# pipe_stall_sched_flat

Figure 1. Wiring heat map (pipe_stall_sched_flat).
15 x 15 tiles, from black (low) to pale yellow (high), scaled to the fullest tile. Values are wire area over tile area, all layers added.
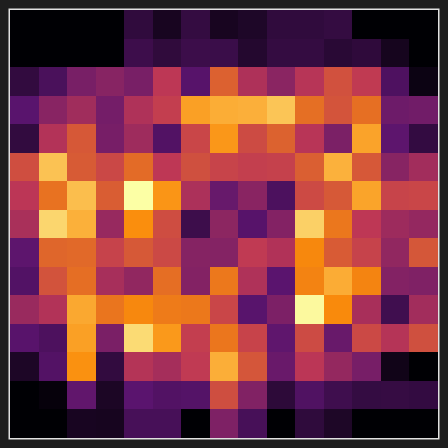

--- src/rtl/pipe_stall_sched_pkg.sv ---
// ============================================================================
// Module   : pipe_stall_sched_pkg
// Brief    : Shared constants and state encoding for the stall/flush sequencer.
// Revision : 1.0
// ============================================================================
`default_nettype none

package pipe_stall_sched_pkg;

  localparam int   WORD_WIDTH = 32;
  localparam logic TRUE       = 1'b1;
  localparam logic FALSE      = 1'b0;

  typedef enum logic [0:0] {
    PSS_RUN        = 1'b0,
    PSS_REDIR_WAIT = 1'b1
  } pss_state_e;

endpackage

`default_nettype wire

--- src/rtl/pipe_stall_sched_if.sv ---
// ============================================================================
// Module   : pipe_stall_sched_if
// Brief    : Hazard inputs and per-stage control outputs of the sequencer.
//            Perf counter signals exist only with PIPE_STALL_PERF_EN defined.
// Revision : 1.0
// ============================================================================
`default_nettype none

interface pipe_stall_sched_if
  import pipe_stall_sched_pkg::*;
#(
  parameter int W = WORD_WIDTH
);

  logic         mem_ex_hazard;
  logic         j_ctrl_hazard;
  logic         branch_ctrl_hazard;
  logic [W-1:0] flush_addr;
  logic         if_busy;
  logic         mem_busy;
  logic         mdu_busy;

  logic         pc_stall;
  logic         if_id_stall;
  logic         if_id_bubble;
  logic         id_ex_stall;
  logic         id_ex_bubble;
  logic         ex_mem_stall;
  logic         ex_mem_bubble;
  logic         mem_wb_bubble;
  logic         redirect_valid;
  logic [W-1:0] redirect_addr;
  logic         if_kill;

`ifdef PIPE_STALL_PERF_EN
  logic [31:0]  perf_stall_cycles;
  logic [31:0]  perf_flush_count;
  logic [31:0]  perf_redirect_wait_cycles;
`endif

  // master: hazard detectors / pipeline side; slave: the sequencer
  modport master (
    output mem_ex_hazard, j_ctrl_hazard, branch_ctrl_hazard, flush_addr,
    output if_busy, mem_busy, mdu_busy,
    input  pc_stall, if_id_stall, if_id_bubble, id_ex_stall, id_ex_bubble,
    input  ex_mem_stall, ex_mem_bubble, mem_wb_bubble,
    input  redirect_valid, redirect_addr, if_kill
`ifdef PIPE_STALL_PERF_EN
    ,
    input  perf_stall_cycles, perf_flush_count, perf_redirect_wait_cycles
`endif
  );

  modport slave (
    input  mem_ex_hazard, j_ctrl_hazard, branch_ctrl_hazard, flush_addr,
    input  if_busy, mem_busy, mdu_busy,
    output pc_stall, if_id_stall, if_id_bubble, id_ex_stall, id_ex_bubble,
    output ex_mem_stall, ex_mem_bubble, mem_wb_bubble,
    output redirect_valid, redirect_addr, if_kill
`ifdef PIPE_STALL_PERF_EN
    ,
    output perf_stall_cycles, perf_flush_count, perf_redirect_wait_cycles
`endif
  );

endinterface

`default_nettype wire

--- src/rtl/pipe_stall_sched_prio.sv ---
// ============================================================================
// Module   : pipe_stall_prio
// Brief    : Combinational priority resolver: hazards -> stage controls and
//            redirect request/issue.
// Revision : 1.0
// ============================================================================
`default_nettype none

module pipe_stall_prio
  import pipe_stall_sched_pkg::*;
(
  input  logic i_mem_busy,
  input  logic i_branch,
  input  logic i_mdu_busy,
  input  logic i_jump,
  input  logic i_load_use,
  input  logic i_if_busy,
  input  logic i_in_wait,
  output logic o_pc_stall,
  output logic o_if_id_stall,
  output logic o_if_id_bubble,
  output logic o_id_ex_stall,
  output logic o_id_ex_bubble,
  output logic o_ex_mem_stall,
  output logic o_ex_mem_bubble,
  output logic o_mem_wb_bubble,
  output logic o_redir_req,
  output logic o_redir_issue
);

  logic w_pc_hold;
  logic w_if_id_bub_raw;

  always_comb begin
    w_pc_hold       = FALSE;
    w_if_id_bub_raw = FALSE;
    o_if_id_stall   = FALSE;
    o_id_ex_stall   = FALSE;
    o_id_ex_bubble  = FALSE;
    o_ex_mem_stall  = FALSE;
    o_ex_mem_bubble = FALSE;
    o_mem_wb_bubble = FALSE;
    o_redir_req     = FALSE;
    o_redir_issue   = FALSE;
    o_pc_stall      = FALSE;
    o_if_id_bubble  = FALSE;

    if (i_mem_busy) begin
      w_pc_hold       = TRUE;
      o_if_id_stall   = TRUE;
      o_id_ex_stall   = TRUE;
      o_ex_mem_stall  = TRUE;
      o_mem_wb_bubble = TRUE;
    end else if (i_branch) begin
      w_if_id_bub_raw = TRUE;
      o_id_ex_bubble  = TRUE;
      o_redir_req     = TRUE;
    end else if (i_mdu_busy) begin
      w_pc_hold       = TRUE;
      o_if_id_stall   = TRUE;
      o_id_ex_stall   = TRUE;
      o_ex_mem_bubble = TRUE;
    end else if (i_jump && !i_in_wait) begin
      // a jump seen while a redirect is pending is on the wrong path
      w_if_id_bub_raw = TRUE;
      o_redir_req     = TRUE;
    end else if (i_load_use) begin
      w_pc_hold       = TRUE;
      o_if_id_stall   = TRUE;
      o_id_ex_bubble  = TRUE;
    end

    o_redir_issue  = !i_mem_busy && !i_if_busy && (o_redir_req || i_in_wait);
    // the PC must be free to load the target on the issue cycle
    o_pc_stall     = (w_pc_hold || i_if_busy || i_in_wait) && !o_redir_issue;
    o_if_id_bubble = (w_if_id_bub_raw || i_if_busy || i_in_wait) && !o_if_id_stall;
  end

endmodule

`default_nettype wire

--- src/rtl/pipe_stall_sched.sv ---
// ============================================================================
// Module   : pipe_stall_sched
// Brief    : Pipeline stall/flush sequencer with pending PC redirect.
//            Optional perf counters enabled by PIPE_STALL_PERF_EN.
// Revision : 1.0
// ============================================================================
`default_nettype none

module pipe_stall_sched
  import pipe_stall_sched_pkg::*;
#(
  parameter int W = WORD_WIDTH
)(
  input  logic                 clk,
  input  logic                 rst_n,
  pipe_stall_sched_if.slave    bus
);

  pss_state_e   r_state;
  pss_state_e   w_state_nxt;
  logic [W-1:0] r_pend_addr;
  logic [W-1:0] w_pend_nxt;
  logic         w_if_kill;

  logic w_pc_stall, w_if_id_stall, w_if_id_bubble, w_id_ex_stall, w_id_ex_bubble;
  logic w_ex_mem_stall, w_ex_mem_bubble, w_mem_wb_bubble;
  logic w_redir_req, w_redir_issue;

  pipe_stall_prio u_prio (
    .i_mem_busy      (bus.mem_busy),
    .i_branch        (bus.branch_ctrl_hazard),
    .i_mdu_busy      (bus.mdu_busy),
    .i_jump          (bus.j_ctrl_hazard),
    .i_load_use      (bus.mem_ex_hazard),
    .i_if_busy       (bus.if_busy),
    .i_in_wait       (r_state == PSS_REDIR_WAIT),
    .o_pc_stall      (w_pc_stall),
    .o_if_id_stall   (w_if_id_stall),
    .o_if_id_bubble  (w_if_id_bubble),
    .o_id_ex_stall   (w_id_ex_stall),
    .o_id_ex_bubble  (w_id_ex_bubble),
    .o_ex_mem_stall  (w_ex_mem_stall),
    .o_ex_mem_bubble (w_ex_mem_bubble),
    .o_mem_wb_bubble (w_mem_wb_bubble),
    .o_redir_req     (w_redir_req),
    .o_redir_issue   (w_redir_issue)
  );

  always_ff @(posedge clk or negedge rst_n) begin
    if (!rst_n) begin
      r_state     <= PSS_RUN;
      r_pend_addr <= '0;
    end else begin
      r_state     <= w_state_nxt;
      r_pend_addr <= w_pend_nxt;
    end
  end

  always_comb begin
    w_state_nxt = r_state;
    w_pend_nxt  = r_pend_addr;
    w_if_kill   = FALSE;
    case (r_state)
      PSS_RUN: begin
        if (w_redir_req && bus.if_busy) begin
          w_pend_nxt  = bus.flush_addr;
          w_state_nxt = PSS_REDIR_WAIT;
          w_if_kill   = TRUE;
        end
      end
      PSS_REDIR_WAIT: begin
        if (w_redir_issue) begin
          w_state_nxt = PSS_RUN;
        end else if (w_redir_req) begin
          // a younger branch replaces the pending target
          w_pend_nxt = bus.flush_addr;
        end
      end
      default: w_state_nxt = PSS_RUN;
    endcase
  end

  // outputs are forced quiet while reset is held, independent of inputs
  assign bus.pc_stall       = rst_n && w_pc_stall;
  assign bus.if_id_stall    = rst_n && w_if_id_stall;
  assign bus.if_id_bubble   = rst_n && w_if_id_bubble;
  assign bus.id_ex_stall    = rst_n && w_id_ex_stall;
  assign bus.id_ex_bubble   = rst_n && w_id_ex_bubble;
  assign bus.ex_mem_stall   = rst_n && w_ex_mem_stall;
  assign bus.ex_mem_bubble  = rst_n && w_ex_mem_bubble;
  assign bus.mem_wb_bubble  = rst_n && w_mem_wb_bubble;
  assign bus.redirect_valid = rst_n && w_redir_issue;
  assign bus.if_kill        = rst_n && w_if_kill;
  assign bus.redirect_addr  = (rst_n && w_redir_issue)
                            ? (w_redir_req ? bus.flush_addr : r_pend_addr)
                            : '0;

`ifdef PIPE_STALL_PERF_EN
  logic [31:0] r_perf_stall;
  logic [31:0] r_perf_flush;
  logic [31:0] r_perf_wait;

  always_ff @(posedge clk or negedge rst_n) begin
    if (!rst_n) begin
      r_perf_stall <= '0;
      r_perf_flush <= '0;
      r_perf_wait  <= '0;
    end else begin
      if (w_pc_stall)                 r_perf_stall <= r_perf_stall + 32'd1;
      if (w_redir_issue)              r_perf_flush <= r_perf_flush + 32'd1;
      if (r_state == PSS_REDIR_WAIT)  r_perf_wait  <= r_perf_wait + 32'd1;
    end
  end

  assign bus.perf_stall_cycles         = r_perf_stall;
  assign bus.perf_flush_count          = r_perf_flush;
  assign bus.perf_redirect_wait_cycles = r_perf_wait;
`endif

endmodule

`default_nettype wire

--- src/flat_wrapper.sv ---
// flat-port wrapper written by rule: the top's interface ports become plain ports
module pipe_stall_sched_flat import pipe_stall_sched_pkg::*;
#(
  parameter int W = WORD_WIDTH
)
  (clk, rst_n, bus_mem_ex_hazard, bus_j_ctrl_hazard, bus_branch_ctrl_hazard, bus_flush_addr, bus_if_busy, bus_mem_busy, bus_mdu_busy, bus_pc_stall, bus_if_id_stall, bus_if_id_bubble, bus_id_ex_stall, bus_id_ex_bubble, bus_ex_mem_stall, bus_ex_mem_bubble, bus_mem_wb_bubble, bus_redirect_valid, bus_redirect_addr, bus_if_kill);
  pipe_stall_sched_if #(.W(W)) bus_i ();
  input  logic clk;
  input  logic rst_n;
  input wire logic [$bits(bus_i.mem_ex_hazard)-1:0] bus_mem_ex_hazard;
  input wire logic [$bits(bus_i.j_ctrl_hazard)-1:0] bus_j_ctrl_hazard;
  input wire logic [$bits(bus_i.branch_ctrl_hazard)-1:0] bus_branch_ctrl_hazard;
  input wire logic [$bits(bus_i.flush_addr)-1:0] bus_flush_addr;
  input wire logic [$bits(bus_i.if_busy)-1:0] bus_if_busy;
  input wire logic [$bits(bus_i.mem_busy)-1:0] bus_mem_busy;
  input wire logic [$bits(bus_i.mdu_busy)-1:0] bus_mdu_busy;
  output wire logic [$bits(bus_i.pc_stall)-1:0] bus_pc_stall;
  output wire logic [$bits(bus_i.if_id_stall)-1:0] bus_if_id_stall;
  output wire logic [$bits(bus_i.if_id_bubble)-1:0] bus_if_id_bubble;
  output wire logic [$bits(bus_i.id_ex_stall)-1:0] bus_id_ex_stall;
  output wire logic [$bits(bus_i.id_ex_bubble)-1:0] bus_id_ex_bubble;
  output wire logic [$bits(bus_i.ex_mem_stall)-1:0] bus_ex_mem_stall;
  output wire logic [$bits(bus_i.ex_mem_bubble)-1:0] bus_ex_mem_bubble;
  output wire logic [$bits(bus_i.mem_wb_bubble)-1:0] bus_mem_wb_bubble;
  output wire logic [$bits(bus_i.redirect_valid)-1:0] bus_redirect_valid;
  output wire logic [$bits(bus_i.redirect_addr)-1:0] bus_redirect_addr;
  output wire logic [$bits(bus_i.if_kill)-1:0] bus_if_kill;
  assign bus_i.mem_ex_hazard = bus_mem_ex_hazard;
  assign bus_i.j_ctrl_hazard = bus_j_ctrl_hazard;
  assign bus_i.branch_ctrl_hazard = bus_branch_ctrl_hazard;
  assign bus_i.flush_addr = bus_flush_addr;
  assign bus_i.if_busy = bus_if_busy;
  assign bus_i.mem_busy = bus_mem_busy;
  assign bus_i.mdu_busy = bus_mdu_busy;
  assign bus_pc_stall = bus_i.pc_stall;
  assign bus_if_id_stall = bus_i.if_id_stall;
  assign bus_if_id_bubble = bus_i.if_id_bubble;
  assign bus_id_ex_stall = bus_i.id_ex_stall;
  assign bus_id_ex_bubble = bus_i.id_ex_bubble;
  assign bus_ex_mem_stall = bus_i.ex_mem_stall;
  assign bus_ex_mem_bubble = bus_i.ex_mem_bubble;
  assign bus_mem_wb_bubble = bus_i.mem_wb_bubble;
  assign bus_redirect_valid = bus_i.redirect_valid;
  assign bus_redirect_addr = bus_i.redirect_addr;
  assign bus_if_kill = bus_i.if_kill;
  pipe_stall_sched #(.W(W)) u_core (.clk(clk), .rst_n(rst_n), .bus(bus_i));
endmodule
--- config.mk ---
export PLATFORM = sky130hd
export DESIGN_NAME = pipe_stall_sched_flat
export DESIGN_NICKNAME = d
export VERILOG_FILES = /design/src/rtl/pipe_stall_sched_pkg.sv /design/src/rtl/pipe_stall_sched_if.sv /design/src/rtl/pipe_stall_sched_prio.sv /design/src/rtl/pipe_stall_sched.sv /design/src/flat_wrapper.sv
export SDC_FILE = /design/constraint.sdc
export NUM_CORES = 1
export LEC_CHECK = 0
export CORE_MARGIN = 4
export CORE_UTILIZATION = 47
export DETAILED_ROUTE_END_ITERATION = 10
export PLACE_DENSITY_LB_ADDON = 0.2
export SLEW_MARGIN = 0
export SYNTH_ARGS = -nofsm -noshare
export SYNTH_HDL_FRONTEND = slang
export SYNTH_SLANG_ARGS = --single-unit
--- constraint.sdc ---
create_clock -name clk -period 4.9 [get_ports clk]
set_input_delay 0.98 -clock clk [delete_from_list [all_inputs] [get_ports clk]]
set_output_delay 0.98 -clock clk [all_outputs]
set_load 0.01 [all_outputs]
# triangle_area

### src/rtl/tri_geom_pkg.sv
// Shared widths and types for the triangle-area datapath.
// Width helpers keep every stage exact for any coordinate width.
package tri_geom_pkg;

    localparam int DEF_COORD_W = 12;
    localparam int DEF_AREA_W  = 22;

    function automatic int diff_w(input int cw);
        return cw + 1;
    endfunction

    function automatic int prod_w(input int cw);
        return 2 * cw + 1;
    endfunction

    function automatic int sum_w(input int cw);
        return 2 * cw + 3;
    endfunction

    localparam int DIFF_W = diff_w(DEF_COORD_W);
    localparam int PROD_W = prod_w(DEF_COORD_W);
    localparam int SUM_W  = sum_w(DEF_COORD_W);

    typedef logic signed [DEF_COORD_W-1:0] coord_t;
    typedef logic [2*DEF_COORD_W+1:0]      area2_t;

endpackage

### src/rtl/tri_cross_term.sv
// One shoelace term x*(y_a-y_b): S1 registers the difference, S2 the product.
// Latency 2 cycles; valid-only, no backpressure (accepts every valid cycle).
module tri_cross_term
    import tri_geom_pkg::*;
#(
    parameter int COORD_W = DEF_COORD_W
) (
    input  logic                               clk,
    input  logic                               rst,
    input  logic                               in_valid,
    input  logic signed [COORD_W-1:0]          x,
    input  logic signed [COORD_W-1:0]          y_a,
    input  logic signed [COORD_W-1:0]          y_b,
    output logic                               out_valid,
    output logic signed [prod_w(COORD_W)-1:0]  prod
);

    localparam int DW = diff_w(COORD_W);
    localparam int PW = prod_w(COORD_W);

    logic                      s1_vld_d, s1_vld_q;
    logic                      s2_vld_d, s2_vld_q;
    logic signed [COORD_W-1:0] x_d, x_q;
    logic signed [DW-1:0]      diff_d, diff_q;
    logic signed [PW-1:0]      prod_d, prod_q;

    always_comb begin
        s1_vld_d = in_valid;
        s2_vld_d = s1_vld_q;
        x_d      = x_q;
        diff_d   = diff_q;
        prod_d   = prod_q;
        // x travels with the difference so both operands arrive at S2 together.
        if (in_valid) begin
            x_d    = x;
            diff_d = DW'(y_a) - DW'(y_b);
        end
        if (s1_vld_q) begin
            prod_d = PW'(x_q) * PW'(diff_q);
        end
    end

    always_ff @(posedge clk or posedge rst) begin
        if (rst) begin
            s1_vld_q <= 1'b0;
            s2_vld_q <= 1'b0;
            x_q      <= '0;
            diff_q   <= '0;
            prod_q   <= '0;
        end else begin
            s1_vld_q <= s1_vld_d;
            s2_vld_q <= s2_vld_d;
            x_q      <= x_d;
            diff_q   <= diff_d;
            prod_q   <= prod_d;
        end
    end

    assign out_valid = s2_vld_q;
    assign prod      = prod_q;

endmodule

### src/rtl/triangle_area.sv
// Absolute twice-area |D| and saturated half-area of a signed 2-D triangle.
// Latency 3 cycles, one sample per cycle; valid-only, no backpressure or stall.
module triangle_area
    import tri_geom_pkg::*;
#(
    parameter int COORD_W = DEF_COORD_W,
    parameter int AREA_W  = DEF_AREA_W
) (
    input  logic                      clk,
    input  logic                      rst,
    input  logic                      in_valid,
    input  logic signed [COORD_W-1:0] x1,
    input  logic signed [COORD_W-1:0] y1,
    input  logic signed [COORD_W-1:0] x2,
    input  logic signed [COORD_W-1:0] y2,
    input  logic signed [COORD_W-1:0] x3,
    input  logic signed [COORD_W-1:0] y3,
    output logic                      out_valid,
    output logic [2*COORD_W+1:0]      area_x2,
    output logic [AREA_W-1:0]         area,
    output logic                      area_ovf
);

    localparam int PW  = prod_w(COORD_W);
    localparam int SW  = sum_w(COORD_W);
    localparam int A2W = 2 * COORD_W + 2;
    localparam int HW  = A2W - 1;

    logic                 vld_a, vld_b, vld_c;
    logic signed [PW-1:0] prod_a, prod_b, prod_c;

    tri_cross_term #(.COORD_W(COORD_W)) u_term_a (
        .clk(clk), .rst(rst), .in_valid(in_valid),
        .x(x1), .y_a(y2), .y_b(y3), .out_valid(vld_a), .prod(prod_a)
    );

    tri_cross_term #(.COORD_W(COORD_W)) u_term_b (
        .clk(clk), .rst(rst), .in_valid(in_valid),
        .x(x2), .y_a(y3), .y_b(y1), .out_valid(vld_b), .prod(prod_b)
    );

    tri_cross_term #(.COORD_W(COORD_W)) u_term_c (
        .clk(clk), .rst(rst), .in_valid(in_valid),
        .x(x3), .y_a(y1), .y_b(y2), .out_valid(vld_c), .prod(prod_c)
    );

    logic                 s3_vld;
    logic signed [SW-1:0] sum;
    logic [SW-1:0]        mag;
    logic [HW-1:0]        half;

    logic                 out_valid_d, out_valid_q;
    logic [A2W-1:0]       area_x2_d, area_x2_q;
    logic [AREA_W-1:0]    area_d, area_q;
    logic                 area_ovf_d, area_ovf_q;

    always_comb begin
        s3_vld      = vld_a & vld_b & vld_c;
        sum         = SW'(prod_a) + SW'(prod_b) + SW'(prod_c);
        mag         = sum[SW-1] ? $unsigned(-sum) : $unsigned(sum);
        half        = HW'(mag >> 1);
        out_valid_d = s3_vld;
        area_x2_d   = area_x2_q;
        area_d      = area_q;
        area_ovf_d  = area_ovf_q;
        if (s3_vld) begin
            area_x2_d  = A2W'(mag);
            // Any set bit at or above AREA_W means the half-area does not fit.
            area_ovf_d = (half >> AREA_W) != '0;
            area_d     = area_ovf_d ? '1 : AREA_W'(half);
        end
    end

    always_ff @(posedge clk or posedge rst) begin
        if (rst) begin
            out_valid_q <= 1'b0;
            area_x2_q   <= '0;
            area_q      <= '0;
            area_ovf_q  <= 1'b0;
        end else begin
            out_valid_q <= out_valid_d;
            area_x2_q   <= area_x2_d;
            area_q      <= area_d;
            area_ovf_q  <= area_ovf_d;
        end
    end

    assign out_valid = out_valid_q;
    assign area_x2   = area_x2_q;
    assign area      = area_q;
    assign area_ovf  = area_ovf_q;

endmodule

### config.mk
export PLATFORM = sky130hd
export DESIGN_NAME = triangle_area
export DESIGN_NICKNAME = d
export VERILOG_FILES = /design/src/rtl/tri_geom_pkg.sv /design/src/rtl/tri_cross_term.sv /design/src/rtl/triangle_area.sv
export SDC_FILE = /design/constraint.sdc
export NUM_CORES = 2
export LEC_CHECK = 0
export ABC_AREA = 1
export CORE_MARGIN = 10
export CORE_UTILIZATION = 25
export DETAILED_ROUTE_END_ITERATION = 6
export GPL_TIMING_DRIVEN = 0
export SYNTH_ARGS = -nofsm -noshare
export SYNTH_HDL_FRONTEND = slang
export SYNTH_HIERARCHICAL = 1
export SYNTH_SLANG_ARGS = --single-unit
### constraint.sdc
create_clock -name clk -period 6.8 [get_ports clk]
set_input_delay 1.36 -clock clk [delete_from_list [all_inputs] [get_ports clk]]
set_output_delay 1.36 -clock clk [all_outputs]
set_load 0.1 [all_outputs]
# pipe_enable_seq

--- config.mk ---
export PLATFORM = sky130hd
export DESIGN_NAME = pipe_enable_seq
export DESIGN_NICKNAME = d
export VERILOG_FILES = /design/src/rtl/pipe_enable_seq.sv
export SDC_FILE = /design/constraint.sdc
export NUM_CORES = 1
export LEC_CHECK = 0
export ABC_CLOCK_PERIOD_IN_PS = 2600
export CELL_PAD_IN_SITES_DETAIL_PLACEMENT = 0
export CELL_PAD_IN_SITES_GLOBAL_PLACEMENT = 1
export CORE_MARGIN = 2
export CORE_UTILIZATION = 40
export CTS_CLUSTER_DIAMETER = 120
export DETAILED_ROUTE_END_ITERATION = 8
export PLACE_DENSITY_LB_ADDON = 0.25
export SYNTH_ARGS = -nofsm -noshare
export SYNTH_HDL_FRONTEND = slang
export SYNTH_SLANG_ARGS = --single-unit
export TNS_END_PERCENT = 10
--- constraint.sdc ---
create_clock -name clk -period 2.6 [get_ports clk]
set_input_delay 0.39 -clock clk [delete_from_list [all_inputs] [get_ports clk]]
set_output_delay 0.39 -clock clk [all_outputs]
set_load 0.01 [all_outputs]
--- src/rtl/pipe_enable_seq.sv ---
// Enable sequencer for N chained serial-link stages: ramps stage enables up from stage 0, holds, then drains upstream-first.
// Optional build macro PIPE_SEQ_AUTO_RUN_EN: an implicit start with DEFAULT_GAP on the first edge after reset release.
module pipe_enable_seq #(
    parameter int NUM_STAGES  = 4,
    parameter int GAP_W       = 4,
    parameter int DEFAULT_GAP = 0
) (
    input  logic                  clk,
    input  logic                  rst,
    input  logic                  start,
    input  logic                  stop,
    input  logic [GAP_W-1:0]      gap,
    output logic [NUM_STAGES-1:0] en,
    output logic                  busy,
    output logic                  run,
    output logic                  done
);

    typedef enum logic [1:0] {
        IDLE      = 2'd0,
        RAMP_UP   = 2'd1,
        RUN       = 2'd2,
        RAMP_DOWN = 2'd3
    } state_t;

    state_t                state, state_next;
    logic [NUM_STAGES-1:0] en_next;
    logic [GAP_W-1:0]      cnt, cnt_next;
    logic [GAP_W-1:0]      gap_q, gap_next;
    logic                  done_next;
    logic                  start_eff;
    logic [GAP_W-1:0]      gap_eff;
    logic [NUM_STAGES-1:0] en_drop;

`ifdef PIPE_SEQ_AUTO_RUN_EN
    logic auto_pend;

    always_ff @(posedge clk or negedge rst) begin
        if (!rst) auto_pend <= 1'b1;
        else      auto_pend <= 1'b0;
    end

    assign start_eff = start | auto_pend;
    assign gap_eff   = auto_pend ? GAP_W'(DEFAULT_GAP) : gap;
`else
    assign start_eff = start;
    assign gap_eff   = gap;
`endif

    // Enables are a contiguous run of ones, so clearing the lowest set bit drops the most upstream running stage.
    assign en_drop = en & (en - NUM_STAGES'(1));

    always_comb begin
        // NOTE: every combinational output gets a default first so no path leaves it unassigned (no latches).
        state_next = state;
        en_next    = en;
        cnt_next   = cnt;
        gap_next   = gap_q;
        done_next  = 1'b0;

        unique case (state)
            IDLE: begin
                if (start_eff && !stop) begin
                    en_next    = NUM_STAGES'(1);
                    cnt_next   = gap_eff;
                    gap_next   = gap_eff;
                    state_next = RAMP_UP;
                end
            end
            RAMP_UP, RUN: begin
                if (stop) begin
                    en_next  = en_drop;
                    cnt_next = gap_q;
                    if (en_drop == '0) begin
                        state_next = IDLE;
                        done_next  = 1'b1;
                    end else begin
                        state_next = RAMP_DOWN;
                    end
                end else if (state == RAMP_UP) begin
                    if (cnt != '0) begin
                        cnt_next = cnt - GAP_W'(1);
                    end else begin
                        en_next  = {en[NUM_STAGES-2:0], 1'b1};
                        cnt_next = gap_q;
                        if (&en[NUM_STAGES-2:0]) state_next = RUN;
                    end
                end
            end
            RAMP_DOWN: begin
                if (cnt != '0) begin
                    cnt_next = cnt - GAP_W'(1);
                end else begin
                    en_next  = en_drop;
                    cnt_next = gap_q;
                    if (en_drop == '0) begin
                        state_next = IDLE;
                        done_next  = 1'b1;
                    end
                end
            end
            default: state_next = IDLE;
        endcase
    end

    // busy/run are flopped from the next state so every output changes on the same edge as en.
    always_ff @(posedge clk or negedge rst) begin
        if (!rst) begin
            state <= IDLE;
            en    <= '0;
            cnt   <= '0;
            gap_q <= '0;
            done  <= 1'b0;
            busy  <= 1'b0;
            run   <= 1'b0;
        end else begin
            // NOTE: sequential state uses non-blocking assignments so all flops update from pre-edge values.
            state <= state_next;
            en    <= en_next;
            cnt   <= cnt_next;
            gap_q <= gap_next;
            done  <= done_next;
            busy  <= (state_next != IDLE);
            run   <= (state_next == RUN);
        end
    end

endmodule
# rcpu_ctrl_flat

## src/rtl/rcpu_pkg.sv

```systemverilog
// Shared encodings for the R-type CPU controller: FSM states, funct codes and ALU operations.
package rcpu_pkg;

   typedef enum logic [2:0] {
      ST_IDLE,
      ST_FETCH,
      ST_DECODE,
      ST_EXEC,
      ST_WB,
      ST_TRAP
   } state_t;

   localparam logic [5:0] FN_ADD  = 6'h20;
   localparam logic [5:0] FN_SUB  = 6'h22;
   localparam logic [5:0] FN_AND  = 6'h24;
   localparam logic [5:0] FN_OR   = 6'h25;
   localparam logic [5:0] FN_XOR  = 6'h26;
   localparam logic [5:0] FN_NOR  = 6'h27;
   localparam logic [5:0] FN_SLTU = 6'h2B;
   localparam logic [5:0] FN_SLLV = 6'h04;

   localparam logic [2:0] ALU_AND  = 3'b000;
   localparam logic [2:0] ALU_OR   = 3'b001;
   localparam logic [2:0] ALU_XOR  = 3'b010;
   localparam logic [2:0] ALU_NOR  = 3'b011;
   localparam logic [2:0] ALU_ADD  = 3'b100;
   localparam logic [2:0] ALU_SUB  = 3'b101;
   localparam logic [2:0] ALU_SLTU = 3'b110;
   localparam logic [2:0] ALU_SLLV = 3'b111;

endpackage

```

## src/rtl/rcpu_ctrl_if.sv

```systemverilog
// Datapath bus between the controller (master) and the R-type datapath (slave).
interface rcpu_ctrl_if;
   logic [31:0] inst;
   logic        PC_Write;
   logic        IR_Write;
   logic        AB_Write;
   logic        F_Write;
   logic        Write_Reg;
   logic [4:0]  R_Addr_A;
   logic [4:0]  R_Addr_B;
   logic [4:0]  W_Addr;
   logic [2:0]  ALU_OP;

   modport master (
      input  inst,
      output PC_Write, IR_Write, AB_Write, F_Write, Write_Reg,
      output R_Addr_A, R_Addr_B, W_Addr, ALU_OP
   );

   modport slave (
      output inst,
      input  PC_Write, IR_Write, AB_Write, F_Write, Write_Reg,
      input  R_Addr_A, R_Addr_B, W_Addr, ALU_OP
   );
endinterface

```

## src/rtl/rcpu_funct_decode.sv

```systemverilog
// Combinational funct -> ALU operation decode; legal is low for any funct outside the supported set.
module rcpu_funct_decode
   import rcpu_pkg::*;
(
   input  logic [5:0] funct,
   output logic [2:0] alu_op,
   output logic       legal
);

   always_comb begin
      alu_op = ALU_AND;
      legal  = 1'b1;
      case (funct)
         FN_ADD:  alu_op = ALU_ADD;
         FN_SUB:  alu_op = ALU_SUB;
         FN_AND:  alu_op = ALU_AND;
         FN_OR:   alu_op = ALU_OR;
         FN_XOR:  alu_op = ALU_XOR;
         FN_NOR:  alu_op = ALU_NOR;
         FN_SLTU: alu_op = ALU_SLTU;
         FN_SLLV: alu_op = ALU_SLLV;
         default: legal  = 1'b0;
      endcase
   end

endmodule

```

## src/rtl/rcpu_ctrl.sv

```systemverilog
// Multi-cycle FETCH/DECODE/EXEC/WB controller for the R-type datapath.
// Optional retired-instruction counter enabled by defining RCTRL_STATS_EN.
module rcpu_ctrl
   import rcpu_pkg::*;
#(
   parameter bit RUN_GATE = 1'b1
`ifdef RCTRL_STATS_EN
   , parameter int unsigned CNT_W = 32
`endif
) (
   input  logic        clk,
   input  logic        rst,
   input  logic        run,
   rcpu_ctrl_if.master bus,
   output logic        busy,
   output logic        trap
`ifdef RCTRL_STATS_EN
   , output logic [CNT_W-1:0] retired
`endif
);

   state_t      state, state_nxt;
   logic [2:0]  alu_op_q;
   logic        wr_en_q;
   logic [2:0]  dec_alu_op;
   logic        dec_legal;
   logic        inst_legal;
   logic        is_nop;

   rcpu_funct_decode u_funct_decode (
      .funct  (bus.inst[5:0]),
      .alu_op (dec_alu_op),
      .legal  (dec_legal)
   );

   assign is_nop     = (bus.inst == '0);
   assign inst_legal = is_nop || ((bus.inst[31:26] == '0) && dec_legal);

   assign bus.R_Addr_A = bus.inst[25:21];
   assign bus.R_Addr_B = bus.inst[20:16];
   assign bus.W_Addr   = bus.inst[15:11];
   assign bus.ALU_OP   = alu_op_q;

   always_ff @(posedge clk or posedge rst) begin
      if (rst) state <= ST_IDLE;
      else     state <= state_nxt;
   end

   // Write enable is captured at DECODE so Write_Reg in WB comes from registers only.
   always_ff @(posedge clk or posedge rst) begin
      if (rst) begin
         alu_op_q <= ALU_AND;
         wr_en_q  <= 1'b0;
      end else if (state == ST_DECODE) begin
         alu_op_q <= dec_alu_op;
         wr_en_q  <= (bus.inst[15:11] != '0) && !is_nop;
      end
   end

   always_comb begin
      state_nxt     = state;
      bus.PC_Write  = 1'b0;
      bus.IR_Write  = 1'b0;
      bus.AB_Write  = 1'b0;
      bus.F_Write   = 1'b0;
      bus.Write_Reg = 1'b0;
      busy          = 1'b1;
      trap          = 1'b0;
      case (state)
         ST_IDLE: begin
            busy = 1'b0;
            if (run) state_nxt = ST_FETCH;
         end
         ST_FETCH: begin
            bus.IR_Write = 1'b1;
            bus.PC_Write = 1'b1;
            state_nxt    = ST_DECODE;
         end
         ST_DECODE: begin
            bus.AB_Write = 1'b1;
            state_nxt    = inst_legal ? ST_EXEC : ST_TRAP;
         end
         ST_EXEC: begin
            bus.F_Write = 1'b1;
            state_nxt   = ST_WB;
         end
         ST_WB: begin
            bus.Write_Reg = wr_en_q;
            state_nxt     = (run || !RUN_GATE) ? ST_FETCH : ST_IDLE;
         end
         ST_TRAP: begin
            busy = 1'b0;
            trap = 1'b1;
         end
         default: state_nxt = ST_IDLE;
      endcase
   end

`ifdef RCTRL_STATS_EN
   always_ff @(posedge clk or posedge rst) begin
      if (rst)                retired <= '0;
      else if (state == ST_WB) retired <= retired + CNT_W'(1);
   end
`endif

endmodule
```

## src/flat_wrapper.sv

```systemverilog
// flat-port wrapper written by rule: the top's interface ports become plain ports
module rcpu_ctrl_flat import rcpu_pkg::*;
#(
   parameter bit RUN_GATE = 1'b1

)
  (clk, rst, run, busy, trap, bus_inst, bus_PC_Write, bus_IR_Write, bus_AB_Write, bus_F_Write, bus_Write_Reg, bus_R_Addr_A, bus_R_Addr_B, bus_W_Addr, bus_ALU_OP);
  rcpu_ctrl_if bus_i ();
  input  logic clk;
  input  logic rst;
  input  logic run;
  output logic busy;
  output logic trap;
  input wire logic [$bits(bus_i.inst)-1:0] bus_inst;
  output wire logic [$bits(bus_i.PC_Write)-1:0] bus_PC_Write;
  output wire logic [$bits(bus_i.IR_Write)-1:0] bus_IR_Write;
  output wire logic [$bits(bus_i.AB_Write)-1:0] bus_AB_Write;
  output wire logic [$bits(bus_i.F_Write)-1:0] bus_F_Write;
  output wire logic [$bits(bus_i.Write_Reg)-1:0] bus_Write_Reg;
  output wire logic [$bits(bus_i.R_Addr_A)-1:0] bus_R_Addr_A;
  output wire logic [$bits(bus_i.R_Addr_B)-1:0] bus_R_Addr_B;
  output wire logic [$bits(bus_i.W_Addr)-1:0] bus_W_Addr;
  output wire logic [$bits(bus_i.ALU_OP)-1:0] bus_ALU_OP;
  assign bus_i.inst = bus_inst;
  assign bus_PC_Write = bus_i.PC_Write;
  assign bus_IR_Write = bus_i.IR_Write;
  assign bus_AB_Write = bus_i.AB_Write;
  assign bus_F_Write = bus_i.F_Write;
  assign bus_Write_Reg = bus_i.Write_Reg;
  assign bus_R_Addr_A = bus_i.R_Addr_A;
  assign bus_R_Addr_B = bus_i.R_Addr_B;
  assign bus_W_Addr = bus_i.W_Addr;
  assign bus_ALU_OP = bus_i.ALU_OP;
  rcpu_ctrl #(.RUN_GATE(RUN_GATE)) u_core (.clk(clk), .rst(rst), .run(run), .bus(bus_i), .busy(busy), .trap(trap));
endmodule
```

## config.mk

```make
export PLATFORM = sky130hd
export DESIGN_NAME = rcpu_ctrl_flat
export DESIGN_NICKNAME = d
export VERILOG_FILES = /design/src/rtl/rcpu_pkg.sv /design/src/rtl/rcpu_ctrl_if.sv /design/src/rtl/rcpu_funct_decode.sv /design/src/rtl/rcpu_ctrl.sv /design/src/flat_wrapper.sv
export SDC_FILE = /design/constraint.sdc
export NUM_CORES = 1
export LEC_CHECK = 0
export CORE_MARGIN = 1.5
export CORE_UTILIZATION = 32
export CTS_BUF_LIST = sky130_fd_sc_hd__clkbuf_8
export DETAILED_ROUTE_END_ITERATION = 10
export GPL_ROUTABILITY_DRIVEN = 0
export PLACE_DENSITY = 0.93
export SLEW_MARGIN = 5
export SYNTH_ARGS = -nofsm -noshare
export SYNTH_HDL_FRONTEND = slang
export SYNTH_HIERARCHICAL = 1
export SYNTH_SLANG_ARGS = --single-unit
```

## constraint.sdc

```tcl
create_clock -name clk -period 2.2 [get_ports clk]
set_clock_uncertainty 0.2 [all_clocks]
set_input_delay 0.55 -clock clk [delete_from_list [all_inputs] [get_ports clk]]
set_output_delay 0.55 -clock clk [all_outputs]
set_load 0.005 [all_outputs]
```

Figure 2. The metal 1 layer (pipe_stall_sched_flat).
Supply wires on this layer in grey.
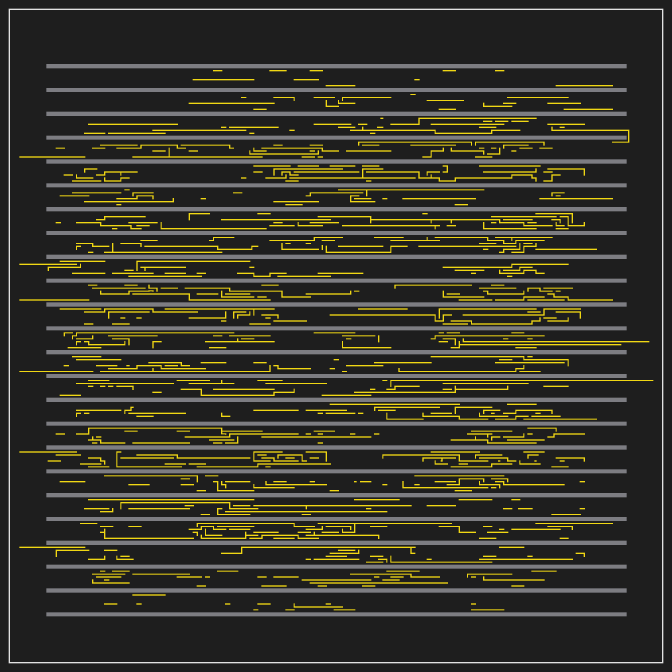
nets with wire on the layer = 274
share of all routed wire = 44%
vias: 1896
met1 usage: 28.61%
final WL: 5551 µm

Figure 3. Wiring by layer (pipe_stall_sched_flat).
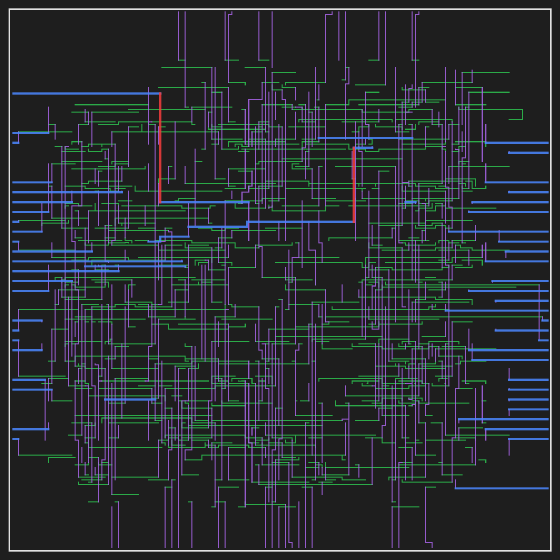
met3 -> blue  # wire length 442 µm
met4 -> red  # wire length 25.2 µm
met1 -> green  # wire length 2430 µm
met2 -> purple  # wire length 2650 µm
Global Route Usage Sum: 21.00%
DR WL/cell: 16.47 µm

About Figure 1:
mean over tiles = 0.16
fullest tile = 0.41
nearly empty tiles = 9.8%
tiles over half the peak = 37%
emptiest ninth of the die = top left

==> flow_metrics.py, pipe_stall_sched_flat <==
# Physical implementation metrics
metrics = {
    "clock_network": {
        "clockBufferDepth": 2,
        "cts_tree": "done",
        "clock.latency.late_pin_ps": 280,
    },
    "worst_setup_path": {
        "worst_r2r_path_depth": 3,
    },
    "sta": {
        "fmax_mhz": 228.2,
        "setup_viol": 0,
    },
    "hold_path": {
        "hold_start": "u_core.r_pend_addr[28]",
    },
    "run_status": {
        "outcome": "completed",
    },
    "synth": {
        "yosysSeqAreaShare_pct": 39.83,
        "common_cells": "35 x a21oi_1, 33 x dfrtp_1, 33 x nand3_1, 33 x o21ai_0, 30 x mux2_4",
        "yosysTopAreaCell": "dfrtp_1",
    },
    "routing": {
        "postRouteAntennaNets": 0,
        "top_layer": "met4",
        "routed_via_density": 5.626,
    },
    "die": {
        "initCoreUtil_pct": 50.03,
        "dieHeight_um": 74.42,
    },
    "final_layout": {
        "final_nets": 326,
        "final_area_um2": 3017,
        "buffer_area_share_pct": 28.70,
    },
    "global_route": {
        "use_met3_pct": 5.541,
    },
}
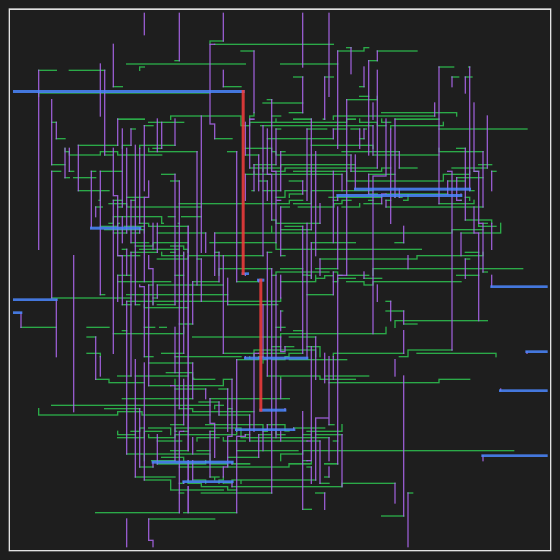
Figure 4: pipe_enable_seq, wiring by layer.
met1 -> green  # wire length 1250 µm
met4 -> red  # wire length 32.6 µm
met2 -> purple  # wire length 1220 µm
met3 -> blue  # wire length 107 µm
vias: 997
Global Route Usage Sum: 18.40%
final WL: 2611 µm
DR WL/cell: 15.18 µm

==> flow_metrics.py, pipe_enable_seq <==
# Physical implementation metrics
metrics = {
    "final_layout": {
        "syn_to_final_growth_pct": 16.93,
        "reg_top3": "cnt x4, en x4, gap_q x4",
        "combGateArea_um2": 610.6,
        "fillers": 265,
        "design.seq.count": 17,
        "mostFrequentLayoutCells": "17 x dfrtp_1, 14 x clkdlybuf4s50_1, 13 x nand2_1, 12 x o21ai_0",
    },
    "hold_path": {
        "hold_start": "gap_q[0]",
        "hp-class": "register to register",
        "hold_depth": 1,
        "min_to": "gap_q[0]",
    },
    "routing": {
        "wl_met1_um": 1254,
        "drc_errors": 0,
        "routed_via_density": 5.797,
        "wl_met3_um": 106,
    },
    "die": {
        "dieHeight_um": 56.47,
        "die_w_um": 56.47,
        "coreArea_um2": 2686,
    },
    "sta": {
        "tightest_slew_ps": 830.3,
        "tns_ps": 0,
        "finalMaxSlewViolations": 0,
        "finalClockPeriodUsage_pct": 89.00,
    },
    "placed_design": {
        "place.gp.congestion": 0.8354,
        "placed_cell_area_um2": 1260,
        "io_buffers": 14,
    },
    "worst_setup_path": {
        "crit_family": "AND-OR/OR-AND gates",
        "critPathLaunchType": "register",
        "worst_r2r_path_depth": 7,
        "slowest_delay_ps": 500,
        "critical_path_buf_inv_count": 2,
        "path_depth": 7,
        "worst_setup_path_end_kind": "register",
    },
    "synth": {
        "synth_cells": 127,
        "flop_cell": "dfrtp_1",
        "yosysTopAreaCell": "dfrtp_1",
        "common_cells": "17 x dfrtp_1, 13 x nand2_1, 12 x o21ai_0, 10 x a21oi_1, 10 x inv_1",
        "yosysSeqAreaShare_pct": 38.64,
        "edf_count": 0,
        "synth_cell_types": 36,
        "xor_share_pct": 0,
    },
    "global_route": {
        "globalRouteMet1Util_pct": 25.99,
        "grt-busiest-layer": "met2",
        "grtUsageMet2_pct": 28.41,
        "grt_start_max_net_pins": 18,
    },
    "job": {
        "warning_count": 29,
        "max_cap_violations": 0,
    },
    "run_status": {
        "outcome": "completed",
    },
    "clock_network": {
        "hold_buffers": 0,
        "htreeDepth": 1,
    },
}
Figure 5. The metal 1 layer (triangle_area).
Supply wires on this layer in grey.
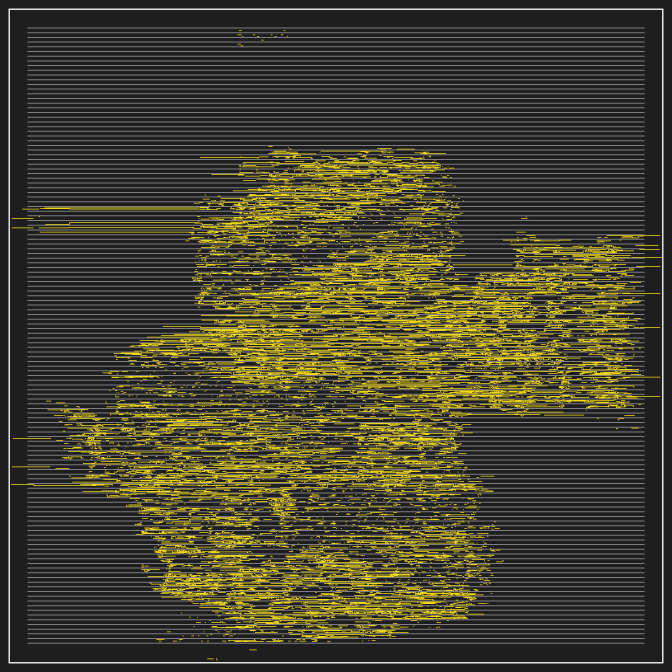
longest straight run = 94.3 µm
nets with wire on the layer = 4901
share of all routed wire = 44%
main direction = horizontal
vias: 26811
met1 usage: 16.67%
final WL: 90000 µm

==> flow_metrics.py, triangle_area <==
# Physical implementation metrics
metrics = {
    "synth": {
        "ys_chip_area_um2": 31980,
        "ys_top_logic_family": "adder cells",
        "synth_cells": 4324,
        "postSynth.asyncResetShare_pct": 100.0,
        "ys_sh_simple_pct": 26.30,
        "syn_avg_cell_area_um2": 7.395,
        "yosysSeqAreaShare_pct": 16.12,
        "synth_area_um2": 31980,
        "edf_count": 0,
        "yosys.area.top_type_share_pct": 29.61,
        "synth_cell_types": 47,
        "synth.area.mux_share_pct": 0,
        "top_cell": "nand2_1",
        "syn_nets": 5093,
        "yosysTopAreaCell": "fa_1",
    },
    "final_layout": {
        "drive_gt1_share_pct": 4.886,
        "final_core_util_pct": 28.51,
        "clock_area_share_pct": 2.564,
        "final_cells": 6166,
        "mostFrequentLayoutCells": "1360 x nand2_1, 1002 x inv_1, 473 x fa_1, 221 x ha_1, 218 x nor2_1",
        "final_nets": 5251,
        "inv_count": 1019,
        "buffers": 248,
        "sh_seq_area_pct": 14.20,
        "largest_reg_flops": 26,
        "comb_cells": 2979,
    },
    "worst_setup_path": {
        "crit_family": "adder cells",
        "r2r_start": "u_term_a/x_q[8]",
        "cp.required_ps": 7260,
        "cp_cell_sequence": "clkbuf_1 -> nand2_1 -> fa_1 -> inv_1 -> fa_1 -> inv_1 -> fa_1 -> inv_1 -> fa_1 -> inv_1 -> fa_1 -> inv_1 -> ha_1 -> nand2_1 -> nor2_1 -> inv_1 -> nor2_2 -> nand3_1 -> nand3_1 -> nand2_1 -> nand3_1 -> nand2_1",
        "cp.arrival_ps": 6300,
        "timing.critical_path.to": "u_term_a/prod[22]",
        "slowest_delay_ps": 740,
        "critical_path_buf_inv_count": 7,
        "crit_path_start": "u_term_a/x_q[8]",
    },
    "global_route": {
        "grt_start_max_net_pins": 40,
        "grt-busiest-layer": "met2",
        "grt_use_total_pct": 12.74,
    },
    "routing": {
        "routed_via_density": 4.348,
        "top_layer": "met4",
    },
    "placed_design": {
        "io_buffers": 124,
        "placedCellCount": 6114,
        "placed_cell_area_um2": 35380,
        "dp_hpwl_um": 77950,
    },
    "sta": {
        "hold_violations": 0,
        "setup_ws_ps": 961.3,
        "finalMaxSlewViolations": 0,
    },
    "clock_network": {
        "clock.latency.late_pin_ps": 610,
        "cts_setup_buffers": 0,
        "cts_buffers": 28,
    },
    "hold_path": {
        "hold_depth": 0,
    },
    "die": {
        "initCoreUtil_pct": 25.11,
        "coreArea_um2": 127400,
        "dieArea_um2": 142600,
    },
    "run_status": {
        "outcome": "completed",
    },
}
Figure 6. Wiring by layer (rcpu_ctrl_flat).
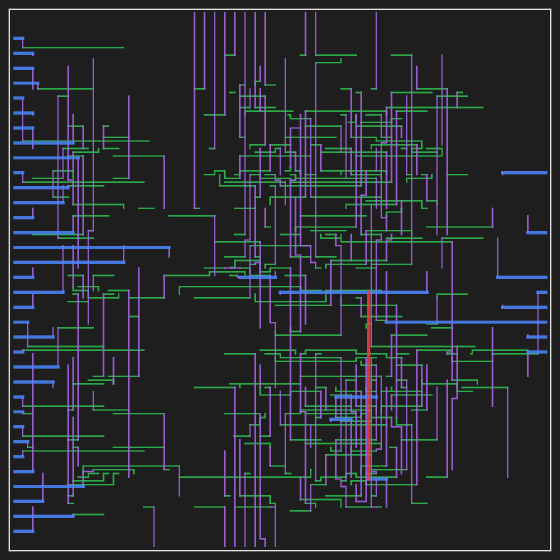
met1 -> green  # wire length 874 µm
met2 -> purple  # wire length 1110 µm
met4 -> red  # wire length 17.0 µm
met3 -> blue  # wire length 159 µm
vias: 852
final WL: 2155 µm
Global Route Usage Sum: 19.33%
DR WL/cell: 12.60 µm

==> flow_metrics.py, rcpu_ctrl_flat <==
# Physical implementation metrics
metrics = {
    "final_layout": {
        "buffer_area_share_pct": 50.45,
        "final_core_util_pct": 70.58,
        "mostFrequentLayoutCells": "39 x clkdlybuf4s50_1, 16 x dlygate4sd2_1, 16 x buf_4, 5 x nor2_1",
        "buffers": 76,
        "clock_area_share_pct": 3.220,
        "fillers": 147,
        "clock_buffers": 3,
        "sh_seq_area_pct": 12.79,
    },
    "worst_setup_path": {
        "crit_path_start": "u_core/state[1]",
        "cp.arrival_ps": 1380,
        "critPathKind": "register to output port",
        "slowest_delay_ps": 440,
        "timing.critical_path.to": "busy",
        "worst-path-max-fanout": 6,
        "crit_family": "buffers and inverters",
        "worst_r2r_path_depth": 5,
        "r2r_start": "u_core/state[2]",
        "cp_cell_sequence": "buf_4 -> nand2b_1 -> clkdlybuf4s50_1",
        "cp.required_ps": 1450,
    },
    "die": {
        "die_w_um": 49.16,
        "dieHeight_um": 49.16,
        "initCoreUtil_pct": 34.41,
        "coreArea_um2": 1982,
    },
    "sta": {
        "fin_crit_ps": 2129,
        "setup_viol": 0,
        "tightest_slew_ps": 295.8,
        "slew_headroom_pct": 80.26,
        "rsz0062_at_grt": "no",
    },
    "clock_network": {
        "cts_tree": "done",
        "hold_buffers": 0,
        "clk_pin_slew_ps": 40,
        "cts_setup_buffers": 3,
    },
    "run_status": {
        "outcome": "completed",
    },
    "placed_design": {
        "placed_cell_area_um2": 1257,
        "placedCellCount": 160,
    },
    "hold_path": {
        "hold_depth": 1,
        "hold_start": "u_core/bus.ALU_OP[2]",
        "hp-class": "register to register",
    },
    "synth": {
        "common_cells": "16 x buf_4, 7 x dfrtp_1, 5 x nor2_1",
        "yosysTopAreaCell": "dfrtp_1",
        "postSynth.asyncResetShare_pct": 100.0,
        "flop_cell": "dfrtp_1",
        "yosys.area.top_type_share_pct": 25.69,
        "synth_flop_count": 7,
        "edf_count": 0,
        "yosysSeqAreaShare_pct": 25.69,
        "ys_sh_simple_pct": 31.19,
    },
    "global_route": {
        "grtUsageMet2_pct": 34.68,
        "globalRouteMet1Util_pct": 23.05,
    },
    "routing": {
        "wl_met1_um": 873,
        "routed_via_density": 4.982,
        "dr_wl_met2_um": 1106,
        "top_layer": "met4",
    },
}

==> screenshots <==
Wiring heat map.
Plate I
38 x 38 tiles, from black (low) to pale yellow (high), scaled to the fullest tile. Values are wire area over tile area, all layers added.
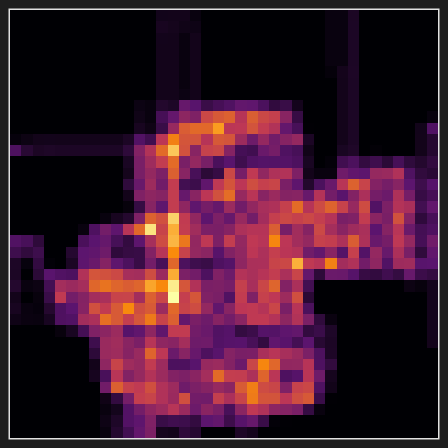
Plate II
11 x 11 tiles, from black (low) to pale yellow (high), scaled to the fullest tile. Values are wire area over tile area, all layers added.
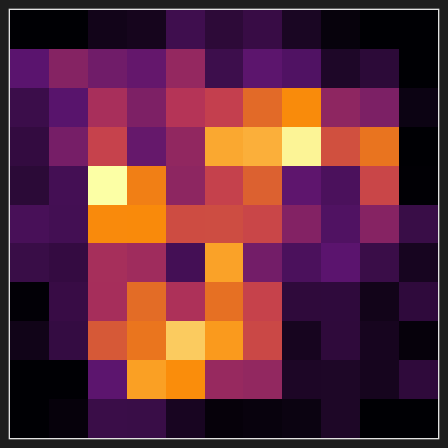
Plate III
10 x 10 tiles, from black (low) to pale yellow (high), scaled to the fullest tile. Values are wire area over tile area, all layers added.
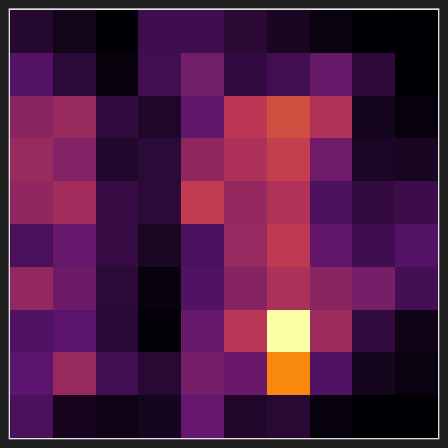
Plate I -> triangle_area
Plate III -> rcpu_ctrl_flat
Plate II -> pipe_enable_seq


# fir_mac_sched

Figure 7. Placed cells, one colour a class (fir_mac_sched).
Bar = 50 µm. Fill, decap, tap and diode cells in grey.
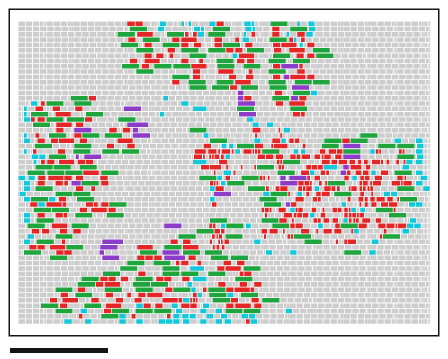

--- src/rtl/fir_mac_sched.sv ---
// Time-multiplexed FIR controller: one shared saturating multiplier, TAPS MAC cycles per sample.
// Latency: result valid TAPS+1 cycles after the accept cycle; one sample per TAPS+2 cycles.
// Backpressure: result held in OUT until out_ready; in_ready stays low until the result drains.
// Optional: define FIR_SAT_FLAG_EN to add out_sat (accumulator clamp seen during this result).
module fir_mac_sched #(
    parameter int TAPS = 4,
    parameter int IW   = 2
) (
    input  logic          system1000,
    input  logic          system1000_rstn,
    input  logic          coef_we,
    input  logic [IW-1:0] coef_addr,
    input  logic [15:0]   coef_data,
    input  logic          in_valid,
    output logic          in_ready,
    input  logic [15:0]   in_data,
    output logic          out_valid,
    input  logic          out_ready,
    output logic [15:0]   out_data,
    output logic [15:0]   mul_a,
    output logic [15:0]   mul_b,
    input  logic [15:0]   mul_res,
    output logic          busy
`ifdef FIR_SAT_FLAG_EN
    ,
    output logic          out_sat
`endif
);

    typedef enum logic [1:0] {IDLE, MAC, OUT} state_t;

    localparam logic [IW-1:0] LAST   = IW'(TAPS - 1);
    localparam logic [IW:0]   TAPS_W = (IW + 1)'(TAPS);

    state_t        state;
    logic [15:0]   coef   [TAPS];
    logic [15:0]   sample [TAPS];
    logic [IW-1:0] wptr;
    logic [IW-1:0] k;
    logic [15:0]   acc;

    logic          accept;
    logic [IW:0]   diff;
    logic [IW-1:0] sidx;
    logic [16:0]   sum17;
    logic          clamp;
    logic [15:0]   acc_next;

    assign accept = (state == IDLE) && in_valid && in_ready;

    // Delay-line index (wptr - k) mod TAPS, valid for any TAPS, plus the operand mux to the multiplier.
    always_comb begin
        diff  = {1'b0, wptr} + TAPS_W - {1'b0, k};
        sidx  = (diff >= TAPS_W) ? IW'(diff - TAPS_W) : IW'(diff);
        mul_a = '0;
        mul_b = '0;
        if (state == MAC) begin
            mul_a = coef[k];
            mul_b = sample[sidx];
        end
    end

    // Saturating accumulate step: clamp every partial sum, not just the final one.
    always_comb begin
        sum17    = {acc[15], acc} + {mul_res[15], mul_res};
        clamp    = sum17[16] ^ sum17[15];
        acc_next = sum17[15:0];
        if (clamp) begin
            acc_next = sum17[16] ? 16'h8000 : 16'h7FFF;
        end
    end

    // Coefficient file: writable only while idle, out-of-range indices dropped.
    always_ff @(posedge system1000 or negedge system1000_rstn) begin
        if (!system1000_rstn) begin
            for (int i = 0; i < TAPS; i++) begin
                coef[i] <= '0;
            end
        end else if ((state == IDLE) && coef_we && ({1'b0, coef_addr} < TAPS_W)) begin
            coef[coef_addr] <= coef_data;
        end
    end

    // Main sequencer: accept sample, run TAPS MAC cycles, hold result until the sink takes it.
    always_ff @(posedge system1000 or negedge system1000_rstn) begin
        if (!system1000_rstn) begin
            state     <= IDLE;
            wptr      <= '0;
            k         <= '0;
            acc       <= '0;
            out_data  <= '0;
            out_valid <= 1'b0;
            in_ready  <= 1'b0;
            busy      <= 1'b0;
            for (int i = 0; i < TAPS; i++) begin
                sample[i] <= '0;
            end
        end else begin
            case (state)
                IDLE: begin
                    in_ready <= 1'b1;
                    if (accept) begin
                        sample[wptr] <= in_data;
                        acc          <= '0;
                        k            <= '0;
                        in_ready     <= 1'b0;
                        busy         <= 1'b1;
                        state        <= MAC;
                    end
                end
                MAC: begin
                    acc <= acc_next;
                    k   <= (k == LAST) ? '0 : k + 1'b1;
                    if (k == LAST) begin
                        out_data  <= acc_next;
                        out_valid <= 1'b1;
                        wptr      <= (wptr == LAST) ? '0 : wptr + 1'b1;
                        state     <= OUT;
                    end
                end
                OUT: begin
                    if (out_ready) begin
                        out_valid <= 1'b0;
                        busy      <= 1'b0;
                        in_ready  <= 1'b1;
                        state     <= IDLE;
                    end
                end
                default: state <= IDLE;
            endcase
        end
    end

`ifdef FIR_SAT_FLAG_EN
    logic sat_run;

    // Sticky clamp flag for the current sample, published alongside out_data and dropped with out_valid.
    always_ff @(posedge system1000 or negedge system1000_rstn) begin
        if (!system1000_rstn) begin
            sat_run <= 1'b0;
            out_sat <= 1'b0;
        end else if (accept) begin
            sat_run <= 1'b0;
        end else if (state == MAC) begin
            sat_run <= sat_run | clamp;
            if (k == LAST) begin
                out_sat <= sat_run | clamp;
            end
        end else if ((state == OUT) && out_ready) begin
            out_sat <= 1'b0;
        end
    end
`endif

endmodule

--- config.mk ---
export PLATFORM = sky130hd
export DESIGN_NAME = fir_mac_sched
export DESIGN_NICKNAME = d
export VERILOG_FILES = /design/src/rtl/fir_mac_sched.sv
export SDC_FILE = /design/constraint.sdc
export NUM_CORES = 1
export LEC_CHECK = 0
export CAP_MARGIN = 0
export CORE_ASPECT_RATIO = 0.75
export CORE_MARGIN = 4
export CORE_UTILIZATION = 25
export DETAILED_ROUTE_END_ITERATION = 8
export SLEW_MARGIN = 20
export SYNTH_ARGS = -nofsm -noshare
export SYNTH_HDL_FRONTEND = slang
export SYNTH_SLANG_ARGS = --single-unit
--- constraint.sdc ---
create_clock -name system1000 -period 3.05 [get_ports system1000]
set_input_delay 0.4575 -clock system1000 [delete_from_list [all_inputs] [get_ports system1000]]
set_output_delay 0.4575 -clock system1000 [all_outputs]
set_load 0.02 [all_outputs]
# pipe_hazard_unit

===== src/rtl/pipe_hazard_unit.sv =====
// pipe_hazard_unit
//   Hazard and forwarding controller for a 5-stage IF/ID/EX/MEM/WB pipeline.
//   It shadows the instructions in EX, MEM and WB with a small scoreboard.
//   From that scoreboard it derives the load-use stall, the ALU operand
//   forwarding selects, the ID-stage writeback bypass and the branch flush.
//   It also keeps saturating counters of stall and flush cycles.
//
// Ports
//   clk_i, rst_i         clock (rising edge), asynchronous active-high reset
//   id_*_i               decoded fields of the instruction currently in ID
//   branch_taken_i       branch in MEM resolved taken
//   stall_o              hold PC and IF/ID, bubble into ID/EX
//   flush_o              clear IF/ID and ID/EX
//   fwd_rs_o, fwd_rt_o   EX operand source: 00 regfile, 10 EX/MEM, 01 WB
//   id_byp_rs_o/_rt_o    ID operand must take WB write data
//   stall_cnt_o          saturating count of stall cycles
//   flush_cnt_o          saturating count of flush cycles

module pipe_hazard_unit #(
    parameter int REG_AW = 5,
    parameter bit FWD_EN = 1'b1,
    parameter int CNT_W  = 16
) (
    input  logic              clk_i,
    input  logic              rst_i,
    input  logic              id_valid_i,
    input  logic [REG_AW-1:0] id_rs_i,
    input  logic [REG_AW-1:0] id_rt_i,
    input  logic              id_use_rs_i,
    input  logic              id_use_rt_i,
    input  logic [REG_AW-1:0] id_rd_i,
    input  logic              id_regwrite_i,
    input  logic              id_memread_i,
    input  logic              branch_taken_i,
    output logic              stall_o,
    output logic              flush_o,
    output logic [1:0]        fwd_rs_o,
    output logic [1:0]        fwd_rt_o,
    output logic              id_byp_rs_o,
    output logic              id_byp_rt_o,
    output logic [CNT_W-1:0]  stall_cnt_o,
    output logic [CNT_W-1:0]  flush_cnt_o
);

    typedef struct packed {
        logic              valid;
        logic [REG_AW-1:0] rd;
        logic              regwrite;
    } slot_t;

    slot_t             ex_q, mem_q, wb_q;
    // The load flag only matters while the load sits in EX, so only EX keeps it.
    logic              ex_memread_q;
    logic [REG_AW-1:0] ex_rs_q, ex_rt_q;
    logic              ex_use_rs_q, ex_use_rt_q;
    logic [CNT_W-1:0]  stall_cnt_q, flush_cnt_q;

    logic              hit_ex, hit_mem, hit_wb;
    logic              dep;

    function automatic logic match(input slot_t s, input logic [REG_AW-1:0] r);
        return s.valid && s.regwrite && (s.rd == r) && (r != '0);
    endfunction

    always_comb begin
        hit_ex  = (id_use_rs_i && match(ex_q,  id_rs_i)) || (id_use_rt_i && match(ex_q,  id_rt_i));
        hit_mem = (id_use_rs_i && match(mem_q, id_rs_i)) || (id_use_rt_i && match(mem_q, id_rt_i));
        hit_wb  = (id_use_rs_i && match(wb_q,  id_rs_i)) || (id_use_rt_i && match(wb_q,  id_rt_i));

        flush_o = branch_taken_i && mem_q.valid;

        if (FWD_EN)
            dep = ex_memread_q && hit_ex;
        else
            dep = hit_ex || hit_mem || hit_wb;

        // A taken branch squashes the consumer anyway, so flush wins over stall.
        stall_o = id_valid_i && !flush_o && dep;
    end

    // MEM is checked before WB so the youngest writer supplies the value.
    always_comb begin
        fwd_rs_o = 2'b00;
        fwd_rt_o = 2'b00;
        if (FWD_EN && ex_q.valid) begin
            if (ex_use_rs_q) begin
                if (match(mem_q, ex_rs_q))
                    fwd_rs_o = 2'b10;
                else if (match(wb_q, ex_rs_q))
                    fwd_rs_o = 2'b01;
            end
            if (ex_use_rt_q) begin
                if (match(mem_q, ex_rt_q))
                    fwd_rt_o = 2'b10;
                else if (match(wb_q, ex_rt_q))
                    fwd_rt_o = 2'b01;
            end
        end
    end

    always_comb begin
        id_byp_rs_o = FWD_EN && id_valid_i && id_use_rs_i && match(wb_q, id_rs_i);
        id_byp_rt_o = FWD_EN && id_valid_i && id_use_rt_i && match(wb_q, id_rt_i);
    end

    always_ff @(posedge clk_i or posedge rst_i) begin
        if (rst_i) begin
            ex_q         <= '0;
            mem_q        <= '0;
            wb_q         <= '0;
            ex_memread_q <= 1'b0;
            ex_rs_q      <= '0;
            ex_rt_q      <= '0;
            ex_use_rs_q  <= 1'b0;
            ex_use_rt_q  <= 1'b0;
        end else begin
            wb_q  <= mem_q;
            mem_q <= flush_o ? slot_t'('0) : ex_q;
            if (id_valid_i && !stall_o && !flush_o) begin
                ex_q         <= '{valid: 1'b1, rd: id_rd_i, regwrite: id_regwrite_i};
                ex_memread_q <= id_memread_i;
                ex_rs_q      <= id_rs_i;
                ex_rt_q      <= id_rt_i;
                ex_use_rs_q  <= id_use_rs_i;
                ex_use_rt_q  <= id_use_rt_i;
            end else begin
                ex_q         <= '0;
                ex_memread_q <= 1'b0;
                ex_rs_q      <= '0;
                ex_rt_q      <= '0;
                ex_use_rs_q  <= 1'b0;
                ex_use_rt_q  <= 1'b0;
            end
        end
    end

    always_ff @(posedge clk_i or posedge rst_i) begin
        if (rst_i) begin
            stall_cnt_q <= '0;
            flush_cnt_q <= '0;
        end else begin
            if (stall_o && (stall_cnt_q != {CNT_W{1'b1}}))
                stall_cnt_q <= stall_cnt_q + CNT_W'(1);
            if (flush_o && (flush_cnt_q != {CNT_W{1'b1}}))
                flush_cnt_q <= flush_cnt_q + CNT_W'(1);
        end
    end

    assign stall_cnt_o = stall_cnt_q;
    assign flush_cnt_o = flush_cnt_q;

endmodule


===== config.mk =====
export PLATFORM = sky130hd
export DESIGN_NAME = pipe_hazard_unit
export DESIGN_NICKNAME = d
export VERILOG_FILES = /design/src/rtl/pipe_hazard_unit.sv
export SDC_FILE = /design/constraint.sdc
export NUM_CORES = 1
export LEC_CHECK = 0
export CORE_MARGIN = 5
export CORE_UTILIZATION = 56
export DETAILED_ROUTE_END_ITERATION = 12
export PLACE_DENSITY = 0.85
export SYNTH_ARGS = -nofsm -noshare
export SYNTH_HDL_FRONTEND = slang
export SYNTH_SLANG_ARGS = --single-unit
export TNS_END_PERCENT = 30

===== constraint.sdc =====
create_clock -name clk_i -period 7.24 [get_ports clk_i]
set_input_delay 2.172 -clock clk_i [delete_from_list [all_inputs] [get_ports clk_i]]
set_output_delay 2.172 -clock clk_i [all_outputs]
set_load 0.1 [all_outputs]

# int_to_fp_convert

===== config.mk =====
export PLATFORM = sky130hd
export DESIGN_NAME = int_to_fp_convert
export DESIGN_NICKNAME = d
export VERILOG_FILES = /design/src/rtl/fp_pkg.sv /design/src/rtl/fp_round_pack.sv /design/src/rtl/int_to_fp_convert.sv
export SDC_FILE = /design/constraint.sdc
export NUM_CORES = 1
export LEC_CHECK = 0
export ABC_AREA = 1
export CAP_MARGIN = 25
export CORE_MARGIN = 5
export CORE_UTILIZATION = 36
export DETAILED_ROUTE_END_ITERATION = 12
export PLACE_DENSITY_LB_ADDON = 0.08
export SYNTH_ARGS = -nofsm -noshare
export SYNTH_HDL_FRONTEND = slang
export SYNTH_SLANG_ARGS = --single-unit

===== constraint.sdc =====
create_clock -name clk -period 3.2 [get_ports clk]
set_input_delay 0.48 -clock clk [delete_from_list [all_inputs] [get_ports clk]]
set_output_delay 0.48 -clock clk [all_outputs]
set_load 0.005 [all_outputs]

===== src/rtl/fp_pkg.sv =====
// fp_pkg: binary32 field widths, bias, special encodings and the state
// encoding of the serial integer-to-float converter. The multiplier
// result-export stage uses the same definitions.
package fp_pkg;

  localparam int FP_EXP_W = 8;
  localparam int FP_MAN_W = 23;
  localparam int FP_BIAS  = 127;

  localparam logic [31:0] FP_QNAN    = 32'h7FFF_FFFF;
  localparam logic [31:0] FP_POS_INF = 32'h7F80_0000;
  localparam logic [31:0] FP_ZERO    = 32'h0000_0000;

  localparam logic [1:0] ST_IDLE  = 2'd0;
  localparam logic [1:0] ST_NORM  = 2'd1;
  localparam logic [1:0] ST_ROUND = 2'd2;
  localparam logic [1:0] ST_DONE  = 2'd3;

  typedef enum logic [1:0] {
    IDLE  = ST_IDLE,
    NORM  = ST_NORM,
    ROUND = ST_ROUND,
    DONE  = ST_DONE
  } conv_state_t;

endpackage


===== src/rtl/fp_round_pack.sv =====
// fp_round_pack: combinational round-to-nearest-even and pack of a
// normalised 32-bit magnitude into a binary32 word.
//   sign     in   1   result sign
//   exp      in   8   biased exponent matching mag[31]
//   mag      in   32  normalised magnitude (mag[31] is the hidden bit)
//   fp       out  32  {sign, exp, man}
//   inexact  out  1   guard or sticky bit nonzero
module fp_round_pack
  import fp_pkg::*;
(
  input  logic        sign,
  input  logic [7:0]  exp,
  input  logic [31:0] mag,
  output logic [31:0] fp,
  output logic        inexact
);

  logic [FP_MAN_W-1:0] man;
  logic                guard;
  logic                sticky;
  logic                rnd;
  logic [FP_MAN_W:0]   man_sum;
  logic [7:0]          exp_out;

  assign man    = mag[30:8];
  assign guard  = mag[7];
  assign sticky = |mag[6:0];
  // Ties go to the even mantissa: only round up on a tie when man is odd.
  assign rnd    = guard & (sticky | man[0]);

  // A carry out of the mantissa leaves man_sum[22:0] all zero, which is
  // exactly the renormalised mantissa; the exponent absorbs the carry.
  assign man_sum = {1'b0, man} + {{FP_MAN_W{1'b0}}, rnd};
  assign exp_out = exp + {7'd0, man_sum[FP_MAN_W]};

  assign fp      = {sign, exp_out, man_sum[FP_MAN_W-1:0]};
  assign inexact = guard | sticky;

endmodule


===== src/rtl/int_to_fp_convert.sv =====
// int_to_fp_convert: serial integer to IEEE754 binary32 converter.
// Normalises one bit per cycle, then rounds to nearest-even.
//   clk          in   1   rising-edge clock
//   rst_n        in   1   synchronous active-low reset
//   in_valid     in   1   in_int / in_signed valid
//   in_ready     out  1   converter idle, can accept
//   in_int       in   32  integer operand
//   in_signed    in   1   1: two's complement, 0: unsigned
//   out_valid    out  1   out_fp valid, held until out_ready
//   out_ready    in   1   consumer accepts result
//   out_fp       out  32  binary32 result
//   out_inexact  out  1   result was rounded
// Handshake: a transfer happens on a rising edge where valid and ready are
// both high; valid, once raised, holds its data until that edge.
module int_to_fp_convert
  import fp_pkg::*;
#(
  parameter int INT_W = 32
) (
  input  logic             clk,
  input  logic             rst_n,
  input  logic             in_valid,
  output logic             in_ready,
  input  logic [INT_W-1:0] in_int,
  input  logic             in_signed,
  output logic             out_valid,
  input  logic             out_ready,
  output logic [31:0]      out_fp,
  output logic             out_inexact
);

  // Exponent of a value whose leading one sits in bit INT_W-1.
  localparam logic [7:0] EXP_PRELOAD = 8'(FP_BIAS + INT_W - 1);

  conv_state_t      state, state_d;
  logic [INT_W-1:0] mag, mag_d;
  logic [7:0]       exp, exp_d;
  logic             sign, sign_d;
  logic [31:0]      fp_q, fp_d;
  logic             inexact_q, inexact_d;

  logic             in_sign;
  logic [INT_W-1:0] in_mag;
  logic [31:0]      rp_fp;
  logic             rp_inexact;

  // Negating 0x80000000 wraps back to 0x80000000, the correct magnitude.
  assign in_sign = in_signed & in_int[INT_W-1];
  assign in_mag  = in_sign ? (~in_int + 1'b1) : in_int;

  fp_round_pack u_round_pack (
    .sign    (sign),
    .exp     (exp),
    .mag     (mag),
    .fp      (rp_fp),
    .inexact (rp_inexact)
  );

  assign in_ready    = (state == IDLE) & rst_n;
  assign out_valid   = (state == DONE);
  assign out_fp      = fp_q;
  assign out_inexact = inexact_q;

  always_comb begin
    state_d   = state;
    mag_d     = mag;
    exp_d     = exp;
    sign_d    = sign;
    fp_d      = fp_q;
    inexact_d = inexact_q;
    unique case (state)
      IDLE: begin
        if (in_valid) begin
          sign_d = in_sign;
          mag_d  = in_mag;
          exp_d  = EXP_PRELOAD;
          if (in_mag == '0) begin
            // Zero is always +0, even for a signed input.
            fp_d      = FP_ZERO;
            inexact_d = 1'b0;
            state_d   = DONE;
          end else begin
            state_d = NORM;
          end
        end
      end
      NORM: begin
        if (mag[INT_W-1]) begin
          state_d = ROUND;
        end else begin
          mag_d = mag << 1;
          exp_d = exp - 8'd1;
        end
      end
      ROUND: begin
        fp_d      = rp_fp;
        inexact_d = rp_inexact;
        state_d   = DONE;
      end
      DONE: begin
        if (out_ready) state_d = IDLE;
      end
      default: state_d = IDLE;
    endcase
  end

  always_ff @(posedge clk) begin
    if (!rst_n) begin
      state     <= IDLE;
      mag       <= '0;
      exp       <= '0;
      sign      <= 1'b0;
      fp_q      <= FP_ZERO;
      inexact_q <= 1'b0;
    end else begin
      state     <= state_d;
      mag       <= mag_d;
      exp       <= exp_d;
      sign      <= sign_d;
      fp_q      <= fp_d;
      inexact_q <= inexact_d;
    end
  end

endmodule


# sap_control_sequencer_flat

[config.mk]
export PLATFORM = sky130hd
export DESIGN_NAME = sap_control_sequencer_flat
export DESIGN_NICKNAME = d
export VERILOG_FILES = /design/src/rtl/sap_control_sequencer_pkg.sv /design/src/rtl/sap_control_sequencer_if.sv /design/src/rtl/sap_control_sequencer_instr_decode.sv /design/src/rtl/sap_control_sequencer.sv /design/src/flat_wrapper.sv
export SDC_FILE = /design/constraint.sdc
export NUM_CORES = 1
export LEC_CHECK = 0
export ABC_AREA = 1
export CORE_UTILIZATION = 39
export CTS_CLUSTER_DIAMETER = 150
export DETAILED_ROUTE_END_ITERATION = 7
export HOLD_SLACK_MARGIN = 0.08
export PLACE_DENSITY = 0.8
export SETUP_SLACK_MARGIN = 0.3
export SYNTH_ARGS = -nofsm -noshare
export SYNTH_HDL_FRONTEND = slang
export SYNTH_HIERARCHICAL = 1
export SYNTH_SLANG_ARGS = --single-unit
export TNS_END_PERCENT = 10
[constraint.sdc]
create_clock -name CLK -period 1.4 [get_ports CLK]
set_input_delay 0.21 -clock CLK [delete_from_list [all_inputs] [get_ports CLK]]
set_output_delay 0.21 -clock CLK [all_outputs]
set_load 0.1 [all_outputs]
[src/rtl/sap_control_sequencer_pkg.sv]
// Shared definitions for the SAP control sequencer.
// Provides the opcode encodings, the FSM state encoding (which is also the
// STATE debug output), the accumulator source selects and the control word.
package sap_pkg;

    localparam logic [3:0] OP_NOP = 4'h0;
    localparam logic [3:0] OP_LDA = 4'h1;
    localparam logic [3:0] OP_ADD = 4'h2;
    localparam logic [3:0] OP_SUB = 4'h3;
    localparam logic [3:0] OP_STA = 4'h4;
    localparam logic [3:0] OP_LDI = 4'h5;
    localparam logic [3:0] OP_JMP = 4'h6;
    localparam logic [3:0] OP_JZ  = 4'h7;
    localparam logic [3:0] OP_JC  = 4'h8;
    localparam logic [3:0] OP_OUT = 4'hE;
    localparam logic [3:0] OP_HLT = 4'hF;

    typedef enum logic [3:0] {
        S_FA  = 4'd0,
        S_FR  = 4'd1,
        S_DEC = 4'd2,
        S_OA  = 4'd3,
        S_OR  = 4'd4,
        S_EA  = 4'd5,
        S_EX  = 4'd6,
        S_JMP = 4'd7,
        S_HLT = 4'd8
    } state_e;

    localparam logic [1:0] A_SRC_MEM = 2'd0;
    localparam logic [1:0] A_SRC_IMM = 2'd1;
    localparam logic [1:0] A_SRC_ALU = 2'd2;

    typedef struct packed {
        logic       pc_count;
        logic       branch;
        logic       mar_load;
        logic       mar_sel;
        logic       mem_we;
        logic       a_load;
        logic [1:0] a_src;
        logic       alu_sub;
        logic       flags_load;
        logic       out_load;
        logic       halted;
    } ctrl_t;

    // Opcodes whose operand byte follows in memory.
    function automatic logic is_two_byte(input logic [3:0] op);
        return (op >= OP_LDA) && (op <= OP_JC);
    endfunction

endpackage

[src/rtl/sap_control_sequencer_if.sv]
// Handshake/bus bundle between the SAP sequencer and the rest of the CPU.
// master: the sequencer (drives the control outputs).
// slave : the datapath side (drives strobe, memory data, PC and flags).
interface sap_control_sequencer_if;
    logic       SLOW_CLOCK_STRB;
    logic [7:0] MEM_DATA;
    logic [7:0] PC_VAL;
    logic       ZERO_FLAG;
    logic       CARRY_FLAG;
    logic       PC_COUNT;
    logic       BRANCH;
    logic [7:0] BRANCH_ADDRESS;
    logic       MAR_LOAD;
    logic       MAR_SEL;
    logic       MEM_WE;
    logic       A_LOAD;
    logic [1:0] A_SRC;
    logic       ALU_SUB;
    logic       FLAGS_LOAD;
    logic       OUT_LOAD;
    logic       HALTED;
    logic [3:0] STATE;

    modport master (
        input  SLOW_CLOCK_STRB, MEM_DATA, PC_VAL, ZERO_FLAG, CARRY_FLAG,
        output PC_COUNT, BRANCH, BRANCH_ADDRESS, MAR_LOAD, MAR_SEL, MEM_WE,
               A_LOAD, A_SRC, ALU_SUB, FLAGS_LOAD, OUT_LOAD, HALTED, STATE
    );

    modport slave (
        output SLOW_CLOCK_STRB, MEM_DATA, PC_VAL, ZERO_FLAG, CARRY_FLAG,
        input  PC_COUNT, BRANCH, BRANCH_ADDRESS, MAR_LOAD, MAR_SEL, MEM_WE,
               A_LOAD, A_SRC, ALU_SUB, FLAGS_LOAD, OUT_LOAD, HALTED, STATE
    );
endinterface

[src/rtl/sap_control_sequencer_instr_decode.sv]
// sap_instr_decode: combinational map from FSM state and opcode to the
// Moore control word.
// Ports:
//   state_i  - current sequencer state
//   opcode_i - IR[7:4]
//   ctrl_o   - control word
module sap_instr_decode
    import sap_pkg::*;
(
    input  state_e     state_i,
    input  logic [3:0] opcode_i,
    output ctrl_t      ctrl_o
);

    always_comb begin
        ctrl_o = '0;
        case (state_i)
            S_FA:  ctrl_o.mar_load = 1'b1;
            S_FR:  ctrl_o.pc_count = 1'b1;
            S_DEC: ctrl_o.out_load = (opcode_i == OP_OUT);
            S_OA:  ctrl_o.mar_load = 1'b1;
            S_OR:  ctrl_o.pc_count = 1'b1;
            S_EA: begin
                ctrl_o.mar_load = 1'b1;
                ctrl_o.mar_sel  = 1'b1;
            end
            S_EX: begin
                case (opcode_i)
                    OP_LDA: begin
                        ctrl_o.a_load = 1'b1;
                        ctrl_o.a_src  = A_SRC_MEM;
                    end
                    OP_LDI: begin
                        ctrl_o.a_load = 1'b1;
                        ctrl_o.a_src  = A_SRC_IMM;
                    end
                    OP_ADD, OP_SUB: begin
                        ctrl_o.a_load     = 1'b1;
                        ctrl_o.a_src      = A_SRC_ALU;
                        ctrl_o.alu_sub    = (opcode_i == OP_SUB);
                        ctrl_o.flags_load = 1'b1;
                    end
                    OP_STA:  ctrl_o.mem_we = 1'b1;
                    default: ;
                endcase
            end
            S_JMP:   ctrl_o.branch = 1'b1;
            S_HLT:   ctrl_o.halted = 1'b1;
            default: ;
        endcase
    end

endmodule

[src/rtl/sap_control_sequencer.sv]
// sap_control_sequencer: fetch/decode/execute controller for the SAP CPU.
// Holds the state register, IR and operand register; every advance is
// qualified by SLOW_CLOCK_STRB.
// Ports:
//   CLK    - system clock
//   ACLR_L - asynchronous active-low reset
//   bus    - strobe, memory data, flags in; PC/MAR/RAM/ACC/ALU/OUT controls out
//
// state | meaning
// FA    | fetch address: MAR <= PC
// FR    | fetch read: IR <= MEM_DATA, PC++
// DEC   | decode (OUT loads the output register here)
// OA    | operand address: MAR <= PC
// OR    | operand read: OPR <= MEM_DATA, PC++, branch condition sampled
// EA    | execute address: MAR <= OPR
// EX    | execute
// JMP   | PC <= OPR
// HLT   | halted until reset
module sap_control_sequencer
    import sap_pkg::*;
(
    input logic                      CLK,
    input logic                      ACLR_L,
    sap_control_sequencer_if.master  bus
);

    state_e     state_q, state_d;
    logic [7:0] ir_q, ir_d;
    logic [7:0] opr_q, opr_d;
    logic [3:0] opcode;
    ctrl_t      ctrl;
    ctrl_t      ctrl_out;

    assign opcode = ir_q[7:4];

    always_ff @(posedge CLK or negedge ACLR_L) begin
        if (!ACLR_L) begin
            state_q <= S_FA;
            ir_q    <= '0;
            opr_q   <= '0;
        end else begin
            state_q <= state_d;
            ir_q    <= ir_d;
            opr_q   <= opr_d;
        end
    end

    always_comb begin
        state_d = state_q;
        ir_d    = ir_q;
        opr_d   = opr_q;
        if (bus.SLOW_CLOCK_STRB) begin
            case (state_q)
                S_FA: state_d = S_FR;
                S_FR: begin
                    ir_d    = bus.MEM_DATA;
                    state_d = S_DEC;
                end
                S_DEC: begin
                    if (is_two_byte(opcode))   state_d = S_OA;
                    else if (opcode == OP_HLT) state_d = S_HLT;
                    else                       state_d = S_FA;
                end
                S_OA: state_d = S_OR;
                S_OR: begin
                    opr_d = bus.MEM_DATA;
                    case (opcode)
                        OP_LDI:                         state_d = S_EX;
                        OP_LDA, OP_ADD, OP_SUB, OP_STA: state_d = S_EA;
                        OP_JMP:                         state_d = S_JMP;
                        OP_JZ:   state_d = bus.ZERO_FLAG  ? S_JMP : S_FA;
                        OP_JC:   state_d = bus.CARRY_FLAG ? S_JMP : S_FA;
                        default:                        state_d = S_FA;
                    endcase
                end
                S_EA:    state_d = S_EX;
                S_EX:    state_d = S_FA;
                S_JMP:   state_d = S_FA;
                S_HLT:   state_d = S_HLT;
                default: state_d = S_FA;
            endcase
        end
    end

    sap_instr_decode u_decode (
        .state_i  (state_q),
        .opcode_i (opcode),
        .ctrl_o   (ctrl)
    );

    // FA is a Moore state with MAR_LOAD high, so controls are forced low
    // directly by the reset pin to keep them quiet while reset is held.
    always_comb begin
        ctrl_out = ACLR_L ? ctrl : '0;
    end

    assign bus.PC_COUNT       = ctrl_out.pc_count;
    assign bus.BRANCH         = ctrl_out.branch;
    assign bus.BRANCH_ADDRESS = (state_q == S_HLT) ? 8'h00 : opr_q;
    assign bus.MAR_LOAD       = ctrl_out.mar_load;
    assign bus.MAR_SEL        = ctrl_out.mar_sel;
    assign bus.MEM_WE         = ctrl_out.mem_we;
    assign bus.A_LOAD         = ctrl_out.a_load;
    assign bus.A_SRC          = ctrl_out.a_src;
    assign bus.ALU_SUB        = ctrl_out.alu_sub;
    assign bus.FLAGS_LOAD     = ctrl_out.flags_load;
    assign bus.OUT_LOAD       = ctrl_out.out_load;
    assign bus.HALTED         = ctrl_out.halted;
    assign bus.STATE          = state_q;

    // IR low nibble and PC_VAL carry no control meaning here.
    logic unused_ok;
    assign unused_ok = ^{ir_q[3:0], bus.PC_VAL};

endmodule
[src/flat_wrapper.sv]
// flat-port wrapper written by rule: the top's interface ports become plain ports
module sap_control_sequencer_flat import sap_pkg::*;
  (CLK, ACLR_L, bus_SLOW_CLOCK_STRB, bus_MEM_DATA, bus_PC_VAL, bus_ZERO_FLAG, bus_CARRY_FLAG, bus_PC_COUNT, bus_BRANCH, bus_BRANCH_ADDRESS, bus_MAR_LOAD, bus_MAR_SEL, bus_MEM_WE, bus_A_LOAD, bus_A_SRC, bus_ALU_SUB, bus_FLAGS_LOAD, bus_OUT_LOAD, bus_HALTED, bus_STATE);
  sap_control_sequencer_if bus_i ();
  input logic CLK;
  input logic ACLR_L;
  input wire logic [$bits(bus_i.SLOW_CLOCK_STRB)-1:0] bus_SLOW_CLOCK_STRB;
  input wire logic [$bits(bus_i.MEM_DATA)-1:0] bus_MEM_DATA;
  input wire logic [$bits(bus_i.PC_VAL)-1:0] bus_PC_VAL;
  input wire logic [$bits(bus_i.ZERO_FLAG)-1:0] bus_ZERO_FLAG;
  input wire logic [$bits(bus_i.CARRY_FLAG)-1:0] bus_CARRY_FLAG;
  output wire logic [$bits(bus_i.PC_COUNT)-1:0] bus_PC_COUNT;
  output wire logic [$bits(bus_i.BRANCH)-1:0] bus_BRANCH;
  output wire logic [$bits(bus_i.BRANCH_ADDRESS)-1:0] bus_BRANCH_ADDRESS;
  output wire logic [$bits(bus_i.MAR_LOAD)-1:0] bus_MAR_LOAD;
  output wire logic [$bits(bus_i.MAR_SEL)-1:0] bus_MAR_SEL;
  output wire logic [$bits(bus_i.MEM_WE)-1:0] bus_MEM_WE;
  output wire logic [$bits(bus_i.A_LOAD)-1:0] bus_A_LOAD;
  output wire logic [$bits(bus_i.A_SRC)-1:0] bus_A_SRC;
  output wire logic [$bits(bus_i.ALU_SUB)-1:0] bus_ALU_SUB;
  output wire logic [$bits(bus_i.FLAGS_LOAD)-1:0] bus_FLAGS_LOAD;
  output wire logic [$bits(bus_i.OUT_LOAD)-1:0] bus_OUT_LOAD;
  output wire logic [$bits(bus_i.HALTED)-1:0] bus_HALTED;
  output wire logic [$bits(bus_i.STATE)-1:0] bus_STATE;
  assign bus_i.SLOW_CLOCK_STRB = bus_SLOW_CLOCK_STRB;
  assign bus_i.MEM_DATA = bus_MEM_DATA;
  assign bus_i.PC_VAL = bus_PC_VAL;
  assign bus_i.ZERO_FLAG = bus_ZERO_FLAG;
  assign bus_i.CARRY_FLAG = bus_CARRY_FLAG;
  assign bus_PC_COUNT = bus_i.PC_COUNT;
  assign bus_BRANCH = bus_i.BRANCH;
  assign bus_BRANCH_ADDRESS = bus_i.BRANCH_ADDRESS;
  assign bus_MAR_LOAD = bus_i.MAR_LOAD;
  assign bus_MAR_SEL = bus_i.MAR_SEL;
  assign bus_MEM_WE = bus_i.MEM_WE;
  assign bus_A_LOAD = bus_i.A_LOAD;
  assign bus_A_SRC = bus_i.A_SRC;
  assign bus_ALU_SUB = bus_i.ALU_SUB;
  assign bus_FLAGS_LOAD = bus_i.FLAGS_LOAD;
  assign bus_OUT_LOAD = bus_i.OUT_LOAD;
  assign bus_HALTED = bus_i.HALTED;
  assign bus_STATE = bus_i.STATE;
  sap_control_sequencer u_core (.CLK(CLK), .ACLR_L(ACLR_L), .bus(bus_i));
endmodule
Figure 8. The metal 1 layer (int_to_fp_convert).
Supply wires on this layer in grey.
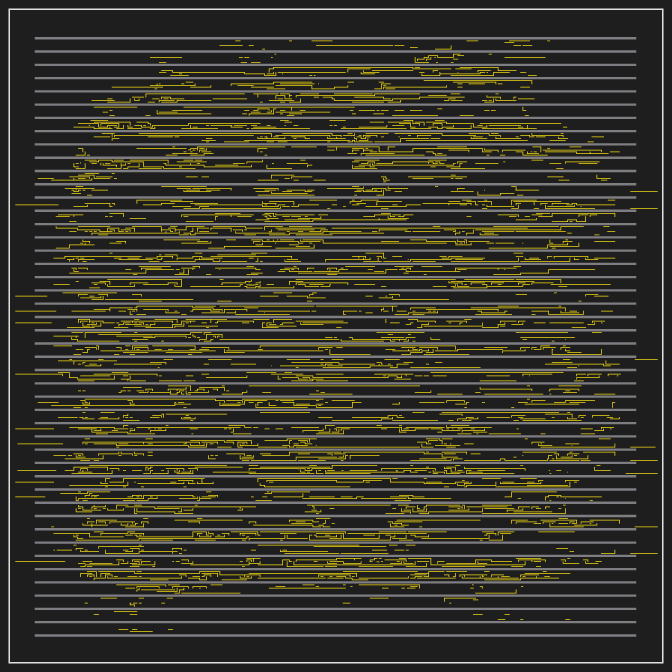
nets with wire on the layer = 976
wire length on this layer = 8090 µm
vias: 5731
final WL: 15750 µm

Figure 9. Placed cells, one colour a class (int_to_fp_convert).
Bar = 50 µm. Fill, decap, tap and diode cells in grey.
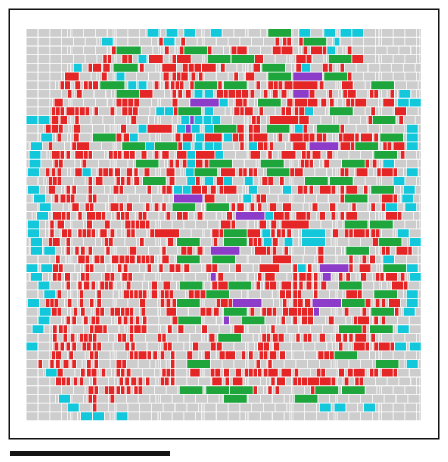
all other logic -> red  # cells 783
clock drivers and dummy loads -> purple  # cells 16
other buffers and delay cells -> cyan  # cells 124
flip-flops -> green  # cells 76
Core Rows: 45
fin area: 7083 µm²
Final Util: 46.94%
Seq area share: 21.53%

==> flow_metrics.py, int_to_fp_convert <==
# Physical implementation metrics
metrics = {
    "sta": {
        "setup_viol": 0,
        "finalClockPeriodUsage_pct": 96.87,
        "tightest_slew_ps": 839.8,
        "finalMaxSlewViolations": 0,
        "whs_ps": 512.4,
        "fin_crit_ps": 3100,
        "fmax_mhz": 322.6,
    },
    "placed_design": {
        "place.gp.congestion": 0.8623,
        "placedCellCount": 1153,
        "dp_hpwl_um": 11920,
        "io_buffers": 71,
    },
    "power_and_ir_drop": {
        "p_comb_share_pct": 49.8,
        "pg_seq_mw": 1.54,
        "top_power_group": "combinational logic",
        "p_seq_share_pct": 31.3,
        "p_int_mw": 2.913,
        "p_clk_mw": 0.931,
        "p_clk_share_pct": 18.9,
        "finalPower_mw": 4.919,
        "powerComb_mw": 2.45,
    },
    "synth": {
        "synth_flop_count": 76,
        "syn_nets": 943,
        "xor_share_pct": 0.9550,
        "ys_chip_area_um2": 5503,
        "synth_cell_types": 38,
        "adder_share_pct": 2.274,
        "yosysSeqAreaShare_pct": 27.65,
        "yosys_warnings": 0,
    },
    "die": {
        "dieHeight_um": 133.6,
        "die_w_um": 133.6,
    },
    "worst_setup_path": {
        "slowest_delay_ps": 330,
        "worst_r2r_path_depth": 23,
        "path_depth": 23,
        "critical_path_buf_inv_count": 4,
        "rr_endpoint": "out_fp[30]",
        "crit_path_top_delay_cell": "dfxtp_2",
        "cp.required_ps": 3430,
        "critPathLaunchType": "register",
        "r2r_start": "mag[1]",
    },
    "clock_network": {
        "cts_resized": 7,
        "root_buffer": "clkbuf_16",
        "hold_buffers": 0,
        "clk_pin_slew_ps": 60,
        "cts_setup_buffers": 18,
    },
    "global_route": {
        "grt_overflow": 0,
        "grt_use_total_pct": 17.77,
        "grt_pass1_vias": 5304,
        "grt_pass1_wl_um": 26250,
        "globalRouteMet1Util_pct": 25.34,
    },
    "routing": {
        "wl_met3_um": 593,
        "dr_wl_met2_um": 6835,
        "wl_met1_um": 8090,
    },
    "final_layout": {
        "area.sequential_um2": 1525,
        "clock_area_share_pct": 3.816,
        "combGateArea_um2": 3516,
        "fillers": 1613,
        "largest_class": "combinational gates",
        "syn_to_final_growth_pct": 28.72,
        "combAreaFraction_pct": 49.64,
        "design.seq.count": 76,
        "inv_count": 108,
        "mostFrequentLayoutCells": "244 x nand2_1, 120 x nor2_1, 100 x inv_1, 83 x a21oi_1, 73 x dfxtp_1",
        "diodes": 0,
    },
    "job": {
        "warning_count": 32,
        "max_cap_violations": 0,
    },
    "run_status": {
        "outcome": "completed",
    },
}
Figure 10. The metal 1 layer (fir_mac_sched).
Supply wires on this layer in grey.
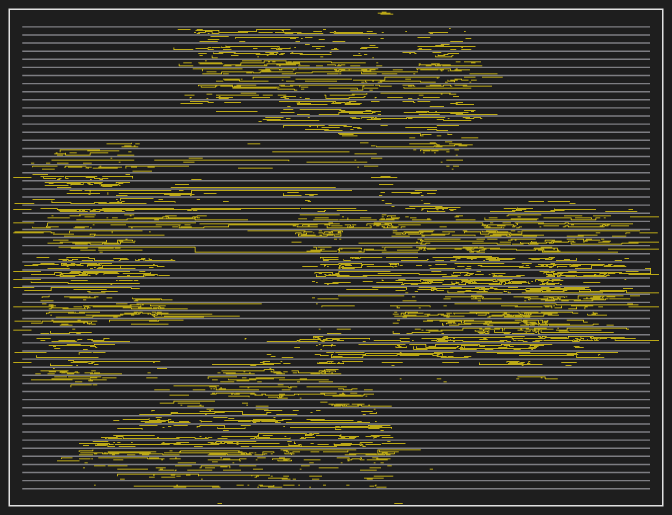
nets with wire on the layer = 776
wire length on this layer = 10300 µm
longest straight run = 55.2 µm
vias: 5351
met1 usage: 16.53%
final WL: 20620 µm

Figure 11. Wiring by layer (fir_mac_sched).
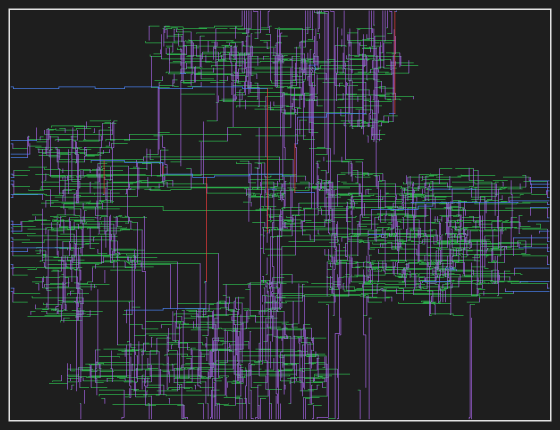
met2 -> purple  # wire length 9510 µm
met4 -> red  # wire length 179 µm
met1 -> green  # wire length 10300 µm
met3 -> blue  # wire length 613 µm
Global Route Usage Sum: 11.68%
DR WL/cell: 17.08 µm

About Figure 7:
clock drivers and dummy loads -> purple  # cells 32
other buffers and delay cells -> cyan  # cells 146
flip-flops -> green  # cells 169
all other logic -> red  # cells 418
core area: 32660 µm²
fin area: 10750 µm²
Core Rows: 57
Seq area share: 39.34%

==> flow_metrics.py, fir_mac_sched <==
# Physical implementation metrics
metrics = {
    "clock_network": {
        "cts.sink_count": 169,
        "hold_buffers": 0,
        "cts_resized": 20,
        "clk_pin_slew_ps": 70,
        "clock.latency.late_pin_ps": 430,
        "htreeDepth": 4,
        "root_buffer": "clkbuf_16",
    },
    "sta": {
        "tightest_slew_ps": 678.4,
        "setup_ws_ps": 148.2,
        "whs_ps": 43.89,
        "setup_viol": 0,
        "fmax_mhz": 344.6,
        "slew_headroom_pct": 54.77,
        "finalMaxSlewViolations": 0,
        "fin_crit_ps": 2902,
        "finalClockPeriodUsage_pct": 95.14,
    },
    "job": {
        "max_cap_violations": 0,
        "warning_count": 29,
    },
    "power_and_ir_drop": {
        "p_clk_mw": 2.33,
        "ir_drop_mv": 0.4138,
        "power_switching_mw": 4.906,
        "pg_seq_mw": 3.93,
    },
    "placed_design": {
        "dp_hpwl_um": 13880,
        "placedCellCount": 1172,
    },
    "final_layout": {
        "design.seq.count": 169,
        "combAreaFraction_pct": 36.78,
        "buffer_area_share_pct": 12.60,
        "comb_cells": 408,
        "clock_area_share_pct": 5.784,
    },
    "synth": {
        "syn_avg_cell_area_um2": 13.53,
        "ys_chip_area_um2": 8337,
        "synthTopCellsByArea": "dfrtp_1 51%, mux2_2 18%, mux4_2 8.6%",
        "synth_cell_types": 51,
        "edf_count": 0,
        "synth.area.mux_share_pct": 26.34,
        "yosysTopAreaCell": "dfrtp_1",
        "yosys.area.top_type_share_pct": 50.73,
    },
    "routing": {
        "wl_met3_um": 613,
        "first_pass_iters": 4,
    },
    "global_route": {
        "grt_overflow": 0,
    },
    "run_status": {
        "outcome": "completed",
    },
    "die": {
        "dieHeight_um": 166.1,
        "initCoreUtil_pct": 25.52,
    },
    "worst_setup_path": {
        "timing.critical_path.to": "mul_b[6]",
        "cp.arrival_ps": 2440,
        "crit_family": "buffers and inverters",
        "crit_path_start": "wptr[0]",
        "reg2reg_slack_ps": 400,
    },
}
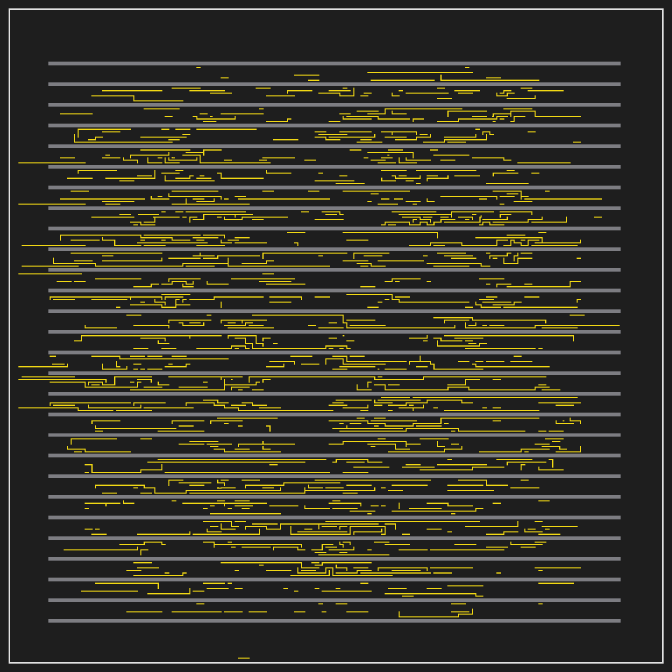
Figure 12: pipe_hazard_unit, the metal 1 layer.
Supply wires on this layer in grey.
share of all routed wire = 44%
longest straight run = 22.1 µm
wire length on this layer = 3030 µm
vias: 2328
final WL: 6975 µm

==> flow_metrics.py, pipe_hazard_unit <==
# Physical implementation metrics
metrics = {
    "hold_path": {
        "hold_start": "mem_q[0]",
        "hold_depth": 0,
        "hp-class": "register to register",
    },
    "synth": {
        "ys_chip_area_um2": 3229,
        "compound_area_share_pct": 2.286,
        "synth_cells": 288,
        "ys_top_logic_family": "simple AND/OR/NAND/NOR gates",
        "yosysTopAreaCell": "dfrtp_1",
    },
    "final_layout": {
        "area.sequential_um2": 1652,
        "buffer_area_share_pct": 15.19,
        "final_core_util_pct": 74.32,
        "combAreaFraction_pct": 36.98,
        "buffers": 64,
        "final_nets": 379,
        "clock_area_share_pct": 4.983,
        "design.seq.count": 66,
    },
    "sta": {
        "fin_crit_ps": 6297,
        "tns_ps": 0,
        "setup_ws_ps": 942.9,
        "slew_headroom_pct": 34.11,
    },
    "worst_setup_path": {
        "cp_cell_sequence": "clkdlybuf4s50_1 -> or4_1 -> o21ai_2 -> nor4_4 -> o21ai_2 -> inv_1 -> buf_4",
        "crit_path_top_delay_cell": "or4_1",
        "path_depth": 7,
        "timing.critical_path.to": "stall_o",
        "slowest_delay_ps": 540,
        "critPathLaunchType": "input port",
    },
    "routing": {
        "dr_wl_met2_um": 3435,
        "drc_errors": 0,
        "top_layer": "met4",
        "first_iter_violations": 133,
    },
    "placed_design": {
        "placed_cell_area_um2": 3913,
        "dp_hpwl_um": 5240,
        "placedCellCount": 415,
    },
    "global_route": {
        "globalRouteMet1Util_pct": 26.23,
        "grt_pass1_wl_um": 11490,
        "grt_overflow": 0,
    },
    "power_and_ir_drop": {
        "p_int_mw": 0.6435,
        "p_clk_mw": 0.312,
        "p_leak_nw": 1.747,
    },
    "clock_network": {
        "clockBufferDepth": 2,
        "cts_setup_buffers": 0,
    },
    "die": {
        "dieHeight_um": 85.94,
    },
    "run_status": {
        "outcome": "completed",
    },
    "job": {
        "warning_count": 27,
    },
}
Figure 13. Wiring by layer (sap_control_sequencer_flat).
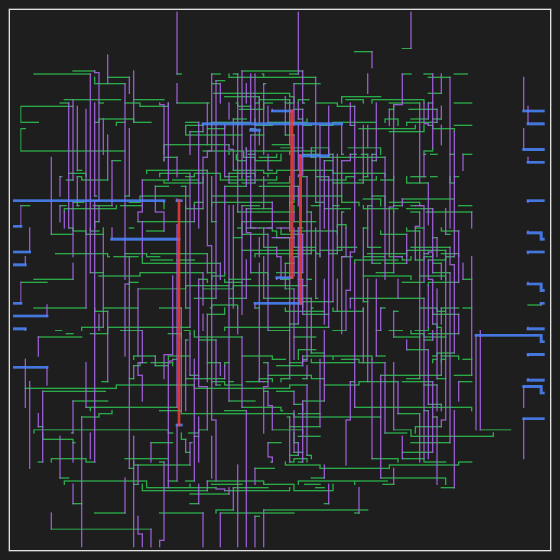
met3 -> blue  # wire length 95.6 µm
met4 -> red  # wire length 57.1 µm
met1 -> green  # wire length 1300 µm
met2 -> purple  # wire length 1790 µm
vias: 1391
Global Route Usage Sum: 20.88%
final WL: 3240 µm

==> flow_metrics.py, sap_control_sequencer_flat <==
# Physical implementation metrics
metrics = {
    "power_and_ir_drop": {
        "p_per_area_nw_per_um2": 2401,
        "finalPower_mw": 5.498,
        "p_leak_nw": 1.078,
        "top_power_group": "combinational logic",
        "powerComb_mw": 4.28,
    },
    "clock_network": {
        "cts_setup_buffers": 5,
        "cts_tree": "done",
        "htreeDepth": 1,
        "clk_pin_slew_ps": 90,
        "cts.sink_count": 16,
        "clock.latency.late_pin_ps": 290,
    },
    "placed_design": {
        "io_buffers": 36,
        "pre_cts_ws_ps": -120.2,
    },
    "routing": {
        "postRouteAntennaNets": 0,
        "first_iter_violations": 35,
        "wl_met1_um": 1301,
        "routed_via_density": 4.847,
        "wl_met3_um": 95,
        "drc_errors": 4,
        "wl_per_cell_um": 11.29,
        "top_layer": "met4",
    },
    "final_layout": {
        "largest_reg_flops": 8,
        "largest_class": "non-clock buffers",
        "clock_area_share_pct": 1.585,
        "comb_cells": 125,
        "fillers": 164,
        "diodes": 0,
        "design.seq.count": 16,
    },
    "global_route": {
        "grt_overflow": 0,
        "antenna_found_initial": 0,
        "globalRouteMet1Util_pct": 24.24,
        "grt_pass1_wl_um": 5340,
        "grtUsageMet2_pct": 40.17,
        "use_met3_pct": 2.268,
        "grt-busiest-layer": "met2",
    },
    "sta": {
        "setup_viol": 32,
        "whs_ps": 407.3,
        "fin_skew_ps": 4.452,
        "hold_violations": 0,
        "fmax_mhz": 543.0,
        "slew_headroom_pct": 79.59,
        "setup_ws_ps": -441.7,
    },
    "hold_path": {
        "hp-class": "input port to async pin",
    },
    "worst_setup_path": {
        "crit_path_start": "u_core/bus.STATE[1]",
        "slowest_delay_ps": 540,
        "critical_path_buf_inv_count": 3,
        "worst_r2r_path_depth": 6,
        "crit_path_top_delay_cell": "dfrtp_4",
    },
    "synth": {
        "synth_cell_types": 21,
        "syn_nets": 210,
        "adder_share_pct": 0,
        "yosysTopAreaCell": "dfrtp_1",
        "ys_sh_simple_pct": 40.61,
        "yosysSeqAreaShare_pct": 33.58,
        "ys_top_logic_family": "simple AND/OR/NAND/NOR gates",
    },
    "die": {
        "die_w_um": 57.30,
    },
    "run_status": {
        "violations": "DRC, setup timing",
        "outcome": "finished, violations left",
    },
}


## Gallery

The metal 1 layer.
Supply wires on this layer in grey.
panel A
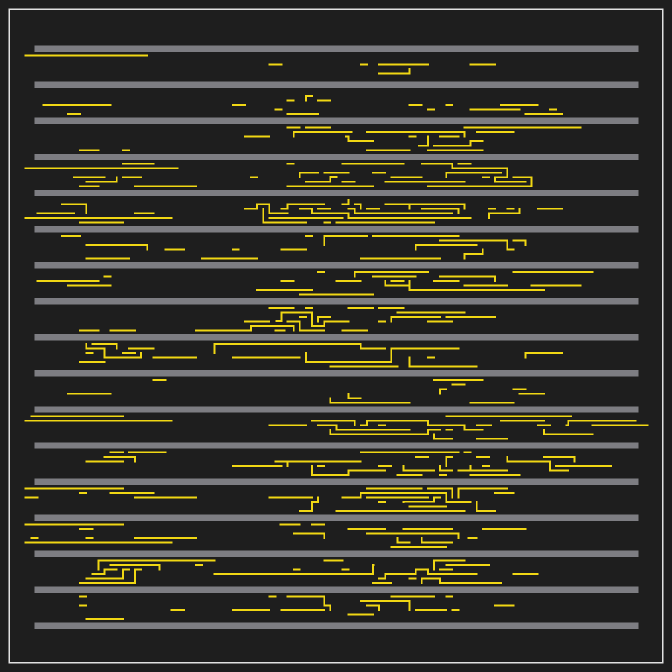
panel B
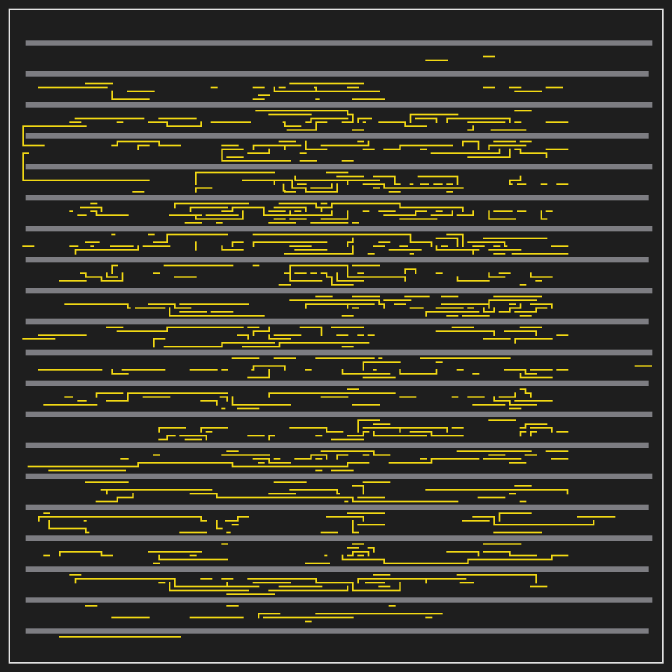
panel C
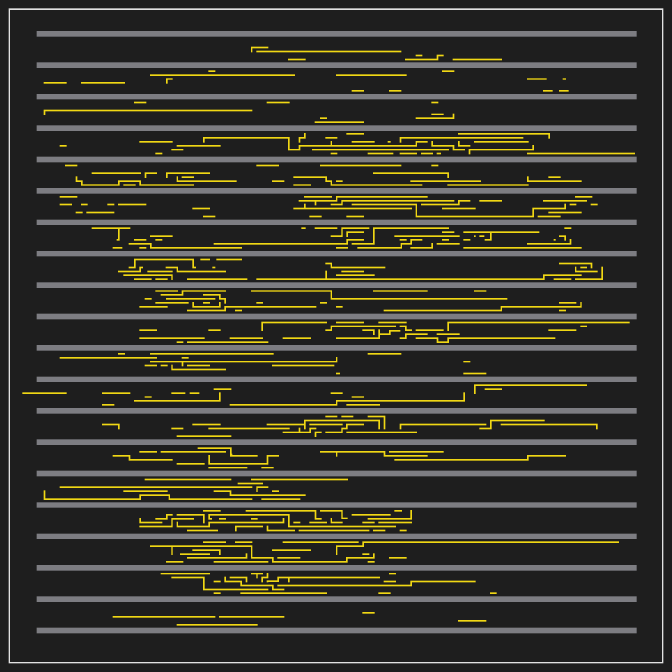
Panel A comes from rcpu_ctrl_flat.
Panel B comes from sap_control_sequencer_flat.
Panel C comes from pipe_enable_seq.

Key to panel C:
longest straight run = 24.8 µm
nets with wire on the layer = 137
share of all routed wire = 48%
main direction = horizontal
wire length on this layer = 1250 µm


==> notes/layouts.md <==
Pictures saved along the way, in no particular order.

Placed cells, one colour a class.
image #1
Bar = 10 µm. Fill, decap, tap and diode cells in grey.
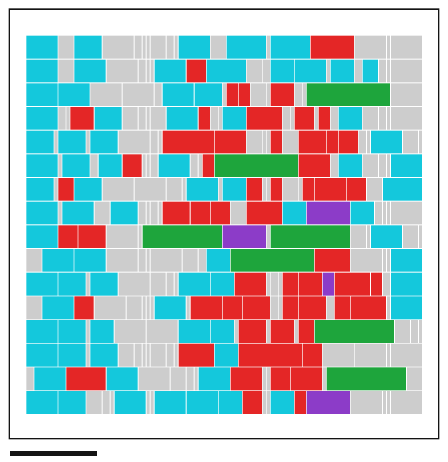
image #2
Bar = 20 µm. Fill, decap, tap and diode cells in grey.
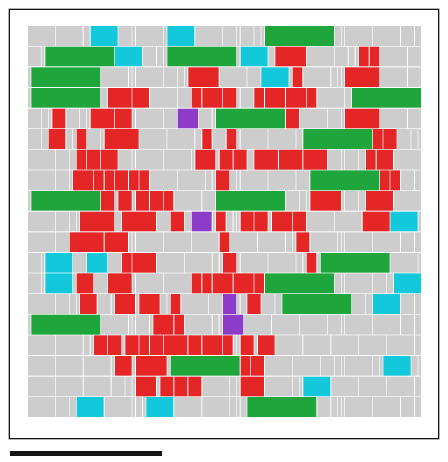
image #3
Bar = 100 µm. Fill, decap, tap and diode cells in grey.
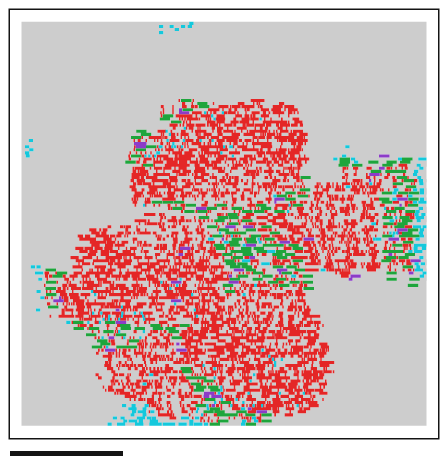
image #4
Bar = 20 µm. Fill, decap, tap and diode cells in grey.
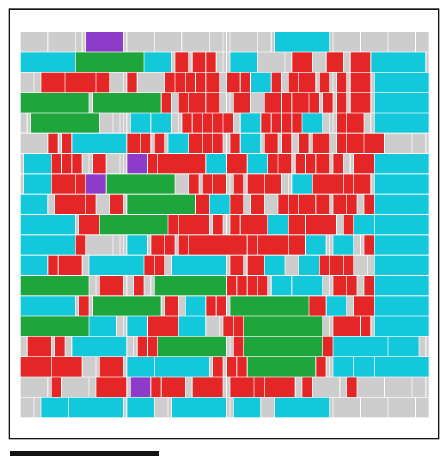
image #5
Bar = 20 µm. Fill, decap, tap and diode cells in grey.
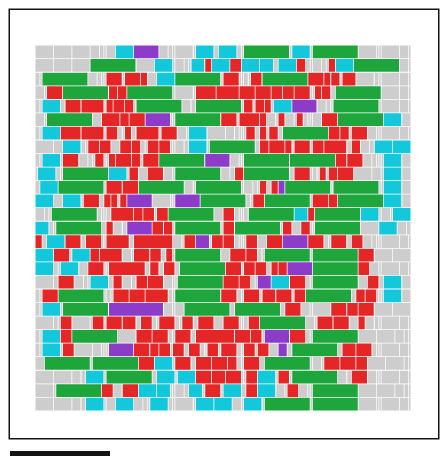
image #6
Bar = 20 µm. Fill, decap, tap and diode cells in grey.
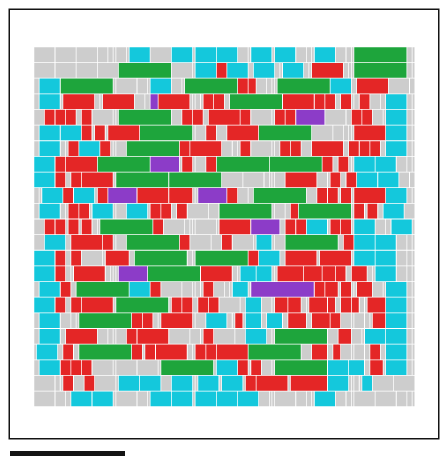
image #1: rcpu_ctrl_flat
image #5: pipe_hazard_unit
image #6: pipe_stall_sched_flat
image #4: sap_control_sequencer_flat
image #3: triangle_area
image #2: pipe_enable_seq

